# block 1

[src/rtl/matvec_stream_tx.sv]
// matvec_stream_tx
// Fetches a command's elements from a synchronous-read operand memory and
// streams them onto the matvec8 input interface, one element per cycle
// while input_ready stays high.
//
// Ports:
//   clk              clock, rising edge
//   reset            asynchronous active-low reset
//   cmd_valid        command offered
//   cmd_ready        idle, command can be accepted
//   cmd_load_matrix  1: K*K matrix elements then K vector elements; 0: K vector elements
//   cmd_base_addr    memory address of element 0
//   mem_rd_en        memory read strobe
//   mem_addr         memory read address (0 when not reading)
//   mem_rd_data      read data, valid the cycle after mem_rd_en
//   input_valid      element valid toward matvec
//   input_ready      matvec accepts the element
//   input_data       element value (0 when input_valid=0)
//   new_matrix       element belongs to a new matrix (0 when input_valid=0)
//   busy             command in progress
//   done             one-cycle pulse after the final handshake
module matvec_stream_tx #(
  parameter int K      = 8,
  parameter int IN_W   = 14,
  parameter int ADDR_W = 10
) (
  input  logic              clk,
  input  logic              reset,
  input  logic              cmd_valid,
  output logic              cmd_ready,
  input  logic              cmd_load_matrix,
  input  logic [ADDR_W-1:0] cmd_base_addr,
  output logic              mem_rd_en,
  output logic [ADDR_W-1:0] mem_addr,
  input  logic [IN_W-1:0]   mem_rd_data,
  output logic              input_valid,
  input  logic              input_ready,
  output logic [IN_W-1:0]   input_data,
  output logic              new_matrix,
  output logic              busy,
  output logic              done
);

  localparam int unsigned NMAT  = K * K;
  localparam int unsigned NFULL = K * K + K;
  localparam int unsigned CW    = $clog2(NFULL + 1);

  typedef enum logic {IDLE, RUN} state_t;

  state_t            state_q, state_d;
  logic              load_q;
  logic [CW-1:0]     len_q, rd_cnt_q, tx_cnt_q;
  logic [ADDR_W-1:0] addr_q;
  logic              infl_q, infl_nm_q;
  logic [1:0]        cnt_q;
  logic [IN_W-1:0]   d0_q, d1_q;
  logic              n0_q, n1_q;
  logic              done_q;

  logic              accept, pop, popf, push, last, rd_nm, wr_slot;
  logic [1:0]        occ;

  // The 2-entry buffer is made of the registered slots plus the read that
  // returns this cycle. When the slots are empty the returning word is shown
  // directly and is only captured if it is not taken in the same cycle.
  always_comb begin
    state_d     = state_q;
    cmd_ready   = 1'b0;
    busy        = 1'b0;
    accept      = 1'b0;
    mem_rd_en   = 1'b0;
    last        = 1'b0;
    input_data  = '0;
    new_matrix  = 1'b0;
    occ         = cnt_q + {1'b0, infl_q};
    input_valid = (cnt_q != 2'd0) || infl_q;
    if (cnt_q != 2'd0) begin
      input_data = d0_q;
      new_matrix = n0_q;
    end else if (infl_q) begin
      input_data = mem_rd_data;
      new_matrix = infl_nm_q;
    end
    pop     = input_valid && input_ready;
    popf    = pop && (cnt_q != 2'd0);
    push    = infl_q && !(pop && (cnt_q == 2'd0));
    wr_slot = (cnt_q - {1'b0, popf}) != 2'd0;
    rd_nm   = load_q && (rd_cnt_q < CW'(NMAT));
    unique case (state_q)
      IDLE: begin
        cmd_ready = 1'b1;
        if (cmd_valid) begin
          accept  = 1'b1;
          state_d = RUN;
        end
      end
      RUN: begin
        busy      = 1'b1;
        mem_rd_en = (rd_cnt_q != len_q) && (occ < 2'd2);
        last      = pop && (tx_cnt_q == len_q - CW'(1));
        if (last) state_d = IDLE;
      end
      default: state_d = IDLE;
    endcase
    mem_addr = mem_rd_en ? addr_q : '0;
  end

  always_ff @(posedge clk or negedge reset) begin
    if (!reset) begin
      state_q   <= IDLE;
      load_q    <= 1'b0;
      len_q     <= '0;
      rd_cnt_q  <= '0;
      tx_cnt_q  <= '0;
      addr_q    <= '0;
      infl_q    <= 1'b0;
      infl_nm_q <= 1'b0;
      cnt_q     <= '0;
      d0_q      <= '0;
      d1_q      <= '0;
      n0_q      <= 1'b0;
      n1_q      <= 1'b0;
      done_q    <= 1'b0;
    end else begin
      state_q   <= state_d;
      done_q    <= last;
      infl_q    <= mem_rd_en;
      infl_nm_q <= mem_rd_en && rd_nm;
      cnt_q     <= cnt_q + {1'b0, push} - {1'b0, popf};
      if (accept) begin
        load_q   <= cmd_load_matrix;
        len_q    <= cmd_load_matrix ? CW'(NFULL) : CW'(K);
        rd_cnt_q <= '0;
        tx_cnt_q <= '0;
        addr_q   <= cmd_base_addr;
      end else begin
        if (mem_rd_en) begin
          rd_cnt_q <= rd_cnt_q + CW'(1);
          addr_q   <= addr_q + ADDR_W'(1);
        end
        if (pop) tx_cnt_q <= tx_cnt_q + CW'(1);
      end
      // Shift first; a push into slot 0 in the same cycle overrides it.
      if (popf) begin
        d0_q <= d1_q;
        n0_q <= n1_q;
      end
      if (push) begin
        if (wr_slot) begin
          d1_q <= mem_rd_data;
          n1_q <= infl_nm_q;
        end else begin
          d0_q <= mem_rd_data;
          n0_q <= infl_nm_q;
        end
      end
    end
  end

  assign done = done_q;

endmodule
[config.mk]
export PLATFORM = sky130hd
export DESIGN_NAME = matvec_stream_tx
export DESIGN_NICKNAME = d
export VERILOG_FILES = /design/src/rtl/matvec_stream_tx.sv
export SDC_FILE = /design/constraint.sdc
export NUM_CORES = 1
export LEC_CHECK = 0
export CORE_MARGIN = 5
export CORE_UTILIZATION = 50
export DETAILED_ROUTE_END_ITERATION = 10
export PLACE_DENSITY_LB_ADDON = 0.05
export SYNTH_ARGS = -nofsm -noshare
export SYNTH_HDL_FRONTEND = slang
export SYNTH_SLANG_ARGS = --single-unit
[constraint.sdc]
create_clock -name clk -period 2.8 [get_ports clk]
set_input_delay 0.42 -clock clk [delete_from_list [all_inputs] [get_ports clk]]
set_output_delay 0.42 -clock clk [all_outputs]
set_load 0.02 [all_outputs]
# block 2

**src/rtl/dkong_noise_sfx.sv**
```systemverilog
`timescale 1ns/1ps
`default_nettype none
// ============================================================================
// Module   : dkong_noise_sfx
// Brief    : Tick-driven XNOR LFSR noise source, noise prescaler and
//            per-channel decaying envelopes with a noise-gated digital mix.
//            Optional macro DKONG_NOISE_SFX_HOLD_EN adds a HOLD state.
// Revision : 1.0 - initial release
// ============================================================================
module dkong_noise_sfx #(
  parameter int LFSR_W  = 24,
  parameter int TAP_A   = 23,
  parameter int TAP_B   = 10,
  parameter int DIV_W   = 3,
  parameter int NUM_CH  = 3,
  parameter int ENV_W   = 8,
  parameter int DECAY_W = 12
) (
  input  logic                              masterclk,
  input  logic                              rst_n,
  input  logic                              tick,
  input  logic [NUM_CH-1:0]                 trig,
  input  logic [NUM_CH*DECAY_W-1:0]         decay_rate,
  output logic [LFSR_W-1:0]                 lfsr_q,
  output logic                              noise_raw,
  output logic                              noise_bit,
  output logic [NUM_CH*ENV_W-1:0]           ch_level,
  output logic [NUM_CH-1:0]                 busy,
  output logic [ENV_W+$clog2(NUM_CH)-1:0]   mix_out
);

  localparam int c_MIX_W = ENV_W + $clog2(NUM_CH);

  typedef enum logic [1:0] {
    ST_IDLE  = 2'd0,
    ST_DECAY = 2'd1,
    ST_HOLD  = 2'd2
  } state_t;

  logic                r_armed;
  logic                r_tick_d;
  logic                r_noise_raw_d;
  logic [NUM_CH-1:0]   r_trig_d;
  logic [LFSR_W-1:0]   r_lfsr;
  logic [DIV_W-1:0]    r_cntr;
  logic [c_MIX_W-1:0]  r_mix;
  logic [c_MIX_W-1:0]  w_mix;
  logic                w_tick_ev;
  logic [NUM_CH-1:0]   w_trig_ev;

  // r_armed masks the first clock after reset so inputs already high when
  // reset releases are not mistaken for fresh rising edges.
  assign w_tick_ev = r_armed & tick & ~r_tick_d;
  assign w_trig_ev = {NUM_CH{r_armed}} & trig & ~r_trig_d;
  assign noise_raw = r_lfsr[TAP_A] ^ r_lfsr[TAP_B];
  assign noise_bit = r_cntr[DIV_W-1];
  assign lfsr_q    = r_lfsr;
  assign mix_out   = r_mix;

  always_ff @(posedge masterclk or negedge rst_n) begin
    if (!rst_n) begin
      r_armed       <= 1'b0;
      r_tick_d      <= 1'b0;
      r_trig_d      <= '0;
      r_noise_raw_d <= 1'b0;
      r_lfsr        <= '0;
      r_cntr        <= '0;
      r_mix         <= '0;
    end else begin
      r_armed       <= 1'b1;
      r_tick_d      <= tick;
      r_trig_d      <= trig;
      r_noise_raw_d <= noise_raw;
      r_mix         <= w_mix;
      if (w_tick_ev)
        r_lfsr <= {r_lfsr[LFSR_W-2:0], ~noise_raw};
      if (noise_raw & ~r_noise_raw_d)
        r_cntr <= r_cntr + DIV_W'(1);
    end
  end

  genvar gi;
  generate
    for (gi = 0; gi < NUM_CH; gi++) begin : g_ch
      state_t             r_state;
      state_t             w_state_nxt;
      logic [ENV_W-1:0]   r_level;
      logic [ENV_W-1:0]   w_level_nxt;
      logic [DECAY_W-1:0] r_rcnt;
      logic [DECAY_W-1:0] w_rcnt_nxt;
      logic [DECAY_W-1:0] w_rate;

      assign w_rate = decay_rate[gi*DECAY_W +: DECAY_W];

      always_ff @(posedge masterclk or negedge rst_n) begin
        if (!rst_n) begin
          r_state <= ST_IDLE;
          r_level <= '0;
          r_rcnt  <= '0;
        end else begin
          r_state <= w_state_nxt;
          r_level <= w_level_nxt;
          r_rcnt  <= w_rcnt_nxt;
        end
      end

      always_comb begin
        w_state_nxt = r_state;
        w_level_nxt = r_level;
        w_rcnt_nxt  = r_rcnt;
        if (w_trig_ev[gi]) begin
          w_level_nxt = '1;
          w_rcnt_nxt  = '0;
`ifdef DKONG_NOISE_SFX_HOLD_EN
          w_state_nxt = ST_HOLD;
`else
          w_state_nxt = ST_DECAY;
`endif
        end else begin
          case (r_state)
            ST_DECAY: begin
              if (w_tick_ev) begin
                if (r_rcnt == w_rate) begin
                  w_rcnt_nxt  = '0;
                  w_level_nxt = r_level - ENV_W'(1);
                  if (r_level == ENV_W'(1))
                    w_state_nxt = ST_IDLE;
                end else begin
                  w_rcnt_nxt = r_rcnt + DECAY_W'(1);
                end
              end
            end
            ST_HOLD: begin
              w_level_nxt = '1;
              if (!trig[gi]) begin
                w_state_nxt = ST_DECAY;
                w_rcnt_nxt  = '0;
              end
            end
            default: w_state_nxt = ST_IDLE;
          endcase
        end
      end

      assign ch_level[gi*ENV_W +: ENV_W] = r_level;
      assign busy[gi] = (r_state != ST_IDLE);
    end
  endgenerate

  always_comb begin
    w_mix = '0;
    for (int i = 0; i < NUM_CH; i++) begin
      if (noise_bit)
        w_mix = w_mix + c_MIX_W'(ch_level[i*ENV_W +: ENV_W]);
    end
  end

endmodule
`default_nettype wire

```
**config.mk**
```make
export PLATFORM = sky130hd
export DESIGN_NAME = dkong_noise_sfx
export DESIGN_NICKNAME = d
export VERILOG_FILES = /design/src/rtl/dkong_noise_sfx.sv
export SDC_FILE = /design/constraint.sdc
export NUM_CORES = 1
export LEC_CHECK = 0
export ABC_CLOCK_PERIOD_IN_PS = 8400
export CORE_UTILIZATION = 58
export CTS_CLUSTER_SIZE = 25
export DETAILED_ROUTE_END_ITERATION = 10
export GPL_ROUTABILITY_DRIVEN = 0
export PLACE_DENSITY = 0.89
export SLEW_MARGIN = 20
export SYNTH_ARGS = -nofsm -noshare
export SYNTH_HDL_FRONTEND = slang
export SYNTH_SLANG_ARGS = --single-unit
```
**constraint.sdc**
```tcl
create_clock -name masterclk -period 8.4 [get_ports masterclk]
set_input_delay 1.26 -clock masterclk [delete_from_list [all_inputs] [get_ports masterclk]]
set_output_delay 1.26 -clock masterclk [all_outputs]
set_load 0.03 [all_outputs]
```

==> screenshots <==
Clock wiring as the flow saved it.
shot_01.png
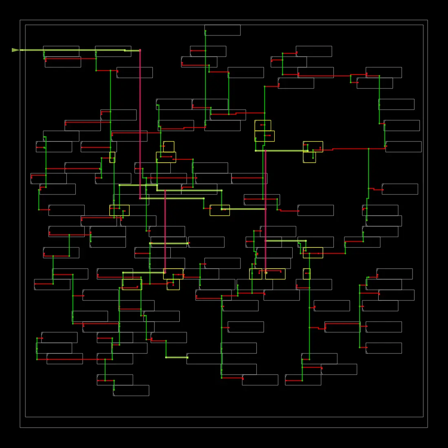
shot_02.png
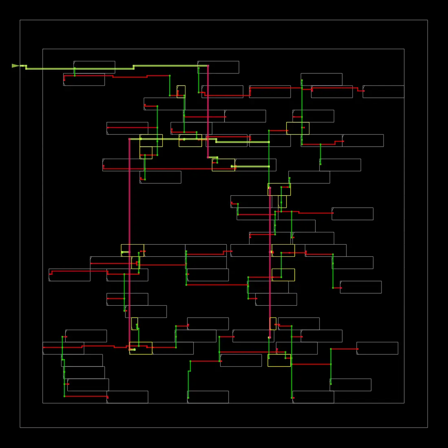
The one with the most sequential cells is shot_01.png.
- block 1 = shot_02.png
- block 2 = shot_01.png

Figure 1. Gate families picked out (block 2).
(3 px per µm)
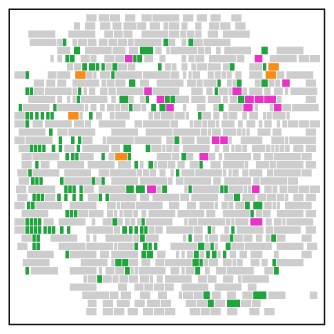
[non-inverting ao/oa cells] magenta | cells: 18
[mux cells] orange | cells: 5 | most used: mux2i_1
[nand cells] green | cells: 167 | most used: nand2_1

==> impl_metrics.py, block 2 <==
# Auto-generated metrics
metrics = {
    "run_status": {
        "status": "finished clean",
    },
    "cells_and_area": {
        "mostFrequentLayoutCells": "nand2_1, dfrtp_1, clkdlybuf4s50_1",
        "mi_logic_area_um2": 3300,
    },
    "timing": {
        "period_used_pct": 51.4,
    },
    "floorplanning": {
        "nWellTaps": 136,
    },
    "worst_setup_path": {
        "crit_end": "mix_out[8]$_DFF_PN0_",
        "critPathTopFamily": "AND-OR/OR-AND gates",
        "path_cells": "inv_1 -> nor2_1 -> ha_1 -> inv_1 -> fa_1 -> nor2b_1 -> o21ai_0 -> a211o_1 -> a31o_2 -> a21oi_1 -> ha_1 -> or3_1 -> a31o_2 -> mux2i_1",
        "r2r_start": "r_cntr[2]$_DFFE_PN0P_",
    },
    "detailed_routing": {
        "met3_length_um": 865,
        "viasPerCell": 5.95,
    },
    "global_route": {
        "grt_remaining_overflow": 0,
        "grt_usage_pct": 27.6,
    },
    "clock_network": {
        "cts_hold_buf": 0,
        "cts_resized": 0,
    },
    "yosys": {
        "syn_inst": 664,
    },
}
Figure 2. Routed clock nets over the placement (block 1).
(4 px per µm)
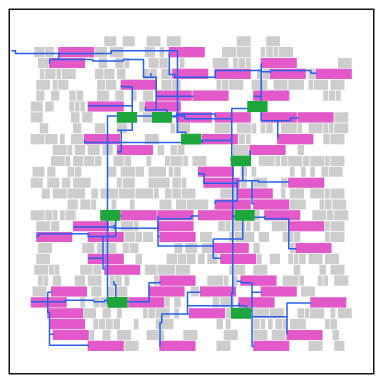
[clock wires] blue | length: 778 µm
[flip-flops] magenta | count: 62
[clock-net drivers] green | count: 9
routed clock nets: 10
clk latency of the worst-skew pair: 0.33 ns
Clock Skew: 0.00748 ns

==> impl_metrics.py, block 1 <==
# Auto-generated metrics
metrics = {
    "run_status": {
        "status": "finished clean",
    },
    "power": {
        "p_leak_nw": 1.81,
        "combPwrFrac_pct": 52.3,
    },
    "worst_setup_path": {
        "critPathTopFamily": "buffers and inverters",
        "cp_data_arrival_time_ns": 2.23,
        "cp.depth": 4,
    },
    "place": {
        "gp_congestion": 0.843,
        "dp_cells": 473,
        "place_hpwl_mm": 4.97,
    },
    "yosys": {
        "syn_inst": 346,
        "ys_sh_simple_pct": 20.7,
        "synth_warnings": 0,
        "edf_count": 0,
    },
    "clock_network": {
        "htree_num_levels": 3,
        "cts_hold_buf": 0,
    },
    "timing": {
        "period_used_pct": 94.6,
    },
    "global_route": {
        "grt_use_met1_pct": 24.4,
        "grt_pass1_vias": 2663,
    },
    "detailed_routing": {
        "drc": 0,
    },
    "floorplanning": {
        "fp_util_pct": 51.4,
    },
}

# block 3

Figure 3. The metal 3 layer (block 3).
(6 px per µm)
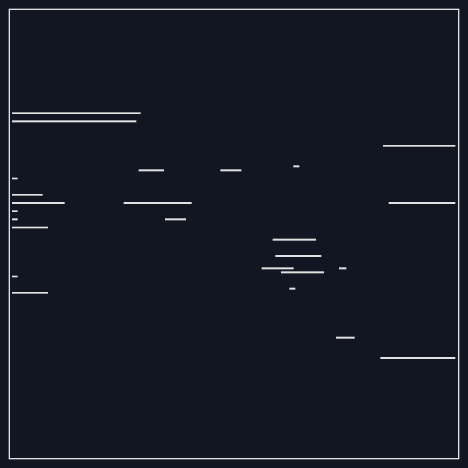

--- src/rtl/freq_ctrl_pkg.sv ---
// -----------------------------------------------------------------------------
// freq_ctrl_pkg
// Shared types and constants for the frequency-lock sequencing controller.
//   lock_state_t : controller FSM states
//   lock_dbg_t   : debug view of controller internals (state, armed, psi_q)
//   abs_diff     : wrap-free absolute difference of two DUR_W-bit values
// -----------------------------------------------------------------------------
package freq_ctrl_pkg;

    localparam int DUR_W        = 9;
    localparam int PER_W        = 8;
    localparam int GOOD_W       = 4;
    localparam int WIN_W        = 7;
    localparam int FLUSH_CYCLES = 2;

    localparam int DEF_TOL      = 2;
    localparam int DEF_LOCK_CNT = 4;
    localparam int DEF_MAX_WIN  = 64;

    typedef enum logic [2:0] {
        IDLE   = 3'd0,
        FLUSH  = 3'd1,
        TRACK  = 3'd2,
        LOCKED = 3'd3,
        FAIL   = 3'd4
    } lock_state_t;

    typedef struct packed {
        lock_state_t state;
        logic        armed;
        logic        psi_q;
    } lock_dbg_t;

    // Compare first, then subtract the smaller from the larger so the result
    // never wraps.
    function automatic logic [DUR_W-1:0] abs_diff(input logic [DUR_W-1:0] a,
                                                  input logic [DUR_W-1:0] b);
        if (a >= b) return a - b;
        else        return b - a;
    endfunction

endpackage

--- src/rtl/freq_lock_ctrl_psi_edge_detect.sv ---
// -----------------------------------------------------------------------------
// psi_edge_detect
// Registers the sampled regulator output psi and derives single-cycle edge
// pulses from the current sample and the registered one.
// Ports:
//   clk, rst : clock, asynchronous active-high reset
//   psi      : sampled signal
//   rise     : ~psi_q & psi
//   fall     : psi_q & ~psi
//   psi_q    : psi delayed by one clock (reset 0)
// -----------------------------------------------------------------------------
module psi_edge_detect (
    input  logic clk,
    input  logic rst,
    input  logic psi,
    output logic rise,
    output logic fall,
    output logic psi_q
);

    always_ff @(posedge clk or posedge rst) begin
        if (rst) psi_q <= 1'b0;
        else     psi_q <= psi;
    end

    assign rise = ~psi_q & psi;
    assign fall = psi_q & ~psi;

endmodule

--- src/rtl/freq_lock_ctrl.sv ---
// -----------------------------------------------------------------------------
// freq_lock_ctrl
// Sequencing controller for the function generator's frequency regulator.
// Accepts a target period over valid/ready, holds the regulator in reset while
// idle and for a fixed flush after every retune, then measures complete high
// phases of psi against the target and declares lock after LOCK_CNT
// consecutive in-tolerance windows.
//
// Optional feature macro: FREQ_LOCK_TIMEOUT_EN
//   defined   : TRACK counts valid windows; MAX_WIN windows without lock
//               moves to FAIL, which holds until the next accepted request.
//   undefined : no window counter, no FAIL entry; fail is tied 0.
//
// Handshake: a request transfers on any clock edge where req_valid and
// req_ready are both high; req_ready is low only while flushing, and
// req_valid may be raised or dropped at any time without further obligation.
//
// Ports:
//   clk, rst    : clock, asynchronous active-high reset
//   req_valid   : new target period offered
//   req_period  : target period (clk cycles of high phase)
//   req_ready   : request can be accepted (decoded from state)
//   psi         : sampled regulator output
//   duration    : regulator's high-phase count
//   set_period  : latched target period to the regulator
//   reg_rst     : regulator reset, active-high
//   locked      : lock achieved
//   fail        : lock timeout
//   good_cnt    : consecutive in-tolerance window count
//   dbg         : FSM state, armed flag and registered psi
// -----------------------------------------------------------------------------
module freq_lock_ctrl
    import freq_ctrl_pkg::*;
#(
    parameter int TOL      = DEF_TOL,
    parameter int LOCK_CNT = DEF_LOCK_CNT,
    parameter int MAX_WIN  = DEF_MAX_WIN
) (
    input  logic              clk,
    input  logic              rst,
    input  logic              req_valid,
    input  logic [PER_W-1:0]  req_period,
    output logic              req_ready,
    input  logic              psi,
    input  logic [DUR_W-1:0]  duration,
    output logic [PER_W-1:0]  set_period,
    output logic              reg_rst,
    output logic              locked,
    output logic              fail,
    output logic [GOOD_W-1:0] good_cnt,
    output lock_dbg_t         dbg
);

    // Reject out-of-range configurations at elaboration.
    if (TOL < 0 || TOL > 255)          begin : g_bad_tol      $error("TOL out of range");      end
    if (LOCK_CNT < 1 || LOCK_CNT > 15) begin : g_bad_lock_cnt $error("LOCK_CNT out of range"); end
    if (MAX_WIN < 1 || MAX_WIN > 127)  begin : g_bad_max_win  $error("MAX_WIN out of range");  end

    localparam logic [DUR_W-1:0]  TOL_V      = DUR_W'(TOL);
    localparam logic [GOOD_W-1:0] LOCK_CNT_V = GOOD_W'(LOCK_CNT);
    localparam logic [GOOD_W-1:0] GOOD_MAX   = {GOOD_W{1'b1}};
    localparam logic [1:0]        FLUSH_LAST = 2'(FLUSH_CYCLES - 1);

    lock_state_t       state;
    logic [1:0]        flush_cnt;
    logic              armed;
    logic              rise;
    logic              fall;
    logic              psi_q;

    logic              accept;
    logic              valid_win;
    logic [DUR_W-1:0]  err;
    logic              win_good;
    logic [GOOD_W-1:0] good_inc;

    psi_edge_detect u_edge (
        .clk   (clk),
        .rst   (rst),
        .psi   (psi),
        .rise  (rise),
        .fall  (fall),
        .psi_q (psi_q)
    );

    assign req_ready = (state != FLUSH);
    assign accept    = req_valid && req_ready;

    // Only a fall that closes an armed high phase is a measurement; the
    // partial phase left over from the flush is discarded.
    assign valid_win = fall && armed && (state == TRACK || state == LOCKED);

    assign err      = abs_diff(duration, {1'b0, set_period});
    assign win_good = (err <= TOL_V);
    assign good_inc = (good_cnt == GOOD_MAX) ? GOOD_MAX : good_cnt + 1'b1;

    assign dbg = '{state: state, armed: armed, psi_q: psi_q};

`ifdef FREQ_LOCK_TIMEOUT_EN
    localparam logic [WIN_W-1:0] MAX_WIN_V = WIN_W'(MAX_WIN);

    logic [WIN_W-1:0] win_cnt;
    logic [WIN_W-1:0] win_next;
    logic             fail_q;

    assign win_next = win_cnt + 1'b1;
    assign fail     = fail_q;
`else
    assign fail = 1'b0;
`endif

    always_ff @(posedge clk or posedge rst) begin
        if (rst) begin
            state      <= IDLE;
            flush_cnt  <= '0;
            armed      <= 1'b0;
            set_period <= '0;
            reg_rst    <= 1'b1;
            locked     <= 1'b0;
            good_cnt   <= '0;
`ifdef FREQ_LOCK_TIMEOUT_EN
            win_cnt    <= '0;
            fail_q     <= 1'b0;
`endif
        end else if (accept) begin
            // A request always wins; any window closing this cycle is dropped.
            state      <= FLUSH;
            flush_cnt  <= '0;
            armed      <= 1'b0;
            set_period <= req_period;
            reg_rst    <= 1'b1;
            locked     <= 1'b0;
            good_cnt   <= '0;
`ifdef FREQ_LOCK_TIMEOUT_EN
            win_cnt    <= '0;
            fail_q     <= 1'b0;
`endif
        end else begin
            case (state)
                IDLE: begin
                    reg_rst <= 1'b1;
                end

                FLUSH: begin
                    if (flush_cnt == FLUSH_LAST) begin
                        state   <= TRACK;
                        reg_rst <= 1'b0;
                    end else begin
                        flush_cnt <= flush_cnt + 1'b1;
                    end
                end

                TRACK: begin
                    if (rise) begin
                        armed <= 1'b1;
                    end else if (valid_win) begin
                        armed    <= 1'b0;
                        good_cnt <= win_good ? good_inc : '0;
`ifdef FREQ_LOCK_TIMEOUT_EN
                        win_cnt  <= win_next;
`endif
                        // Lock takes priority over a timeout on the same window.
                        if (win_good && good_inc >= LOCK_CNT_V) begin
                            state  <= LOCKED;
                            locked <= 1'b1;
                        end
`ifdef FREQ_LOCK_TIMEOUT_EN
                        else if (win_next >= MAX_WIN_V) begin
                            state   <= FAIL;
                            reg_rst <= 1'b1;
                            fail_q  <= 1'b1;
                        end
`endif
                    end
                end

                LOCKED: begin
                    if (rise) begin
                        armed <= 1'b1;
                    end else if (valid_win) begin
                        armed <= 1'b0;
                        if (win_good) begin
                            good_cnt <= good_inc;
                        end else begin
                            state    <= TRACK;
                            locked   <= 1'b0;
                            good_cnt <= '0;
`ifdef FREQ_LOCK_TIMEOUT_EN
                            win_cnt  <= '0;
`endif
                        end
                    end
                end

                FAIL: begin
                    reg_rst <= 1'b1;
                end

                default: begin
                    state   <= IDLE;
                    reg_rst <= 1'b1;
                    locked  <= 1'b0;
                end
            endcase
        end
    end

endmodule

--- config.mk ---
export PLATFORM = sky130hd
export DESIGN_NAME = freq_lock_ctrl
export DESIGN_NICKNAME = d
export VERILOG_FILES = /design/src/rtl/freq_ctrl_pkg.sv /design/src/rtl/freq_lock_ctrl_psi_edge_detect.sv /design/src/rtl/freq_lock_ctrl.sv
export SDC_FILE = /design/constraint.sdc
export NUM_CORES = 1
export LEC_CHECK = 0
export CAP_MARGIN = 20
export CORE_MARGIN = 5
export CORE_UTILIZATION = 45
export CTS_CLUSTER_DIAMETER = 80
export DETAILED_ROUTE_END_ITERATION = 16
export PLACE_DENSITY = 0.73
export SLEW_MARGIN = 30
export SYNTH_ARGS = -nofsm -noshare
export SYNTH_HDL_FRONTEND = slang
export SYNTH_SLANG_ARGS = --single-unit
--- constraint.sdc ---
create_clock -name clk -period 4.2 [get_ports clk]
set_input_delay 0.63 -clock clk [delete_from_list [all_inputs] [get_ports clk]]
set_output_delay 0.63 -clock clk [all_outputs]
set_load 0.02 [all_outputs]
# block 4

<file path="src/rtl/frame_header_aligner.sv">
// ---------------------------------------------------------------------------
// frame_header_aligner
//
// Word-alignment stage that sits in front of the descrambler. The serial
// deserializer delivers 32-bit words with an arbitrary bit phase. This block
// slides a 32-bit window across two consecutive words until it finds the 2-bit
// frame header, confirms the alignment, and then locks. While locked it hands
// the 30-bit scrambled payload to the descrambler, together with a per-frame
// enable that tells the descrambler whether the payload is scrambled.
//
// Ports
//   clock             in   1   rising-edge clock, shared with the deserializer
//   reset             in   1   asynchronous, active-high; clears all state
//   rawWord           in   32  unaligned deserializer word, bit 31 received first
//   rawValid          in   1   rawWord valid; all state advances only when 1
//   frameOut          out  30  aligned payload (window bits below the header)
//   frameValid        out  1   frameOut is a good-header frame taken while LOCKED
//   deScrambleEnable  out  1   frameValid and header == 2'b10
//   locked            out  1   state == LOCKED
//   bitOffset         out  5   current slip offset, 0..31
//
// Parameters
//   LOCK_COUNT     consecutive good headers needed to declare lock (2..255)
//   WINDOW         header-error monitoring window while locked, in words (2..255)
//   UNLOCK_ERRORS  bad headers within one window that force loss of lock
// ---------------------------------------------------------------------------
module frame_header_aligner #(
    parameter int LOCK_COUNT    = 64,
    parameter int WINDOW        = 64,
    parameter int UNLOCK_ERRORS = 16
) (
    input  logic        clock,
    input  logic        reset,
    input  logic [31:0] rawWord,
    input  logic        rawValid,
    output logic [29:0] frameOut,
    output logic        frameValid,
    output logic        deScrambleEnable,
    output logic        locked,
    output logic [4:0]  bitOffset
);

    typedef enum logic [1:0] {
        HUNT   = 2'd0,
        VERIFY = 2'd1,
        LOCKED = 2'd2
    } alignState_t;

    localparam logic [7:0] LOCK_TARGET  = 8'(LOCK_COUNT);
    localparam logic [7:0] WINDOW_LAST  = 8'(WINDOW - 1);
    localparam logic [7:0] UNLOCK_LIMIT = 8'(UNLOCK_ERRORS);

    alignState_t r_state;
    logic [31:0] r_prevWord;
    logic [4:0]  r_bitOffset;
    logic [7:0]  r_goodCnt;
    logic [7:0]  r_winCnt;
    logic [7:0]  r_errCnt;
    logic [29:0] r_frameOut;
    logic        r_frameValid;
    logic        r_deScrambleEnable;
    logic        r_locked;

    logic [63:0] w_window;
    logic [63:0] w_shifted;
    logic [31:0] w_aligned;
    logic [1:0]  w_hdr;
    logic [29:0] w_payload;
    logic        w_hdrOk;
    logic [7:0]  w_goodNext;
    logic [7:0]  w_errNew;

    // The previous word is the older half of the window, so an offset of zero
    // selects the previous word exactly and larger offsets pull bits in from
    // the current word. Shifting left by the offset and keeping the top half
    // gives window bits [63-offset -: 32] without a variable part-select.
    // A legal header is any pair of differing bits: 01 marks idle/control,
    // 10 marks a scrambled payload.
    assign w_window   = {r_prevWord, rawWord};
    assign w_shifted  = w_window << r_bitOffset;
    assign w_aligned  = w_shifted[63:32];
    assign w_hdr      = w_aligned[31:30];
    assign w_payload  = w_aligned[29:0];
    assign w_hdrOk    = (w_hdr == 2'b01) || (w_hdr == 2'b10);
    assign w_goodNext = r_goodCnt + 8'd1;
    assign w_errNew   = r_errCnt + {7'd0, ~w_hdrOk};

    // Alignment state machine and registered outputs. Nothing moves unless
    // rawValid is high, except that the per-frame strobes drop to zero on any
    // idle cycle so a stale frame is never presented twice. On a bad header
    // while hunting or verifying, the offset slips by one bit and the new
    // offset is applied to the next valid word; the 5-bit offset wraps from
    // 31 back to 0 on its own. Once locked, errors are counted within a
    // fixed window of accepted words and the counter restarts at each window
    // boundary; reaching the error limit drops lock even on the last word of
    // a window. Frames are only emitted for good headers seen while already
    // locked, so the word that completes verification and the word that
    // breaks lock are never forwarded. A bad header while locked leaves
    // frameOut holding its last payload.
    always_ff @(posedge clock or posedge reset) begin
        if (reset) begin
            r_state            <= HUNT;
            r_prevWord         <= 32'd0;
            r_bitOffset        <= 5'd0;
            r_goodCnt          <= 8'd0;
            r_winCnt           <= 8'd0;
            r_errCnt           <= 8'd0;
            r_frameOut         <= 30'd0;
            r_frameValid       <= 1'b0;
            r_deScrambleEnable <= 1'b0;
            r_locked           <= 1'b0;
        end else if (!rawValid) begin
            r_frameValid       <= 1'b0;
            r_deScrambleEnable <= 1'b0;
        end else begin
            r_prevWord         <= rawWord;
            r_frameValid       <= 1'b0;
            r_deScrambleEnable <= 1'b0;
            case (r_state)
                HUNT: begin
                    if (w_hdrOk) begin
                        r_state   <= VERIFY;
                        r_goodCnt <= 8'd1;
                    end else begin
                        r_bitOffset <= r_bitOffset + 5'd1;
                    end
                end
                VERIFY: begin
                    if (w_hdrOk) begin
                        r_goodCnt <= w_goodNext;
                        if (w_goodNext == LOCK_TARGET) begin
                            r_state  <= LOCKED;
                            r_locked <= 1'b1;
                            r_winCnt <= 8'd0;
                            r_errCnt <= 8'd0;
                        end
                    end else begin
                        r_state     <= HUNT;
                        r_goodCnt   <= 8'd0;
                        r_bitOffset <= r_bitOffset + 5'd1;
                    end
                end
                LOCKED: begin
                    if (w_errNew == UNLOCK_LIMIT) begin
                        r_state     <= HUNT;
                        r_locked    <= 1'b0;
                        r_bitOffset <= r_bitOffset + 5'd1;
                        r_goodCnt   <= 8'd0;
                        r_winCnt    <= 8'd0;
                        r_errCnt    <= 8'd0;
                    end else begin
                        if (r_winCnt == WINDOW_LAST) begin
                            r_winCnt <= 8'd0;
                            r_errCnt <= 8'd0;
                        end else begin
                            r_winCnt <= r_winCnt + 8'd1;
                            r_errCnt <= w_errNew;
                        end
                        if (w_hdrOk) begin
                            r_frameValid       <= 1'b1;
                            r_frameOut         <= w_payload;
                            r_deScrambleEnable <= (w_hdr == 2'b10);
                        end
                    end
                end
                default: begin
                    r_state  <= HUNT;
                    r_locked <= 1'b0;
                end
            endcase
        end
    end

    assign frameOut         = r_frameOut;
    assign frameValid       = r_frameValid;
    assign deScrambleEnable = r_deScrambleEnable;
    assign locked           = r_locked;
    assign bitOffset        = r_bitOffset;

endmodule

</file>
<file path="config.mk">
export PLATFORM = sky130hd
export DESIGN_NAME = frame_header_aligner
export DESIGN_NICKNAME = d
export VERILOG_FILES = /design/src/rtl/frame_header_aligner.sv
export SDC_FILE = /design/constraint.sdc
export NUM_CORES = 1
export LEC_CHECK = 0
export CAP_MARGIN = 20
export CORE_MARGIN = 2
export CORE_UTILIZATION = 61
export CTS_CLUSTER_DIAMETER = 120
export DETAILED_ROUTE_END_ITERATION = 10
export PLACE_DENSITY = 0.94
export SLEW_MARGIN = 15
export SYNTH_ARGS = -nofsm -noshare
export SYNTH_HDL_FRONTEND = slang
export SYNTH_SLANG_ARGS = --single-unit
</file>
<file path="constraint.sdc">
create_clock -name clock -period 8.92 [get_ports clock]
set_clock_uncertainty 0.2 [all_clocks]
set_input_delay 0.892 -clock clock [delete_from_list [all_inputs] [get_ports clock]]
set_output_delay 0.892 -clock clock [all_outputs]
set_load 0.05 [all_outputs]
</file>
Figure 4. Clock wiring as the flow saved it (block 3).
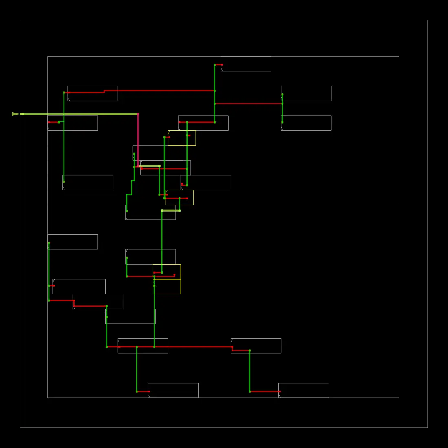
Sink Count: 20
clock-net power: 0.150 mW
Clock Skew: 0.00297 ns
total CTS buffers: 3
clkbuf count: 4

Notes on Figure 3 above:
nets with wire on the layer: 23
main direction: horizontal

==> impl_metrics.py, block 3 <==
# Auto-generated metrics
metrics = {
    "run_status": {
        "status": "finished clean",
    },
    "floorplanning": {
        "die_area_um2": 5570,
    },
    "worst_setup_path": {
        "rrSetupSlack_ns": 1.25,
        "crit_required_ns": 4.36,
        "cp-start-kind": "primary input",
        "cp_num_buf_inv": 2,
    },
    "clock_network": {
        "cts_resized": 0,
        "htree_num_levels": 1,
    },
    "cells_and_area": {
        "nNetsFinal": 306,
        "regMostFlops": "set_period",
        "layout_top_cell": "clkdlybuf4s50_1",
        "final_layout_size_suffix_gt1_share_pct": 5.30,
        "clkCellAreaFrac_pct": 2.37,
    },
    "yosys": {
        "adder_share_pct": 14.1,
        "ys_sh_simple_pct": 17.1,
        "synth.area.mux_share_pct": 1.60,
        "synthArstFlopShare_pct": 100,
    },
    "run": {
        "cap_violations": 0,
    },
    "power": {
        "power_switching_mw": 0.673,
        "total_power_mw": 1.42,
        "p_clk_share_pct": 10.5,
    },
    "global_route": {
        "use_met3_pct": 2.27,
        "use_met2_pct": 29.5,
        "top_usage_layer": "met2",
    },
    "detailed_routing": {
        "firstDrtPassIters": 5,
        "topRoutingLayerUsed": "met4",
        "antenna_left": 0,
        "num_vias": 1750,
    },
    "timing": {
        "rsz0062_at_grt": "no",
    },
}
Figure 5. Gate families picked out (block 4).
(2 px per µm)
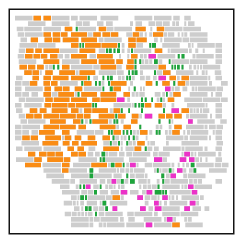
[mux cells] orange | cells: 160 | most used: mux2_2
[non-inverting ao/oa cells] magenta | cells: 30 | most used: a22o_1
[nand cells] green | cells: 111 | most used: nand2_1
Top cell excl fill/tap: dfrtp_1
Comb/total area: 53.6%
Non-Filler Instances: 878

Figure 6. The metal 3 layer (block 4).
(4 px per µm)
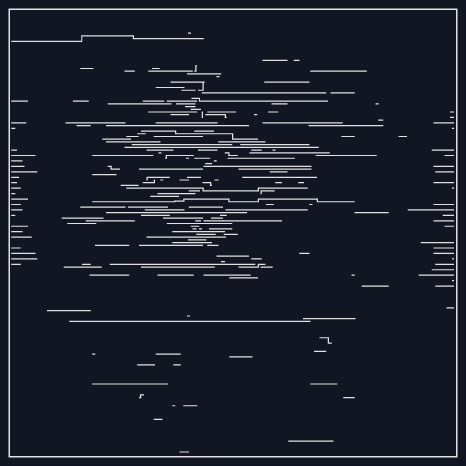
wire length on this layer: 1650 µm
share of all routed wire: 8.7%
grt met3 use: 6.48%
drt total wl: 19.0 mm
vias: 5973

==> impl_metrics.py, block 4 <==
# Auto-generated metrics
metrics = {
    "cells_and_area": {
        "final_layout_size_suffix_gt1_share_pct": 21.8,
        "sh_seq_area_pct": 29.7,
        "final-seq-area_um2": 2400,
    },
    "clock_network": {
        "cts.sinks": 96,
        "cts_hold_buf": 0,
        "clock_latency_ns": 0.36,
        "post_cts_buffers": 0,
    },
    "run_status": {
        "status": "finished clean",
    },
    "worst_setup_path": {
        "critical_path_class": "reg2reg",
        "cp-start-kind": "flip-flop",
        "cpMaxStageDelayCell": "dfrtp_2",
        "end_kind": "flip-flop",
        "cp_data_arrival_time_ns": 5.52,
    },
    "power": {
        "internal_power_mw": 1.65,
        "p_leak_nw": 3.40,
        "p_seq_mw": 0.641,
    },
    "run": {
        "tool_warnings": 30,
    },
    "yosys": {
        "top_cells_by_count": "dfrtp_1, nand2_1, mux2_2",
        "logic_family": "multiplexers",
        "ff_type": "dfrtp_1",
        "aoi_share_pct": 14.3,
        "synth_top_cell_by_count": "dfrtp_1",
    },
    "global_route": {
        "use_met2_pct": 49.9,
        "top_usage_layer": "met2",
        "grt_use_met1_pct": 42.3,
        "grt_antenna_before_repair": 0,
    },
    "detailed_routing": {
        "wl_per_cell_um": 21.6,
        "wl_met2_mm": 9.18,
        "antenna_left": 0,
        "firstDrtPassIters": 6,
    },
    "place": {
        "port_buffers": 72,
    },
    "floorplanning": {
        "rows": 39,
    },
}

==> layout pictures side by side <==
Routed metal, one colour a layer.
image #1
(4 px per µm)
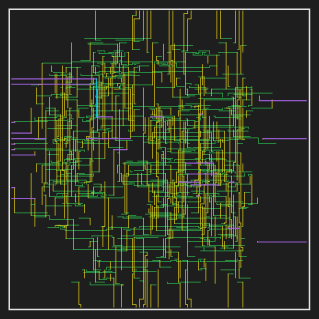
image #2
(2 px per µm)
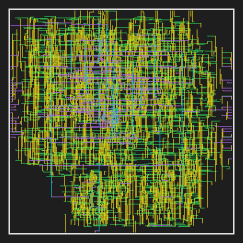
image #1 -> block 3
image #2 -> block 4


# block 5

## config.mk

```make
export PLATFORM = sky130hd
export DESIGN_NAME = dct_transpose_buffer
export DESIGN_NICKNAME = d
export VERILOG_FILES = /design/src/rtl/dct_pkg.sv /design/src/rtl/dct_tbuf_bank.sv /design/src/rtl/dct_transpose_buffer.sv
export SDC_FILE = /design/constraint.sdc
export NUM_CORES = 1
export LEC_CHECK = 0
export CAP_MARGIN = 20
export CORE_UTILIZATION = 52
export DETAILED_ROUTE_END_ITERATION = 10
export PLACE_DENSITY = 0.78
export SLEW_MARGIN = 20
export SYNTH_ARGS = -nofsm -noshare
export SYNTH_HDL_FRONTEND = slang
export SYNTH_SLANG_ARGS = --single-unit
export TNS_END_PERCENT = 20
```

## constraint.sdc

```tcl
create_clock -name clk -period 7.6 [get_ports clk]
set_input_delay 1.14 -clock clk [delete_from_list [all_inputs] [get_ports clk]]
set_output_delay 1.14 -clock clk [all_outputs]
set_load 0.02 [all_outputs]
```

## src/rtl/dct_pkg.sv

```systemverilog
// dct_pkg: shared sizes and sample type for the 2D-DCT datapath
package dct_pkg;
  localparam int DCT_N = 8;
  localparam int DCT_IN_W = 9;
  localparam int DCT_COL_W = 10;
  typedef logic signed [DCT_IN_W-1:0] sample_t;
endpackage

```

## src/rtl/dct_tbuf_bank.sv

```systemverilog
// dct_tbuf_bank: one 8x8 sample bank, written a row at a time, read a column at a time
module dct_tbuf_bank
  import dct_pkg::*;
(
  input  logic                          clk,
  input  logic                          we,
  input  logic [2:0]                    row,
  input  logic [DCT_N*DCT_IN_W-1:0]     wdata,
  input  logic [2:0]                    col,
  output logic [DCT_N*DCT_IN_W-1:0]     rdata
);
  sample_t mem [DCT_N][DCT_N];
  // row write; sample 0 sits in the top slice of the packed row
  always_ff @(posedge clk)
    if (we)
      for (int c = 0; c < DCT_N; c++)
        mem[row][c] <= wdata[(DCT_N-1-c)*DCT_IN_W +: DCT_IN_W];
  // column read; row 0 lands in the top slice of the packed column
  always_comb begin
    rdata = '0;
    for (int r = 0; r < DCT_N; r++)
      rdata[(DCT_N-1-r)*DCT_IN_W +: DCT_IN_W] = mem[r][col];
  end
endmodule

```

## src/rtl/dct_transpose_buffer.sv

```systemverilog
// dct_transpose_buffer: ping-pong 8x8 transpose buffer between row and column DCT (DCT_TRANSPOSE_SINGLE_BANK_EN selects one bank)
module dct_transpose_buffer
  import dct_pkg::*;
#(
  parameter int DW = DCT_IN_W,
  parameter int N  = DCT_N
) (
  input  logic            clk,
  input  logic            rst_n,
  input  logic            in_valid,
  output logic            in_ready,
  input  logic [N*DW-1:0] in_row,
  output logic            out_valid,
  input  logic            out_ready,
  output logic [N*DW-1:0] out_col,
  output logic [2:0]      out_idx,
  output logic            out_last
);
  logic [1:0] full, set_f, clr_f;
  logic wb, rb, acc, drn;
  logic [2:0] wr_row, rd_col;
  logic [N*DW-1:0] d0;
  assign in_ready  = !full[wb];
  assign out_valid = full[rb];
  assign out_idx   = rd_col;
  assign out_last  = rd_col == 3'd7;
  assign acc = in_valid && in_ready;
  assign drn = out_valid && out_ready;
  // a block completes on its 8th row and retires on its 8th column; they never hit the same bank together
  always_comb begin
    set_f = (acc && wr_row == 3'd7) ? 2'b01 << wb : 2'b00;
    clr_f = (drn && rd_col == 3'd7) ? 2'b01 << rb : 2'b00;
  end
  // bank flags and row/column counters
  always_ff @(posedge clk or negedge rst_n)
    if (!rst_n) begin
      full   <= 2'b00;
      wr_row <= 3'd0;
      rd_col <= 3'd0;
    end else begin
      full <= (full | set_f) & ~clr_f;
      if (acc) wr_row <= wr_row + 3'd1;
      if (drn) rd_col <= rd_col + 3'd1;
    end
`ifdef DCT_TRANSPOSE_SINGLE_BANK_EN
  assign wb = 1'b0;
  assign rb = 1'b0;
  assign out_col = out_valid ? d0 : '0;
  dct_tbuf_bank u_bank0 (.clk(clk), .we(acc), .row(wr_row), .wdata(in_row), .col(rd_col), .rdata(d0));
`else
  logic [N*DW-1:0] d1;
  // write pointer flips after a block fills, read pointer after a block drains
  always_ff @(posedge clk or negedge rst_n)
    if (!rst_n) begin
      wb <= 1'b0;
      rb <= 1'b0;
    end else begin
      if (|set_f) wb <= !wb;
      if (|clr_f) rb <= !rb;
    end
  assign out_col = !out_valid ? '0 : rb ? d1 : d0;
  dct_tbuf_bank u_bank0 (.clk(clk), .we(acc && !wb), .row(wr_row), .wdata(in_row), .col(rd_col), .rdata(d0));
  dct_tbuf_bank u_bank1 (.clk(clk), .we(acc && wb), .row(wr_row), .wdata(in_row), .col(rd_col), .rdata(d1));
`endif
endmodule

```

# block 6

--- src/rtl/gpio_in_debounce.sv ---
// Memory-mapped push-button input port: 2-flop sync, per-pin debounce, W1C press latch, maskable IRQ.
// Pin-to-LEVEL latency 2+DEBOUNCE cycles; register reads return data one cycle after the read edge.
module gpio_in_debounce #(
    parameter int WIDTH      = 4,
    parameter int DEBOUNCE   = 1000,
    parameter int CNT_W      = 16,
    parameter int ACTIVE_LOW = 1
) (
    input  logic             clk,
    input  logic             reset,
    input  logic [WIDTH-1:0] pins,
    input  logic             cs,
    input  logic             we,
    input  logic [1:0]       addr,
    input  logic [7:0]       din,
    output logic [7:0]       dout,
    output logic             irq
);

    localparam logic [WIDTH-1:0] IDLE_LVL = (ACTIVE_LOW != 0) ? {WIDTH{1'b1}} : {WIDTH{1'b0}};
    localparam logic [CNT_W-1:0] CNT_MAX  = CNT_W'(DEBOUNCE - 1);

    logic [WIDTH-1:0] sync1_q, sync2_q;
    logic [WIDTH-1:0] p;
    logic [WIDTH-1:0] stable_q, stable_d;
    logic [WIDTH-1:0] rise;
    logic [WIDTH-1:0] edge_q, edge_d;
    logic [WIDTH-1:0] irq_en_q, irq_en_d;
    logic [CNT_W-1:0] cnt_q [WIDTH];
    logic [CNT_W-1:0] cnt_d [WIDTH];
    logic [7:0]       dout_q, dout_d;
    logic             irq_q;
    logic [7:0]       rdata;
    logic [WIDTH-1:0] din_w;
    logic             wr, rd;

    assign p     = (ACTIVE_LOW != 0) ? ~sync2_q : sync2_q;
    assign wr    = cs & we;
    assign rd    = cs & ~we;
    assign din_w = din[WIDTH-1:0];

    generate
        if (WIDTH < 8) begin : g_unused_din
            logic unused_din;
            assign unused_din = ^din[7:WIDTH];
        end
    endgenerate

    // Accept a new level only after DEBOUNCE consecutive differing cycles.
    always_comb begin
        stable_d = stable_q;
        rise     = '0;
        for (int i = 0; i < WIDTH; i++) begin
            cnt_d[i] = '0;
            if (p[i] != stable_q[i]) begin
                if (cnt_q[i] == CNT_MAX) begin
                    stable_d[i] = p[i];
                    rise[i]     = p[i];
                end else begin
                    cnt_d[i] = cnt_q[i] + CNT_W'(1);
                end
            end
        end
    end

    // A press landing on the same edge as its W1C keeps the bit set.
    always_comb begin
        edge_d   = rise | (edge_q & ~((wr && addr == 2'd1) ? din_w : '0));
        irq_en_d = (wr && addr == 2'd2) ? din_w : irq_en_q;
        rdata    = '0;
        case (addr)
            2'd0:    rdata[WIDTH-1:0] = stable_q;
            2'd1:    rdata[WIDTH-1:0] = edge_q;
            2'd2:    rdata[WIDTH-1:0] = irq_en_q;
            default: rdata[WIDTH-1:0] = p;
        endcase
        dout_d = rd ? rdata : 8'h00;
    end

    always_ff @(posedge clk) begin
        if (reset) begin
            sync1_q  <= IDLE_LVL;
            sync2_q  <= IDLE_LVL;
            stable_q <= '0;
            edge_q   <= '0;
            irq_en_q <= '0;
            dout_q   <= 8'h00;
            irq_q    <= 1'b0;
            for (int i = 0; i < WIDTH; i++) begin
                cnt_q[i] <= '0;
            end
        end else begin
            sync1_q  <= pins;
            sync2_q  <= sync1_q;
            stable_q <= stable_d;
            edge_q   <= edge_d;
            irq_en_q <= irq_en_d;
            dout_q   <= dout_d;
            irq_q    <= |(edge_q & irq_en_q);
            for (int i = 0; i < WIDTH; i++) begin
                cnt_q[i] <= cnt_d[i];
            end
        end
    end

    assign dout = dout_q;
    assign irq  = irq_q;

endmodule

--- config.mk ---
export PLATFORM = sky130hd
export DESIGN_NAME = gpio_in_debounce
export DESIGN_NICKNAME = d
export VERILOG_FILES = /design/src/rtl/gpio_in_debounce.sv
export SDC_FILE = /design/constraint.sdc
export NUM_CORES = 1
export LEC_CHECK = 0
export CAP_MARGIN = 0
export CORE_MARGIN = 5
export CORE_UTILIZATION = 25
export CTS_CLUSTER_DIAMETER = 200
export DETAILED_ROUTE_END_ITERATION = 8
export SLEW_MARGIN = 25
export SYNTH_ARGS = -nofsm -noshare
export SYNTH_HDL_FRONTEND = slang
export SYNTH_SLANG_ARGS = --single-unit
--- constraint.sdc ---
create_clock -name clk -period 2.8 [get_ports clk]
set_input_delay 0.7 -clock clk [delete_from_list [all_inputs] [get_ports clk]]
set_output_delay 0.7 -clock clk [all_outputs]
set_load 0.005 [all_outputs]
# block 7

### config.mk
export PLATFORM = sky130hd
export DESIGN_NAME = pipe_stage_skid
export DESIGN_NICKNAME = d
export VERILOG_FILES = /design/src/rtl/pipe_stage_skid_pkg.sv /design/src/rtl/pipe_stage_skid_sat_counter.sv /design/src/rtl/pipe_stage_skid.sv
export SDC_FILE = /design/constraint.sdc
export NUM_CORES = 1
export LEC_CHECK = 0
export CAP_MARGIN = 20
export CORE_MARGIN = 2
export CORE_UTILIZATION = 51
export CTS_BUF_LIST = sky130_fd_sc_hd__clkbuf_8
export CTS_CLUSTER_DIAMETER = 50
export DETAILED_ROUTE_END_ITERATION = 12
export MAX_ROUTING_LAYER = met4
export PLACE_DENSITY = 0.82
export SLEW_MARGIN = 5
export SYNTH_ARGS = -nofsm -noshare
export SYNTH_HDL_FRONTEND = slang
export SYNTH_SLANG_ARGS = --single-unit
### constraint.sdc
create_clock -name clk -period 3.02 [get_ports clk]
set_clock_uncertainty 0.15 [all_clocks]
set_input_delay 0.302 -clock clk [delete_from_list [all_inputs] [get_ports clk]]
set_output_delay 0.302 -clock clk [all_outputs]
set_load 0.02 [all_outputs]
### src/rtl/pipe_stage_skid_pkg.sv
// Shared definitions for the skid-buffered pipeline stage: occupancy states
// and a helper that decides whether a state presents a payload downstream.
package pipe_stage_skid_pkg;

  typedef enum logic [1:0] {
    PIPE_ST_EMPTY = 2'd0,
    PIPE_ST_BUSY  = 2'd1,
    PIPE_ST_FULL  = 2'd2
  } pipe_st_e;

  // The unused encoding 2'd3 counts as empty so a corrupted state never presents data.
  function automatic logic st_has_data(input pipe_st_e st);
    return (st == PIPE_ST_BUSY) || (st == PIPE_ST_FULL);
  endfunction

endpackage

### src/rtl/pipe_stage_skid_sat_counter.sv
// Saturating up-counter with synchronous active-low clear, used for
// performance-debug event counts such as backpressure cycles.
module sat_counter #(
  parameter int W = 16
) (
  input  logic         clk,
  input  logic         rst,
  input  logic         inc,
  output logic [W-1:0] cnt
);

  localparam logic [W-1:0] CNT_MAX = '1;

  always_ff @(posedge clk) begin
    if (!rst) begin
      cnt <= '0;
    end else if (inc && (cnt != CNT_MAX)) begin
      cnt <= cnt + 1'b1;
    end
  end

endmodule

### src/rtl/pipe_stage_skid.sv
// Generic inter-stage pipeline register: valid/ready handshake with a
// two-entry skid buffer, flush-to-bubble and a backpressure cycle counter.
module pipe_stage_skid
  import pipe_stage_skid_pkg::*;
#(
  parameter int               WIDTH      = 32,
  parameter logic [WIDTH-1:0] RESET_DATA = '0,
  parameter int               CNT_W      = 16
) (
  input  logic             clk,
  input  logic             rst,
  input  logic             flush,
  input  logic             in_valid,
  output logic             in_ready,
  input  logic [WIDTH-1:0] in_data,
  output logic             out_valid,
  input  logic             out_ready,
  output logic [WIDTH-1:0] out_data,
  output logic [CNT_W-1:0] stall_cnt
);

  pipe_st_e         state_p1;
  logic [WIDTH-1:0] main_p1;
  logic [WIDTH-1:0] skid_p1;
  logic             in_fire;
  logic             out_fire;
  logic             stall;

  // in_ready depends on registered state only, never on out_ready or in_valid.
  assign in_ready  = rst && (state_p1 != PIPE_ST_FULL);
  assign out_valid = st_has_data(state_p1);
  assign out_data  = main_p1;
  assign in_fire   = in_valid && in_ready;
  assign out_fire  = out_valid && out_ready;
  assign stall     = out_valid && !out_ready;

  // Stage register: main holds the presented payload, skid absorbs one extra.
  always_ff @(posedge clk) begin
    if (!rst) begin
      state_p1 <= PIPE_ST_EMPTY;
      main_p1  <= RESET_DATA;
      skid_p1  <= RESET_DATA;
    end else if (flush) begin
      state_p1 <= PIPE_ST_EMPTY;
      main_p1  <= RESET_DATA;
      skid_p1  <= RESET_DATA;
    end else begin
      case (state_p1)
        PIPE_ST_BUSY: begin
          if (in_fire && out_fire) begin
            main_p1 <= in_data;
          end else if (in_fire) begin
            state_p1 <= PIPE_ST_FULL;
            skid_p1  <= in_data;
          end else if (out_fire) begin
            state_p1 <= PIPE_ST_EMPTY;
          end
        end
        PIPE_ST_FULL: begin
          if (out_fire) begin
            state_p1 <= PIPE_ST_BUSY;
            main_p1  <= skid_p1;
          end
        end
        default: begin
          if (in_fire) begin
            state_p1 <= PIPE_ST_BUSY;
            main_p1  <= in_data;
          end else begin
            state_p1 <= PIPE_ST_EMPTY;
          end
        end
      endcase
    end
  end

  sat_counter #(
    .W(CNT_W)
  ) u_stall_cnt (
    .clk(clk),
    .rst(rst),
    .inc(stall),
    .cnt(stall_cnt)
  );

endmodule


==> screenshots <==
Routed metal, one colour a layer.
Plate I
(2 px per µm)
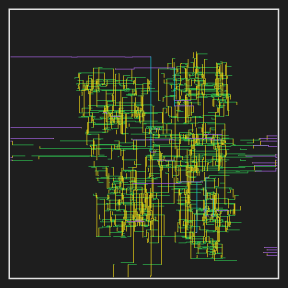
Plate II
(3 px per µm)
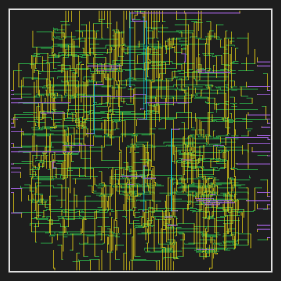
Plate III
(1 px per µm)
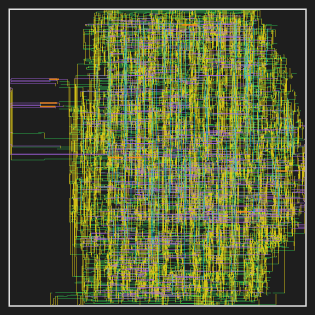
Of these, smallest die: Plate II
Plate II comes from block 7.
Plate I comes from block 6.
Plate III comes from block 5.

Figure 7. The metal 3 layer (block 5).
(1.5 px per µm)
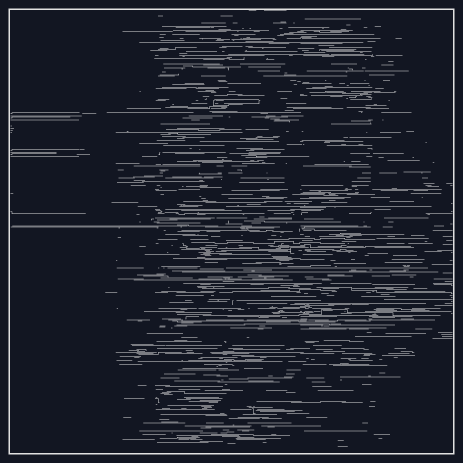
wire length on this layer: 15300 µm
share of all routed wire: 13%
main direction: horizontal
longest straight run: 171 µm

==> impl_metrics.py, block 5 <==
# Auto-generated metrics
metrics = {
    "run_status": {
        "status": "finished clean",
    },
    "yosys": {
        "ff_type": "edfxtp_1",
        "ys_sh_xor_pct": 0.0391,
        "synth_seq_share_pct": 77.9,
        "area_leaders": "edfxtp_1, mux4_2, mux2i_1",
        "synthArstFlopShare_pct": 0.861,
        "syn_area_um2": 44700,
        "synth.top_cell.area_share_pct": 77.3,
        "logic_family": "multiplexers",
        "yosys_cells": 2135,
    },
    "run": {
        "tool_warnings": 31,
        "cap_violations": 0,
    },
    "global_route": {
        "grt_max_degree": 123,
        "grt_use_met1_pct": 35.8,
        "top_usage_layer": "met2",
    },
    "power": {
        "internal_power_mw": 13.1,
        "p_clk_share_pct": 27.9,
        "combPwrFrac_pct": 31.7,
        "swShare_pct": 32.6,
    },
    "cells_and_area": {
        "final_util_pct": 59.9,
        "final_area_um2": 51000,
        "largest_class": "registers",
        "mostFrequentLayoutCells": "edfxtp_1, nand2_1, mux4_2",
    },
    "detailed_routing": {
        "drt_iter0_drc": 3507,
        "firstDrtPassIters": 6,
        "wl_met1_mm": 40.7,
        "num_vias": 23643,
    },
    "worst_setup_path": {
        "r2r_start": "wr_row[2]$_DFFE_PN0N_",
        "startpoint": "out_idx[1]$_DFFE_PN0P_",
        "cp_num_buf_inv": 3,
    },
    "timing": {
        "fmax_mhz": 168,
        "rsz0062_at_grt": "no",
        "tns_ns": 0,
    },
    "floorplanning": {
        "die_w_um": 295,
        "nWellTaps": 1144,
    },
    "clock_network": {
        "cts.sinks": 1162,
        "clock_latency_ns": 0.69,
        "cts_max_path_buffers": 3,
    },
    "place": {
        "place_hpwl_mm": 64.3,
        "gp_congestion": 0.802,
    },
}
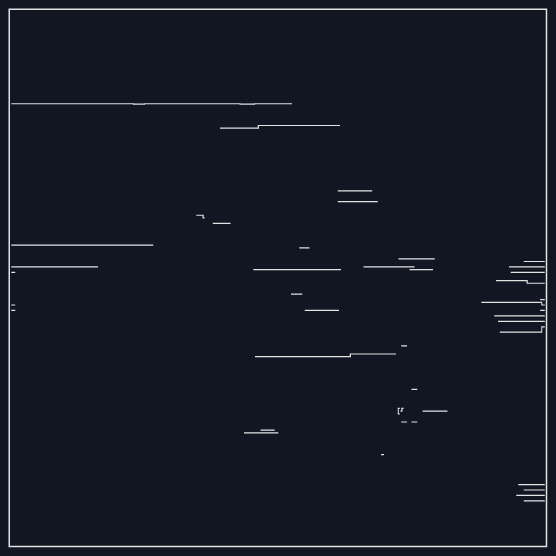
Figure 8: block 6, the metal 3 layer.
(4 px per µm)
wire length on this layer: 417 µm
longest straight run: 35.2 µm

==> impl_metrics.py, block 6 <==
# Auto-generated metrics
metrics = {
    "run_status": {
        "status": "finished clean",
    },
    "cells_and_area": {
        "fillerInstances": 1536,
        "signal_buffers": 21,
    },
    "power": {
        "p_clk_share_pct": 48.5,
        "vdd_drop_max_uv": 263,
        "p_clk_mw": 1.27,
        "combPwrFrac_pct": 2.6,
        "internal_power_mw": 2.09,
        "swShare_pct": 20.2,
    },
    "worst_hold_path": {
        "hold_path.class": "reg2reg",
        "min_to": "sync2_q[3]$_SDFF_PP1_",
    },
    "yosys": {
        "synth.area.mux_share_pct": 2.41,
        "synth_top_cell_by_area": "dfxtp_1",
        "area_leaders": "dfxtp_1, xnor2_1, nor2_1",
        "top_cells_by_count": "dfxtp_1, nor2_1, xnor2_1",
        "edf_count": 0,
        "ys_seq_elements": 89,
    },
    "detailed_routing": {
        "drt_iter0_drc": 220,
        "wl_mm": 7.48,
        "wl_met1_mm": 3.72,
        "drc": 0,
    },
    "clock_network": {
        "cts_resized": 0,
    },
    "worst_setup_path": {
        "critical_path_class": "in2reg",
        "cp_num_buf_inv": 1,
        "cp.depth": 4,
        "slowest_delay_ns": 0.82,
    },
    "floorplanning": {
        "core-area_um2": 15100,
        "chipHeight_um": 134,
    },
    "run": {
        "tool_warnings": 30,
    },
    "global_route": {
        "use_met2_pct": 13.4,
    },
    "place": {
        "place_hpwl_mm": 5.32,
    },
    "timing": {
        "hold_ws_ns": 0.409,
    },
}
Figure 9. The metal 3 layer (block 7).
(6 px per µm)
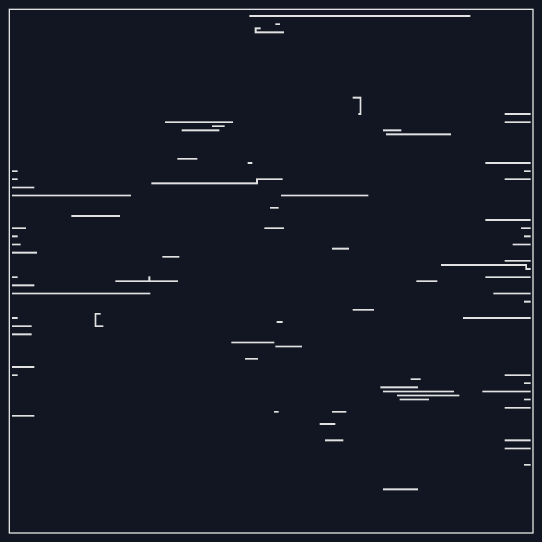
main direction: horizontal
nets with wire on the layer: 64
wire length on this layer: 394 µm
share of all routed wire: 4.9%

==> impl_metrics.py, block 7 <==
# Auto-generated metrics
metrics = {
    "global_route": {
        "grt_use_met1_pct": 26.1,
    },
    "worst_hold_path": {
        "worstHoldPathCells": 2,
        "hold_path.class": "reg2reg",
    },
    "detailed_routing": {
        "wl_met2_mm": 3.97,
        "drt_iter0_drc": 141,
    },
    "power": {
        "p_clk_share_pct": 40.5,
    },
    "yosys": {
        "syn_inst": 411,
        "synth_top_cell_by_area": "dfxtp_1",
        "postSynthAreaPerCell_um2": 8.55,
    },
    "worst_setup_path": {
        "path_cells": "inv_1 -> ha_1 -> or2_4 -> or4_1 -> or4_1 -> a21oi_1",
        "rr_worst_depth": 6,
        "critical_path_class": "reg2reg",
        "crit_required_ns": 3.15,
        "startpoint": "state_p1[0]$_SDFFE_PP0P_",
    },
    "clock_network": {
        "cts-buffers-inserted": 9,
    },
    "floorplanning": {
        "chipHeight_um": 87.0,
        "io_pins": 87,
        "rows": 30,
    },
    "run_status": {
        "status": "finished clean",
    },
    "cells_and_area": {
        "signal_buffers": 95,
    },
    "place": {
        "place_hpwl_mm": 5.41,
    },
}

# block 8

Figure 10. The metal 3 layer (block 8).
(4 px per µm)
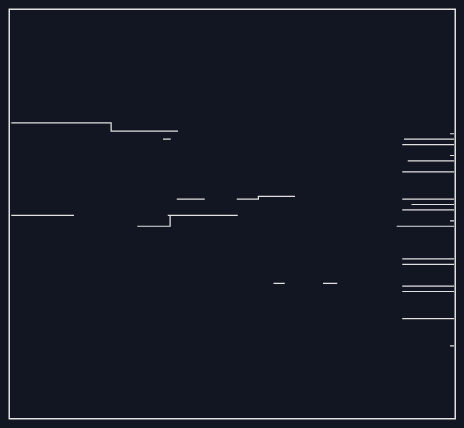

### src/rtl/time_pkg.sv
// ============================================================================
// Module      : time_pkg
// Description : Mode encodings and BCD digit limits shared by the time counter.
// Revision    : 1.0 - initial release
// ============================================================================
`default_nettype none

package time_pkg;

    typedef enum logic [1:0] {
        MODE_RUN      = 2'b00,
        MODE_SET_HOUR = 2'b01,
        MODE_SET_MIN  = 2'b10
    } mode_t;

    localparam logic [2:0] SEC_TENS_MAX   = 3'd5;
    localparam logic [3:0] ONES_MAX       = 4'd9;
    localparam logic [1:0] HOUR_TENS_MAX  = 2'd2;
    localparam logic [3:0] HOUR_WRAP_ONES = 4'd3;

endpackage

`default_nettype wire

### src/rtl/key_debounce.sv
// ============================================================================
// Module      : key_debounce
// Description : Accepts a raw key level after it has been stable for
//               DEBOUNCE_CYCLES cycles and pulses once per accepted press.
// Revision    : 1.0 - initial release
// ============================================================================
`default_nettype none

module key_debounce #(
    parameter int DEBOUNCE_CYCLES = 50
) (
    input  logic Clock_5K,
    input  logic Reset,
    input  logic Key_In,
    output logic Key_Level,
    output logic Key_Press
);

    localparam logic [11:0] CNT_LAST = 12'(DEBOUNCE_CYCLES - 1);

    logic [11:0] r_cnt;
    logic        r_level;
    logic        r_press;

    always_ff @(posedge Clock_5K or negedge Reset) begin
        if (!Reset) begin
            r_cnt   <= '0;
            r_level <= 1'b0;
            r_press <= 1'b0;
        end else begin
            r_press <= 1'b0;
            if (Key_In == r_level) begin
                r_cnt <= '0;
            end else if (r_cnt == CNT_LAST) begin
                // The differing level has now persisted for the full window.
                r_level <= Key_In;
                r_cnt   <= '0;
                r_press <= Key_In;
            end else begin
                r_cnt <= r_cnt + 12'd1;
            end
        end
    end

    assign Key_Level = r_level;
    assign Key_Press = r_press;

endmodule

`default_nettype wire

### src/rtl/time_counter.sv
// ============================================================================
// Module      : time_counter
// Description : 24-hour BCD time of day driven by a 1 Hz level input, with
//               debounced Mode/Inc keys for setting hours and minutes.
// Revision    : 1.0 - initial release
// ============================================================================
`default_nettype none

module time_counter
    import time_pkg::*;
#(
    parameter int DEBOUNCE_CYCLES = 50
) (
    input  logic       Clock_5K,
    input  logic       Reset,
    input  logic       Clock_1Sec,
    input  logic       Mode_Key,
    input  logic       Inc_Key,
    output logic [1:0] Hour_Tens,
    output logic [3:0] Hour_Ones,
    output logic [2:0] Min_Tens,
    output logic [3:0] Min_Ones,
    output logic [2:0] Sec_Tens,
    output logic [3:0] Sec_Ones,
    output logic [1:0] Mode,
    output logic       Blink,
    output logic       Sec_Tick
);

    logic       w_mode_level, w_mode_raw_press, w_mode_press;
    logic       w_inc_level, w_inc_raw_press, w_inc_press;
    logic       w_tick;
    logic       w_min_step, w_hour_step, w_min_carry_en;
    logic       w_sec_tick_nxt;
    mode_t      r_mode, w_mode_nxt;
    logic       r_sec_prev, r_blink, r_sec_tick;
    logic [1:0] r_hour_t, w_hour_t_nxt;
    logic [3:0] r_hour_o, w_hour_o_nxt;
    logic [2:0] r_min_t, w_min_t_nxt;
    logic [3:0] r_min_o, w_min_o_nxt;
    logic [2:0] r_sec_t, w_sec_t_nxt;
    logic [3:0] r_sec_o, w_sec_o_nxt;

    key_debounce #(.DEBOUNCE_CYCLES(DEBOUNCE_CYCLES)) u_mode_key (
        .Clock_5K (Clock_5K),
        .Reset    (Reset),
        .Key_In   (Mode_Key),
        .Key_Level(w_mode_level),
        .Key_Press(w_mode_raw_press)
    );

    key_debounce #(.DEBOUNCE_CYCLES(DEBOUNCE_CYCLES)) u_inc_key (
        .Clock_5K (Clock_5K),
        .Reset    (Reset),
        .Key_In   (Inc_Key),
        .Key_Level(w_inc_level),
        .Key_Press(w_inc_raw_press)
    );

    assign w_mode_press = w_mode_raw_press & w_mode_level;
    assign w_inc_press  = w_inc_raw_press & w_inc_level;
    assign w_tick       = Clock_1Sec & ~r_sec_prev;

    always_ff @(posedge Clock_5K or negedge Reset) begin
        if (!Reset) begin
            r_mode <= MODE_RUN;
        end else begin
            r_mode <= w_mode_nxt;
        end
    end

    always_comb begin
        w_mode_nxt = r_mode;
        if (w_mode_press) begin
            case (r_mode)
                MODE_RUN:      w_mode_nxt = MODE_SET_HOUR;
                MODE_SET_HOUR: w_mode_nxt = MODE_SET_MIN;
                MODE_SET_MIN:  w_mode_nxt = MODE_RUN;
                default:       w_mode_nxt = MODE_RUN;
            endcase
        end
    end

    always_comb begin
        w_hour_t_nxt   = r_hour_t;
        w_hour_o_nxt   = r_hour_o;
        w_min_t_nxt    = r_min_t;
        w_min_o_nxt    = r_min_o;
        w_sec_t_nxt    = r_sec_t;
        w_sec_o_nxt    = r_sec_o;
        w_sec_tick_nxt = 1'b0;
        w_min_step     = 1'b0;
        w_hour_step    = 1'b0;
        w_min_carry_en = 1'b0;

        // A Mode press swallows any coincident tick or Inc press.
        if (w_mode_press) begin
            if (r_mode == MODE_SET_MIN) begin
                w_sec_t_nxt = '0;
                w_sec_o_nxt = '0;
            end
        end else begin
            case (r_mode)
                MODE_RUN: begin
                    if (w_tick) begin
                        w_sec_tick_nxt = 1'b1;
                        w_min_carry_en = 1'b1;
                        if (r_sec_o != ONES_MAX) begin
                            w_sec_o_nxt = r_sec_o + 4'd1;
                        end else begin
                            w_sec_o_nxt = '0;
                            if (r_sec_t != SEC_TENS_MAX) begin
                                w_sec_t_nxt = r_sec_t + 3'd1;
                            end else begin
                                w_sec_t_nxt = '0;
                                w_min_step  = 1'b1;
                            end
                        end
                    end
                end
                MODE_SET_HOUR: w_hour_step = w_inc_press;
                MODE_SET_MIN:  w_min_step  = w_inc_press;
                default: ;
            endcase
        end

        if (w_min_step) begin
            if (r_min_o != ONES_MAX) begin
                w_min_o_nxt = r_min_o + 4'd1;
            end else begin
                w_min_o_nxt = '0;
                if (r_min_t != SEC_TENS_MAX) begin
                    w_min_t_nxt = r_min_t + 3'd1;
                end else begin
                    w_min_t_nxt = '0;
                    w_hour_step = w_min_carry_en;
                end
            end
        end

        if (w_hour_step) begin
            if (r_hour_t == HOUR_TENS_MAX && r_hour_o == HOUR_WRAP_ONES) begin
                w_hour_t_nxt = '0;
                w_hour_o_nxt = '0;
            end else if (r_hour_o == ONES_MAX) begin
                w_hour_o_nxt = '0;
                w_hour_t_nxt = r_hour_t + 2'd1;
            end else begin
                w_hour_o_nxt = r_hour_o + 4'd1;
            end
        end
    end

    always_ff @(posedge Clock_5K or negedge Reset) begin
        if (!Reset) begin
            r_sec_prev <= 1'b0;
            r_blink    <= 1'b0;
            r_sec_tick <= 1'b0;
            r_hour_t   <= '0;
            r_hour_o   <= '0;
            r_min_t    <= '0;
            r_min_o    <= '0;
            r_sec_t    <= '0;
            r_sec_o    <= '0;
        end else begin
            r_sec_prev <= Clock_1Sec;
            r_blink    <= (r_mode != MODE_RUN) & Clock_1Sec;
            r_sec_tick <= w_sec_tick_nxt;
            r_hour_t   <= w_hour_t_nxt;
            r_hour_o   <= w_hour_o_nxt;
            r_min_t    <= w_min_t_nxt;
            r_min_o    <= w_min_o_nxt;
            r_sec_t    <= w_sec_t_nxt;
            r_sec_o    <= w_sec_o_nxt;
        end
    end

    assign Hour_Tens = r_hour_t;
    assign Hour_Ones = r_hour_o;
    assign Min_Tens  = r_min_t;
    assign Min_Ones  = r_min_o;
    assign Sec_Tens  = r_sec_t;
    assign Sec_Ones  = r_sec_o;
    assign Mode      = r_mode;
    assign Blink     = r_blink;
    assign Sec_Tick  = r_sec_tick;

endmodule

`default_nettype wire

### config.mk
export PLATFORM = sky130hd
export DESIGN_NAME = time_counter
export DESIGN_NICKNAME = d
export VERILOG_FILES = /design/src/rtl/time_pkg.sv /design/src/rtl/key_debounce.sv /design/src/rtl/time_counter.sv
export SDC_FILE = /design/constraint.sdc
export NUM_CORES = 1
export LEC_CHECK = 0
export CAP_MARGIN = 20
export CORE_ASPECT_RATIO = 0.9
export CORE_MARGIN = 10
export CORE_UTILIZATION = 35
export CTS_BUF_LIST = sky130_fd_sc_hd__clkbuf_4 sky130_fd_sc_hd__clkbuf_8
export DETAILED_ROUTE_END_ITERATION = 10
export PLACE_DENSITY = 0.61
export SETUP_SLACK_MARGIN = 0.15
export SLEW_MARGIN = 20
export SYNTH_ARGS = -nofsm -noshare
export SYNTH_HDL_FRONTEND = slang
export SYNTH_SLANG_ARGS = --single-unit
export TNS_END_PERCENT = 10
### constraint.sdc
create_clock -name Clock_5K -period 2.1 [get_ports Clock_5K]
set_input_delay 0.42 -clock Clock_5K [delete_from_list [all_inputs] [get_ports Clock_5K]]
set_output_delay 0.42 -clock Clock_5K [all_outputs]
set_load 0.005 [all_outputs]
# block 9

[src/rtl/cavlc_coef_block_buffer.sv]
// cavlc_coef_block_buffer
// Collects serial quantized residual coefficients into 4x4 blocks held in a
// two-bank (ping-pong) register buffer. Each completed block is presented in
// parallel to the CAVLC stages over a block-level valid/ready handshake.
// While one bank is being presented, the other bank keeps filling.
//
// Ports:
//   clk        clock
//   rst        synchronous active-high reset
//   coef_in    incoming coefficient (two's complement, stored bit-exact)
//   coef_sop   first coefficient of a block, qualified by coef_valid
//   coef_valid coef_in valid
//   coef_ready buffer can accept coef_in this cycle
//   blk_out    parallel block, element (r,c) at [(4r+c)*COEF_W +: COEF_W]
//   blk_valid  blk_out holds a complete block
//   blk_ready  consumer accepts the block
//   sop_err    one-cycle pulse: a partial block was discarded by coef_sop
//
// Build option:
//   CAVLC_ZIGZAG_IN_EN  input arrives in zigzag scan order and is scattered
//                       to raster positions; undefined = raster-order input.

module cavlc_coef_block_buffer #(
    parameter int COEF_W   = 15,
    parameter int NUM_COEF = 16
) (
    input  logic                       clk,
    input  logic                       rst,
    input  logic [COEF_W-1:0]          coef_in,
    input  logic                       coef_sop,
    input  logic                       coef_valid,
    output logic                       coef_ready,
    output logic [NUM_COEF*COEF_W-1:0] blk_out,
    output logic                       blk_valid,
    input  logic                       blk_ready,
    output logic                       sop_err
);

    localparam int BLK_W = NUM_COEF * COEF_W;

    logic [BLK_W-1:0] bank_q [2];
    logic [1:0]       full_q;
    logic             wr_bank_q;
    logic             rd_bank_q;
    logic [3:0]       wr_cnt_q;
    logic             sop_err_q;

    logic             accept;
    logic             restart;
    logic             complete;
    logic             drain;
    logic [3:0]       wr_idx;
    logic [3:0]       slot;

    // Scan position -> raster position inside the 4x4 block.
    function automatic logic [3:0] raster_idx(input logic [3:0] k);
`ifdef CAVLC_ZIGZAG_IN_EN
        logic [3:0] r;
        r = k;
        case (k)
            4'd0:  r = 4'd0;
            4'd1:  r = 4'd1;
            4'd2:  r = 4'd4;
            4'd3:  r = 4'd8;
            4'd4:  r = 4'd5;
            4'd5:  r = 4'd2;
            4'd6:  r = 4'd3;
            4'd7:  r = 4'd6;
            4'd8:  r = 4'd9;
            4'd9:  r = 4'd12;
            4'd10: r = 4'd13;
            4'd11: r = 4'd10;
            4'd12: r = 4'd7;
            4'd13: r = 4'd11;
            4'd14: r = 4'd14;
            4'd15: r = 4'd15;
            default: r = k;
        endcase
        return r;
`else
        return k;
`endif
    endfunction

    assign coef_ready = !full_q[wr_bank_q];
    assign blk_valid  = full_q[rd_bank_q];
    assign blk_out    = bank_q[rd_bank_q];
    assign sop_err    = sop_err_q;

    always_comb begin
        accept   = coef_valid && coef_ready;
        // A start-of-block marker in the middle of a block throws away the
        // partial contents and restarts the fill at element 0.
        restart  = accept && coef_sop && (wr_cnt_q != 4'd0);
        wr_idx   = coef_sop ? 4'd0 : wr_cnt_q;
        slot     = raster_idx(wr_idx);
        complete = accept && (wr_idx == 4'd15);
        drain    = blk_valid && blk_ready;
    end

    // Completion and drain can never target the same bank in one cycle:
    // completion needs full[wr_bank]=0, drain needs full[rd_bank]=1.
    always_ff @(posedge clk) begin
        if (rst) begin
            bank_q[0] <= '0;
            bank_q[1] <= '0;
            full_q    <= 2'b00;
            wr_bank_q <= 1'b0;
            rd_bank_q <= 1'b0;
            wr_cnt_q  <= 4'd0;
            sop_err_q <= 1'b0;
        end else begin
            sop_err_q <= restart;
            if (accept) begin
                bank_q[wr_bank_q][slot*COEF_W +: COEF_W] <= coef_in;
                wr_cnt_q <= 4'(wr_idx + 4'd1);
            end
            if (complete) begin
                full_q[wr_bank_q] <= 1'b1;
                wr_bank_q         <= ~wr_bank_q;
            end
            if (drain) begin
                full_q[rd_bank_q] <= 1'b0;
                rd_bank_q         <= ~rd_bank_q;
            end
        end
    end

endmodule

[config.mk]
export PLATFORM = sky130hd
export DESIGN_NAME = cavlc_coef_block_buffer
export DESIGN_NICKNAME = d
export VERILOG_FILES = /design/src/rtl/cavlc_coef_block_buffer.sv
export SDC_FILE = /design/constraint.sdc
export NUM_CORES = 1
export LEC_CHECK = 0
export ABC_CLOCK_PERIOD_IN_PS = 4070
export CORE_ASPECT_RATIO = 1.25
export CORE_MARGIN = 2
export CORE_UTILIZATION = 25
export CTS_CLUSTER_DIAMETER = 150
export DETAILED_ROUTE_END_ITERATION = 10
export PLACE_DENSITY = 0.39
export RECOVER_POWER = 100
export SLEW_MARGIN = 10
export SYNTH_ARGS = -nofsm -noshare
export SYNTH_HDL_FRONTEND = slang
export SYNTH_SLANG_ARGS = --single-unit
[constraint.sdc]
create_clock -name clk -period 4.07 [get_ports clk]
set_input_delay 0.814 -clock clk [delete_from_list [all_inputs] [get_ports clk]]
set_output_delay 0.814 -clock clk [all_outputs]
set_load 0.005 [all_outputs]
# block 10

[src/rtl/cpu_control_fsm_if.sv]
// Control bundle between the multicycle control FSM and the datapath.
// The FSM is the master: it samples the opcode and drives every strobe/select.
interface cpu_control_fsm_if;
  logic [5:0] opcode;
  logic       PCWrite;
  logic       PCWriteCond;
  logic       InstMemRead;
  logic       MemRead;
  logic       MemWrite;
  logic       MemtoReg;
  logic       InstrRegWrite;
  logic [1:0] PCSource;
  logic [2:0] ALUop;
  logic [1:0] ALUSrcB;
  logic [1:0] ALUSrcA;
  logic       RegRead1;
  logic       RegRead2;
  logic       RegWrite;
  logic       ImmExtend;
  logic       RegDst;
  logic       BranchType;

  modport master (
    input  opcode,
    output PCWrite, PCWriteCond, InstMemRead,
    output MemRead, MemWrite, MemtoReg,
    output InstrRegWrite, PCSource, ALUop,
    output ALUSrcB, ALUSrcA, RegRead1,
    output RegRead2, RegWrite, ImmExtend,
    output RegDst, BranchType
  );

  modport slave (
    output opcode,
    input  PCWrite, PCWriteCond, InstMemRead,
    input  MemRead, MemWrite, MemtoReg,
    input  InstrRegWrite, PCSource, ALUop,
    input  ALUSrcB, ALUSrcA, RegRead1,
    input  RegRead2, RegWrite, ImmExtend,
    input  RegDst, BranchType
  );
endinterface

[src/rtl/cpu_control_fsm.sv]
// Multicycle CPU control unit: Moore FSM stepping fetch/decode/exec/mem/wb.
// Strobes depend only on state and the opcode latched at the end of DECODE.
module cpu_control_fsm (
  input  logic              clk,
  input  logic              rst,
  cpu_control_fsm_if.master ctl
);

  typedef enum logic [3:0] {
    INIT, FETCH, DECODE, EXEC_R,
    WB_R, EXEC_I, LI_EXEC, WB_I,
    MEM_ADDR, MEM_READ, MEM_WB,
    MEM_WRITE, BRANCH, JUMP
  } state_t;

  localparam logic [5:0] OP_J   = 6'b000001;
  localparam logic [5:0] OP_LI  = 6'b111001;
  localparam logic [5:0] OP_LWI = 6'b111011;
  localparam logic [5:0] OP_SWI = 6'b111100;
  localparam logic [5:0] OP_ORI = 6'b110100;
  localparam logic [5:0] OP_ANI = 6'b110101;

  state_t     state;
  state_t     stateNext;
  logic [5:0] opReg;

  logic isR, isI, isLi, isMem, isBr, isJ;

  assign isR   = ctl.opcode[5:4] == 2'b01;
  assign isI   = ctl.opcode[5:3] == 3'b110 &&
                 ctl.opcode[2:1] != 2'b00;
  assign isLi  = ctl.opcode == OP_LI;
  assign isMem = ctl.opcode == OP_LWI ||
                 ctl.opcode == OP_SWI;
  assign isBr  = ctl.opcode[5:1] == 5'b10000;
  assign isJ   = ctl.opcode == OP_J;

  always_ff @(posedge clk or negedge rst) begin
    if (!rst) begin
      state <= INIT;
      opReg <= '0;
    end else begin
      state <= stateNext;
      if (state == DECODE)
        opReg <= ctl.opcode;
    end
  end

  always_comb begin
    stateNext         = state;
    ctl.PCWrite       = 1'b0;
    ctl.PCWriteCond   = 1'b0;
    ctl.InstMemRead   = 1'b0;
    ctl.MemRead       = 1'b0;
    ctl.MemWrite      = 1'b0;
    ctl.MemtoReg      = 1'b0;
    ctl.InstrRegWrite = 1'b0;
    ctl.PCSource      = 2'b00;
    ctl.ALUop         = 3'b000;
    ctl.ALUSrcB       = 2'b00;
    ctl.ALUSrcA       = 2'b00;
    ctl.RegRead1      = 1'b0;
    ctl.RegRead2      = 1'b0;
    ctl.RegWrite      = 1'b0;
    ctl.ImmExtend     = 1'b0;
    ctl.RegDst        = 1'b0;
    ctl.BranchType    = 1'b0;
    unique case (state)
      INIT: stateNext = FETCH;
      FETCH: begin
        ctl.InstMemRead   = 1'b1;
        ctl.InstrRegWrite = 1'b1;
        ctl.PCWrite       = 1'b1;
        ctl.ALUSrcB       = 2'b01;
        ctl.ALUop         = 3'b010;
        stateNext         = DECODE;
      end
      DECODE: begin
        // ALU precomputes the branch target
        ctl.RegRead1  = 1'b1;
        ctl.RegRead2  = 1'b1;
        ctl.ALUSrcB   = 2'b10;
        ctl.ImmExtend = 1'b1;
        ctl.ALUop     = 3'b010;
        unique case (1'b1)
          isR:     stateNext = EXEC_R;
          isI:     stateNext = EXEC_I;
          isLi:    stateNext = LI_EXEC;
          isMem:   stateNext = MEM_ADDR;
          isBr:    stateNext = BRANCH;
          isJ:     stateNext = JUMP;
          default: stateNext = FETCH;
        endcase
      end
      EXEC_R: begin
        ctl.ALUSrcA = 2'b01;
        ctl.ALUop   = opReg[2:0];
        stateNext   = WB_R;
      end
      WB_R: begin
        ctl.RegWrite = 1'b1;
        ctl.RegDst   = 1'b1;
        stateNext    = FETCH;
      end
      EXEC_I: begin
        ctl.ALUSrcA   = 2'b01;
        ctl.ALUSrcB   = 2'b10;
        ctl.ALUop     = opReg[2:0];
        ctl.ImmExtend = !(opReg == OP_ORI ||
                          opReg == OP_ANI);
        stateNext     = WB_I;
      end
      LI_EXEC: begin
        ctl.ALUSrcA   = 2'b10;
        ctl.ALUSrcB   = 2'b10;
        ctl.ALUop     = 3'b010;
        ctl.ImmExtend = 1'b1;
        stateNext     = WB_I;
      end
      WB_I: begin
        ctl.RegWrite = 1'b1;
        stateNext    = FETCH;
      end
      MEM_ADDR: begin
        ctl.ALUSrcA = 2'b10;
        ctl.ALUSrcB = 2'b10;
        ctl.ALUop   = 3'b010;
        stateNext   = (opReg == OP_LWI) ?
                      MEM_READ : MEM_WRITE;
      end
      MEM_READ: begin
        ctl.MemRead = 1'b1;
        stateNext   = MEM_WB;
      end
      MEM_WB: begin
        ctl.RegWrite = 1'b1;
        ctl.MemtoReg = 1'b1;
        stateNext    = FETCH;
      end
      MEM_WRITE: begin
        ctl.MemWrite = 1'b1;
        stateNext    = FETCH;
      end
      BRANCH: begin
        ctl.ALUSrcA     = 2'b01;
        ctl.ALUop       = 3'b011;
        ctl.PCWriteCond = 1'b1;
        ctl.PCSource    = 2'b01;
        ctl.BranchType  = opReg[0];
        stateNext       = FETCH;
      end
      JUMP: begin
        ctl.PCWrite  = 1'b1;
        ctl.PCSource = 2'b10;
        stateNext    = FETCH;
      end
      default: stateNext = INIT;
    endcase
  end

endmodule

[src/flat_wrapper.sv]
// flat-port wrapper written by rule: the top's interface ports become plain ports
module cpu_control_fsm_flat 
  (clk, rst, ctl_opcode, ctl_PCWrite, ctl_PCWriteCond, ctl_InstMemRead, ctl_MemRead, ctl_MemWrite, ctl_MemtoReg, ctl_InstrRegWrite, ctl_PCSource, ctl_ALUop, ctl_ALUSrcB, ctl_ALUSrcA, ctl_RegRead1, ctl_RegRead2, ctl_RegWrite, ctl_ImmExtend, ctl_RegDst, ctl_BranchType);
  cpu_control_fsm_if ctl_i ();
  input  logic clk;
  input  logic rst;
  input wire logic [$bits(ctl_i.opcode)-1:0] ctl_opcode;
  output wire logic [$bits(ctl_i.PCWrite)-1:0] ctl_PCWrite;
  output wire logic [$bits(ctl_i.PCWriteCond)-1:0] ctl_PCWriteCond;
  output wire logic [$bits(ctl_i.InstMemRead)-1:0] ctl_InstMemRead;
  output wire logic [$bits(ctl_i.MemRead)-1:0] ctl_MemRead;
  output wire logic [$bits(ctl_i.MemWrite)-1:0] ctl_MemWrite;
  output wire logic [$bits(ctl_i.MemtoReg)-1:0] ctl_MemtoReg;
  output wire logic [$bits(ctl_i.InstrRegWrite)-1:0] ctl_InstrRegWrite;
  output wire logic [$bits(ctl_i.PCSource)-1:0] ctl_PCSource;
  output wire logic [$bits(ctl_i.ALUop)-1:0] ctl_ALUop;
  output wire logic [$bits(ctl_i.ALUSrcB)-1:0] ctl_ALUSrcB;
  output wire logic [$bits(ctl_i.ALUSrcA)-1:0] ctl_ALUSrcA;
  output wire logic [$bits(ctl_i.RegRead1)-1:0] ctl_RegRead1;
  output wire logic [$bits(ctl_i.RegRead2)-1:0] ctl_RegRead2;
  output wire logic [$bits(ctl_i.RegWrite)-1:0] ctl_RegWrite;
  output wire logic [$bits(ctl_i.ImmExtend)-1:0] ctl_ImmExtend;
  output wire logic [$bits(ctl_i.RegDst)-1:0] ctl_RegDst;
  output wire logic [$bits(ctl_i.BranchType)-1:0] ctl_BranchType;
  assign ctl_i.opcode = ctl_opcode;
  assign ctl_PCWrite = ctl_i.PCWrite;
  assign ctl_PCWriteCond = ctl_i.PCWriteCond;
  assign ctl_InstMemRead = ctl_i.InstMemRead;
  assign ctl_MemRead = ctl_i.MemRead;
  assign ctl_MemWrite = ctl_i.MemWrite;
  assign ctl_MemtoReg = ctl_i.MemtoReg;
  assign ctl_InstrRegWrite = ctl_i.InstrRegWrite;
  assign ctl_PCSource = ctl_i.PCSource;
  assign ctl_ALUop = ctl_i.ALUop;
  assign ctl_ALUSrcB = ctl_i.ALUSrcB;
  assign ctl_ALUSrcA = ctl_i.ALUSrcA;
  assign ctl_RegRead1 = ctl_i.RegRead1;
  assign ctl_RegRead2 = ctl_i.RegRead2;
  assign ctl_RegWrite = ctl_i.RegWrite;
  assign ctl_ImmExtend = ctl_i.ImmExtend;
  assign ctl_RegDst = ctl_i.RegDst;
  assign ctl_BranchType = ctl_i.BranchType;
  cpu_control_fsm u_core (.clk(clk), .rst(rst), .ctl(ctl_i));
endmodule
[config.mk]
export PLATFORM = sky130hd
export DESIGN_NAME = cpu_control_fsm_flat
export DESIGN_NICKNAME = d
export VERILOG_FILES = /design/src/rtl/cpu_control_fsm_if.sv /design/src/rtl/cpu_control_fsm.sv /design/src/flat_wrapper.sv
export SDC_FILE = /design/constraint.sdc
export NUM_CORES = 1
export LEC_CHECK = 0
export ABC_AREA = 1
export CAP_MARGIN = 5
export CORE_MARGIN = 2
export CORE_UTILIZATION = 43
export DETAILED_ROUTE_END_ITERATION = 10
export PLACE_DENSITY = 0.78
export SETUP_SLACK_MARGIN = 0.3
export SLEW_MARGIN = 20
export SYNTH_ARGS = -nofsm -noshare
export SYNTH_HDL_FRONTEND = slang
export SYNTH_SLANG_ARGS = --single-unit
[constraint.sdc]
create_clock -name clk -period 1.35 [get_ports clk]
set_input_delay 0.2025 -clock clk [delete_from_list [all_inputs] [get_ports clk]]
set_output_delay 0.2025 -clock clk [all_outputs]
set_load 0.01 [all_outputs]
# block 11

<file path="config.mk">
export PLATFORM = sky130hd
export DESIGN_NAME = opnd_stage_arb_flat
export DESIGN_NICKNAME = d
export VERILOG_FILES = /design/src/rtl/opnd_stage_arb_if.sv /design/src/rtl/opnd_stage_arb.sv /design/src/flat_wrapper.sv
export SDC_FILE = /design/constraint.sdc
export NUM_CORES = 1
export LEC_CHECK = 0
export CAP_MARGIN = 20
export CELL_PAD_IN_SITES_DETAIL_PLACEMENT = 1
export CELL_PAD_IN_SITES_GLOBAL_PLACEMENT = 1
export CORE_AREA = 5 5 374 376
export CTS_BUF_LIST = sky130_fd_sc_hd__clkbuf_16
export DETAILED_ROUTE_END_ITERATION = 10
export DIE_AREA = 0 0 379 381
export PLACE_DENSITY_LB_ADDON = 0.08
export SETUP_SLACK_MARGIN = 0.05
export SYNTH_ARGS = -nofsm -noshare
export SYNTH_HDL_FRONTEND = slang
export SYNTH_SLANG_ARGS = --single-unit
</file>
<file path="constraint.sdc">
create_clock -name clk -period 3.8 [get_ports clk]
set_input_delay 1.14 -clock clk [delete_from_list [all_inputs] [get_ports clk]]
set_output_delay 1.14 -clock clk [all_outputs]
set_load 0.01 [all_outputs]
</file>
<file path="src/rtl/opnd_stage_arb_if.sv">
// Handshake and payload bundle between the two requesters, the operand stage arbiter
// and the downstream consumer.
`timescale 1ns/1ps
interface opnd_stage_arb_if #(
   parameter int NBYTES = 32,
   parameter int DW     = 32
);
   logic                   req0_valid;
   logic                   req0_ready;
   logic [NBYTES-1:0][7:0] req0_d;
   logic [DW-1:0]          req0_a;
   logic [DW-1:0]          req0_b;

   logic                   req1_valid;
   logic                   req1_ready;
   logic [NBYTES-1:0][7:0] req1_d;
   logic [DW-1:0]          req1_a;
   logic [DW-1:0]          req1_b;

   logic                   out_valid;
   logic                   out_ready;
   logic [NBYTES-1:0][7:0] out_d;
   logic [DW-1:0]          out_a;
   logic [DW-1:0]          out_b;
   logic                   out_src;

   // master: requesters plus downstream consumer; slave: the arbiter itself
   modport master (
      output req0_valid, req0_d, req0_a, req0_b,
      output req1_valid, req1_d, req1_a, req1_b,
      output out_ready,
      input  req0_ready, req1_ready,
      input  out_valid, out_d, out_a, out_b, out_src
   );

   modport slave (
      input  req0_valid, req0_d, req0_a, req0_b,
      input  req1_valid, req1_d, req1_a, req1_b,
      input  out_ready,
      output req0_ready, req1_ready,
      output out_valid, out_d, out_a, out_b, out_src
   );
endinterface

</file>
<file path="src/rtl/opnd_stage_arb.sv">
// Two-requester round-robin arbiter feeding a single registered operand output stage.
// Optional saturating per-requester accept counters with OPARB_GRANT_CNT_EN.
`timescale 1ns/1ps
module opnd_stage_arb #(
   parameter int NBYTES = 32,
   parameter int DW     = 32
) (
   input  logic                 clk,
   input  logic                 rst,
   opnd_stage_arb_if.slave      bus
`ifdef OPARB_GRANT_CNT_EN
   ,
   output logic [15:0]          gnt_cnt0,
   output logic [15:0]          gnt_cnt1
`endif
);

   typedef enum logic {EMPTY = 1'b0, FULL = 1'b1} state_t;

   state_t                 state_q, state_d;
   logic                   last_q;
   logic                   src_q;
   logic [NBYTES-1:0][7:0] out_d_q;
   logic [DW-1:0]          out_a_q;
   logic [DW-1:0]          out_b_q;

   logic gnt;
   logic can_load;
   logic rdy0;
   logic rdy1;
   logic accept;

   // Readies are gated by rst so nothing is offered while reset is held.
   always_comb begin
      gnt      = 1'b0;
      can_load = 1'b0;
      rdy0     = 1'b0;
      rdy1     = 1'b0;
      accept   = 1'b0;
      state_d  = state_q;

      if (bus.req0_valid && bus.req1_valid) begin
         gnt = ~last_q;
      end else if (bus.req1_valid) begin
         gnt = 1'b1;
      end

      can_load = (state_q == EMPTY) || bus.out_ready;
      rdy0     = rst & can_load & ~gnt & bus.req0_valid;
      rdy1     = rst & can_load &  gnt & bus.req1_valid;
      accept   = rdy0 | rdy1;

      if (accept) begin
         state_d = FULL;
      end else if ((state_q == FULL) && bus.out_ready) begin
         state_d = EMPTY;
      end
   end

   always_ff @(posedge clk or negedge rst) begin
      if (!rst) begin
         state_q <= EMPTY;
      end else begin
         state_q <= state_d;
      end
   end

   // Payload only moves on accept; a pop alone leaves the old values in place.
   always_ff @(posedge clk or negedge rst) begin
      if (!rst) begin
         out_d_q <= '0;
         out_a_q <= '0;
         out_b_q <= '0;
         src_q   <= 1'b0;
         last_q  <= 1'b1;
      end else if (accept) begin
         out_d_q <= gnt ? bus.req1_d : bus.req0_d;
         out_a_q <= gnt ? bus.req1_a : bus.req0_a;
         out_b_q <= gnt ? bus.req1_b : bus.req0_b;
         src_q   <= gnt;
         last_q  <= gnt;
      end
   end

`ifdef OPARB_GRANT_CNT_EN
   logic [15:0] cnt0_q;
   logic [15:0] cnt1_q;

   always_ff @(posedge clk or negedge rst) begin
      if (!rst) begin
         cnt0_q <= 16'd0;
         cnt1_q <= 16'd0;
      end else begin
         if (rdy0 && (cnt0_q != 16'hFFFF)) begin
            cnt0_q <= cnt0_q + 16'd1;
         end
         if (rdy1 && (cnt1_q != 16'hFFFF)) begin
            cnt1_q <= cnt1_q + 16'd1;
         end
      end
   end

   assign gnt_cnt0 = cnt0_q;
   assign gnt_cnt1 = cnt1_q;
`endif

   assign bus.req0_ready = rdy0;
   assign bus.req1_ready = rdy1;
   assign bus.out_valid  = (state_q == FULL);
   assign bus.out_d      = out_d_q;
   assign bus.out_a      = out_a_q;
   assign bus.out_b      = out_b_q;
   assign bus.out_src    = src_q;

endmodule

</file>
<file path="src/flat_wrapper.sv">
// flat-port wrapper written by rule: the top's interface ports become plain ports
module opnd_stage_arb_flat 
#(
   parameter int NBYTES = 32,
   parameter int DW     = 32
)
  (clk, rst, bus_req0_valid, bus_req0_d, bus_req0_a, bus_req0_b, bus_req1_valid, bus_req1_d, bus_req1_a, bus_req1_b, bus_out_ready, bus_req0_ready, bus_req1_ready, bus_out_valid, bus_out_d, bus_out_a, bus_out_b, bus_out_src);
  opnd_stage_arb_if #(.NBYTES(NBYTES), .DW(DW)) bus_i ();
  input  logic clk;
  input  logic rst;
  input wire logic [$bits(bus_i.req0_valid)-1:0] bus_req0_valid;
  input wire logic [$bits(bus_i.req0_d)-1:0] bus_req0_d;
  input wire logic [$bits(bus_i.req0_a)-1:0] bus_req0_a;
  input wire logic [$bits(bus_i.req0_b)-1:0] bus_req0_b;
  input wire logic [$bits(bus_i.req1_valid)-1:0] bus_req1_valid;
  input wire logic [$bits(bus_i.req1_d)-1:0] bus_req1_d;
  input wire logic [$bits(bus_i.req1_a)-1:0] bus_req1_a;
  input wire logic [$bits(bus_i.req1_b)-1:0] bus_req1_b;
  input wire logic [$bits(bus_i.out_ready)-1:0] bus_out_ready;
  output wire logic [$bits(bus_i.req0_ready)-1:0] bus_req0_ready;
  output wire logic [$bits(bus_i.req1_ready)-1:0] bus_req1_ready;
  output wire logic [$bits(bus_i.out_valid)-1:0] bus_out_valid;
  output wire logic [$bits(bus_i.out_d)-1:0] bus_out_d;
  output wire logic [$bits(bus_i.out_a)-1:0] bus_out_a;
  output wire logic [$bits(bus_i.out_b)-1:0] bus_out_b;
  output wire logic [$bits(bus_i.out_src)-1:0] bus_out_src;
  assign bus_i.req0_valid = bus_req0_valid;
  assign bus_i.req0_d = bus_req0_d;
  assign bus_i.req0_a = bus_req0_a;
  assign bus_i.req0_b = bus_req0_b;
  assign bus_i.req1_valid = bus_req1_valid;
  assign bus_i.req1_d = bus_req1_d;
  assign bus_i.req1_a = bus_req1_a;
  assign bus_i.req1_b = bus_req1_b;
  assign bus_i.out_ready = bus_out_ready;
  assign bus_req0_ready = bus_i.req0_ready;
  assign bus_req1_ready = bus_i.req1_ready;
  assign bus_out_valid = bus_i.out_valid;
  assign bus_out_d = bus_i.out_d;
  assign bus_out_a = bus_i.out_a;
  assign bus_out_b = bus_i.out_b;
  assign bus_out_src = bus_i.out_src;
  opnd_stage_arb #(.NBYTES(NBYTES), .DW(DW)) u_core (.clk(clk), .rst(rst), .bus(bus_i));
endmodule
</file>
Figure 11. Gate families picked out (block 10).
(6 px per µm)
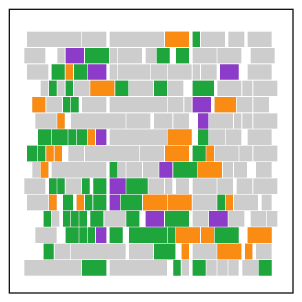
[nor cells] orange | cells: 25 | most used: nor2_1
[aoi and oai cells] purple | cells: 12 | most used: o21ai_2
[nand cells] green | cells: 53 | most used: nand2_1
Top cell excl fill/tap: buf_6
Comb/total area: 37.6%
Non-Filler Instances: 211

Figure 12. Routed metal, one colour a layer (block 10).
(6 px per µm)
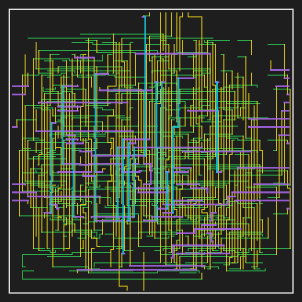
[M1] green | wire length: 1480 µm
[M2] yellow | wire length: 2070 µm
[M3] purple | wire length: 375 µm
[M4] cyan | wire length: 229 µm

==> impl_metrics.py, block 10 <==
# Auto-generated metrics
metrics = {
    "cells_and_area": {
        "mi_logic_area_um2": 592,
        "signal_buffers": 66,
        "mostFrequentLayoutCells": "buf_6, buf_4, nand2_1",
    },
    "worst_setup_path": {
        "critical_path_class": "reg2out",
        "reg2reg_to": "u_core.state[1]$_DFF_PN0_",
    },
    "clock_network": {
        "clk_pin_slew_worst_paths_ns": 0.07,
    },
    "run_status": {
        "status": "complete, but fails checks",
        "violations": "negative setup slack",
    },
    "timing": {
        "maxSlewHeadroom_pct": 66.1,
        "setup_viol": 30,
        "worst_slack_ns": -0.385,
    },
    "yosys": {
        "adder_share_pct": 0,
    },
    "floorplanning": {
        "io_pins": 30,
    },
    "global_route": {
        "grt_pass1_wl_mm": 4.61,
    },
    "detailed_routing": {
        "firstDrtPassIters": 4,
    },
}
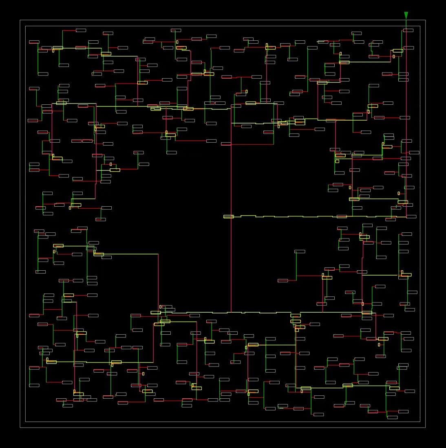
Figure 13: block 11, clock wiring as the flow saved it.
clock-net power: 4.41 mW
Sink Count: 323
clkbuf count: 53
Clock Skew: 0.0136 ns

==> impl_metrics.py, block 11 <==
# Auto-generated metrics
metrics = {
    "run_status": {
        "status": "finished clean",
    },
    "worst_setup_path": {
        "cp_data_arrival_time_ns": 2.42,
        "crit_required_ns": 2.66,
        "cpMaxStageDelayCell": "clkdlybuf4s50_1",
        "rrSetupSlack_ns": 1.33,
        "path_cells": "clkdlybuf4s50_1 -> nand2b_4 -> nand4b_1 -> buf_4 -> inv_1 -> dlygate4sd2_1",
        "end_kind": "output port",
        "startpoint": "bus_out_ready",
        "rr_worst_depth": 6,
        "cp.depth": 6,
        "cp-start-kind": "primary input",
        "cp_max_fo": 2,
    },
    "detailed_routing": {
        "num_vias": 17553,
        "wl_met1_mm": 43.3,
        "viasPerCell": 4.16,
        "topRoutingLayerUsed": "met5",
        "drc": 0,
    },
    "floorplanning": {
        "die_area_um2": 144000,
        "rows": 136,
        "nWellTaps": 1794,
        "die_w_um": 379,
    },
    "global_route": {
        "grt_max_degree": 172,
        "grt_pass1_vias": 19463,
    },
    "yosys": {
        "adder_share_pct": 0,
        "area_leaders": "dfrtp_1, o221a_2, nor2b_1",
        "syn_area_um2": 16700,
        "synth_warnings": 0,
        "synth.top_cell.area_share_pct": 48.4,
        "aoi_share_pct": 21.8,
    },
    "place": {
        "dp_cells": 4092,
        "pre_cts_slack_ns": -0.315,
    },
    "timing": {
        "period_minus_slack_ns": 3.56,
        "worstMarginPinSlew_ns": 1.39,
        "rsz0062_at_grt": "no",
        "fmax_mhz": 281,
    },
    "power": {
        "internal_power_mw": 9.27,
        "swShare_pct": 32.6,
    },
    "clock_network": {
        "cts-buffers-inserted": 50,
        "cts_tree": "done",
    },
    "cells_and_area": {
        "final_util_pct": 21.9,
        "fillerInstances": 15366,
        "diodes": 40,
    },
}
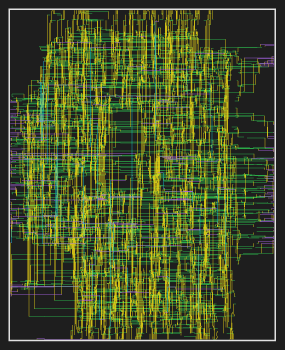
Figure 14: block 9, routed metal, one colour a layer.
(1 px per µm)
[M3] purple | wire length: 3460 µm
[M2] yellow | wire length: 38.5 mm
[M4] cyan | wire length: 1970 µm
[M1] green | wire length: 36.2 mm

==> impl_metrics.py, block 9 <==
# Auto-generated metrics
metrics = {
    "cells_and_area": {
        "flops": 490,
        "signal_buffers": 363,
        "comb_share_pct": 21.9,
        "largest_reg_flops": 480,
        "mostFrequentLayoutCells": "edfxtp_1, nor3_1, clkdlybuf4s50_1",
        "final_area_um2": 26900,
        "areaGrowthSynthToFinish_pct": 27.0,
        "nNetsFinal": 1785,
        "reg_top3": "bank_q: 480 flops, wr_cnt_q: 4 flops, full_q: 2 flops",
        "final_util_pct": 32.0,
    },
    "run_status": {
        "status": "finished clean",
    },
    "run": {
        "tool_warnings": 30,
    },
    "detailed_routing": {
        "wl_mm": 80.2,
        "drc": 0,
    },
    "yosys": {
        "ys_sh_xor_pct": 0.0825,
        "ys_chip_area_um2": 21200,
        "synth_top_cell_by_area": "edfxtp_1",
        "edf_count": 480,
        "adder_share_pct": 0.177,
        "ys_seq_elements": 490,
        "ys_sh_simple_pct": 12.9,
    },
    "clock_network": {
        "clock-root-buffer": "clkbuf_16",
    },
    "worst_setup_path": {
        "rrSetupSlack_ns": 0.63,
        "path_cells": "clkbuf_2 -> mux2_1 -> clkdlybuf4s50_1",
        "critical_path_class": "reg2out",
        "reg2reg_to": "bank_q[0][228]$_SDFFCE_PN0P_",
        "critPathTopFamily": "buffers and inverters",
        "cp_max_fo": 40,
    },
    "power": {
        "internal_power_mw": 8.91,
        "combPwrFrac_pct": 6.6,
        "vdd_drop_max_uv": 249,
    },
    "global_route": {
        "grt_use_met1_pct": 24.5,
        "grt_remaining_overflow": 0,
        "use_met2_pct": 30.0,
        "grt_pass1_vias": 14351,
        "use_met3_pct": 2.71,
    },
    "floorplanning": {
        "nWellTaps": 1089,
        "io_pins": 263,
        "fp_util_pct": 25.2,
    },
    "place": {
        "pre_cts_slack_ns": 0.448,
        "dp_cells": 2797,
    },
    "worst_hold_path": {
        "min_from": "rd_bank_q$_SDFFE_PP0P_",
    },
    "timing": {
        "rsz0062_at_grt": "no",
        "hold_viol_final": 0,
    },
}
Figure 15. Clock wiring as the flow saved it (block 8).
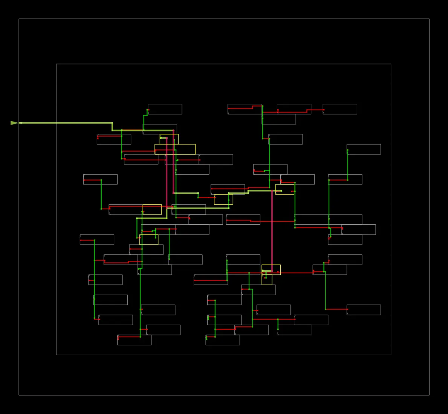
clk latency of the worst-skew pair: 0.31 ns
clock-net power: 0.735 mW
Flops: 53
Sink Count: 53
Clock Skew: 0.00882 ns

Figure 16. Gate families picked out (block 8).
(2 px per µm)
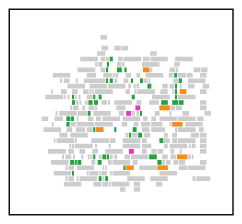
[mux cells] orange | cells: 8 | most used: mux2_4
[non-inverting ao/oa cells] magenta | cells: 3 | most used: a21o_1
[nand cells] green | cells: 49 | most used: nand2_1

## Picture notes: Figure 10
nets with wire on the layer: 21
longest straight run: 24.8 µm
main direction: horizontal

==> impl_metrics.py, block 8 <==
# Auto-generated metrics
metrics = {
    "run_status": {
        "status": "finished clean",
    },
    "cells_and_area": {
        "areaGrowthSynthToFinish_pct": 24.9,
        "nNetsFinal": 315,
        "final_cell_count_no_fill": 396,
        "final_area_um2": 3270,
    },
    "power": {
        "p_clk_share_pct": 32.2,
        "comb_power_mw": 0.394,
        "power_density_nw_per_um2": 698,
    },
    "worst_setup_path": {
        "crit_end": "Hour_Tens[0]$_DFFE_PN0P_",
        "critPathTopFamily": "simple AND/OR/NAND/NOR gates",
        "reg2reg_to": "Hour_Tens[0]$_DFFE_PN0P_",
        "end_kind": "flip-flop",
        "rr_worst_depth": 5,
    },
    "yosys": {
        "ys_seq_elements": 53,
        "ys_types": 47,
        "syn_nets": 266,
    },
    "global_route": {
        "grt_max_degree": 54,
        "grt_antenna_before_repair": 0,
    },
    "run": {
        "cap_violations": 0,
    },
    "clock_network": {
        "htree_num_levels": 2,
        "cts_tree": "done",
    },
    "timing": {
        "worst_slack_ns": 0.112,
        "hold_ws_ns": 0.0842,
    },
    "detailed_routing": {
        "drt_iter0_drc": 76,
    },
    "floorplanning": {
        "die_area_um2": 11300,
    },
}

==> layout pictures side by side <==
The metal 3 layer.
panel A
(10 px per µm)
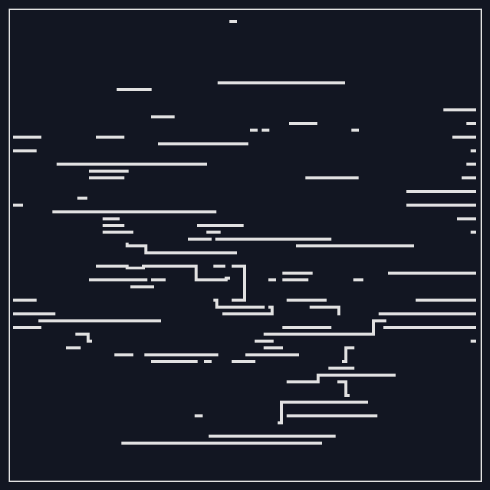
panel B
(1 px per µm)
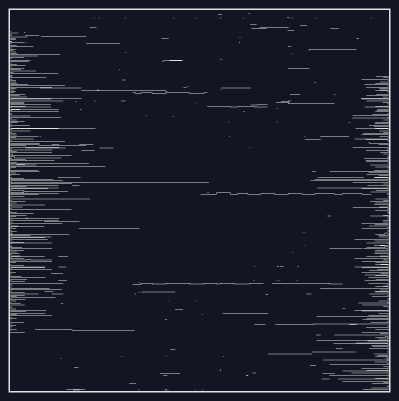
panel C
(1.5 px per µm)
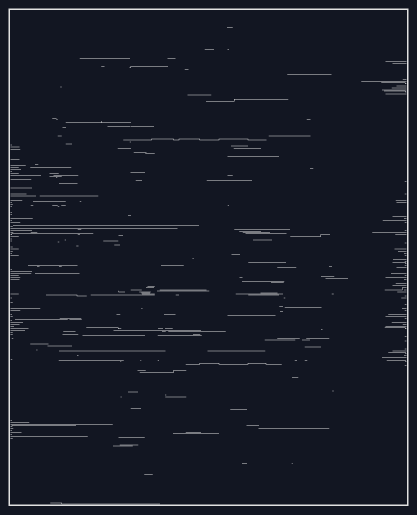
block 11 -> panel B
block 10 -> panel A
block 9 -> panel C
The one with the largest die is panel B.
The one with the smallest die is panel A.



==> gallery <==
Gate families picked out.
(a)
(3 px per µm)
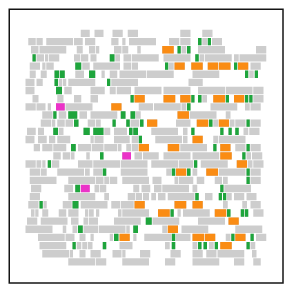
(b)
(4 px per µm)
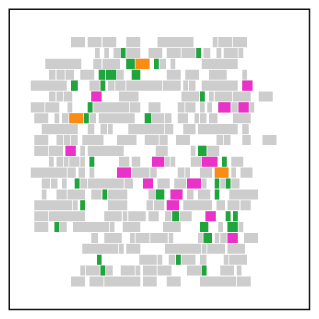
(c)
(3 px per µm)
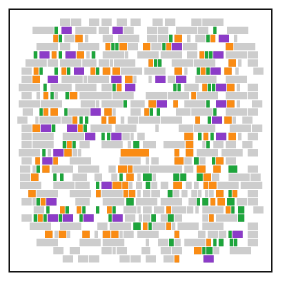
(d)
(2 px per µm)
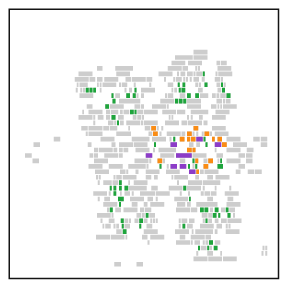
(c) comes from block 7.
(b) comes from block 3.
(a) comes from block 1.
(d) comes from block 6.
Of these, largest die: (d)

Key to (a):
[mux cells] orange | cells: 36 | most used: mux2i_1
[nand cells] green | cells: 82 | most used: nand2_1 | where: all over the die
[non-inverting ao/oa cells] magenta | cells: 3 | most used: a31o_2


==> layout pictures side by side <==
Routed clock nets over the placement.
picture 1
(1 px per µm)
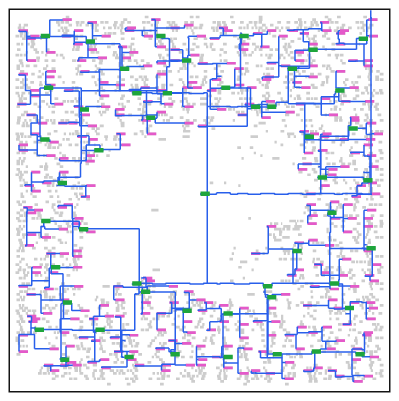
picture 2
(6 px per µm)
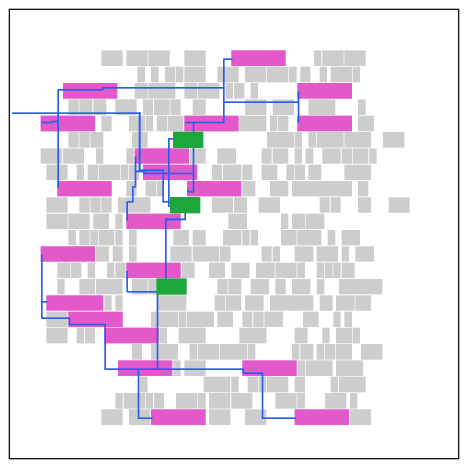
picture 3
(4 px per µm)
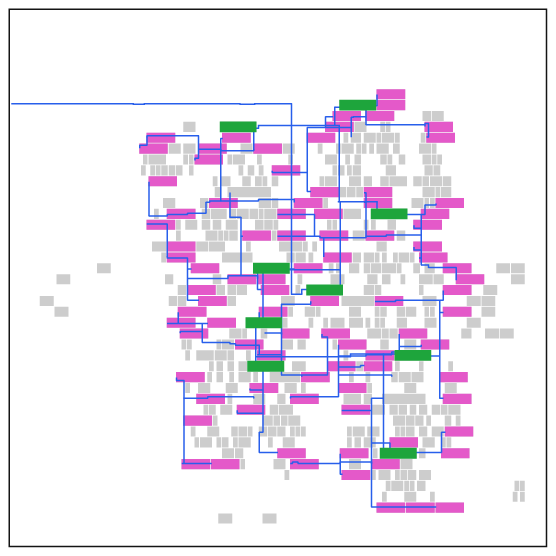
picture 4
(10 px per µm)
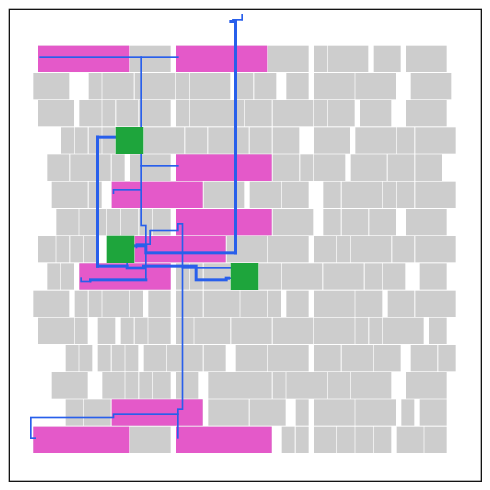
picture 5
(6 px per µm)
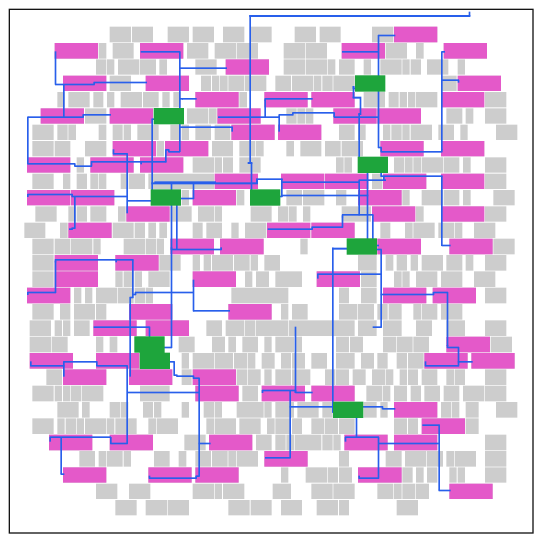
picture 6
(1.5 px per µm)
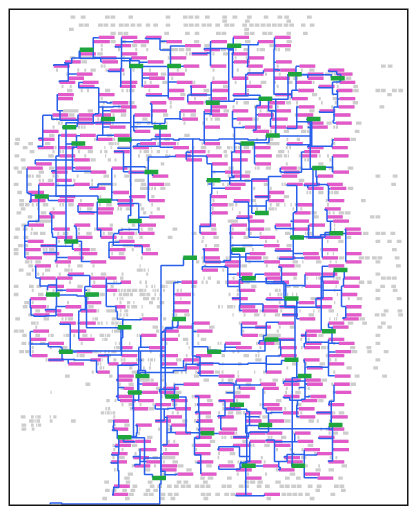
| picture | from |
|---|---|
| picture 6 | block 9 |
| picture 2 | block 3 |
| picture 5 | block 7 |
| picture 3 | block 6 |
| picture 1 | block 11 |
| picture 4 | block 10 |
Of these, most sequential cells: picture 6
Of these, fewest sequential cells: picture 4

Key to picture 6:
[flip-flops] magenta | count: 490
[clock-net drivers] green | count: 52
[clock wires] blue | length: 7070 µm
routed clock nets: 53

Power is estimated from default activity; no workload was simulated.
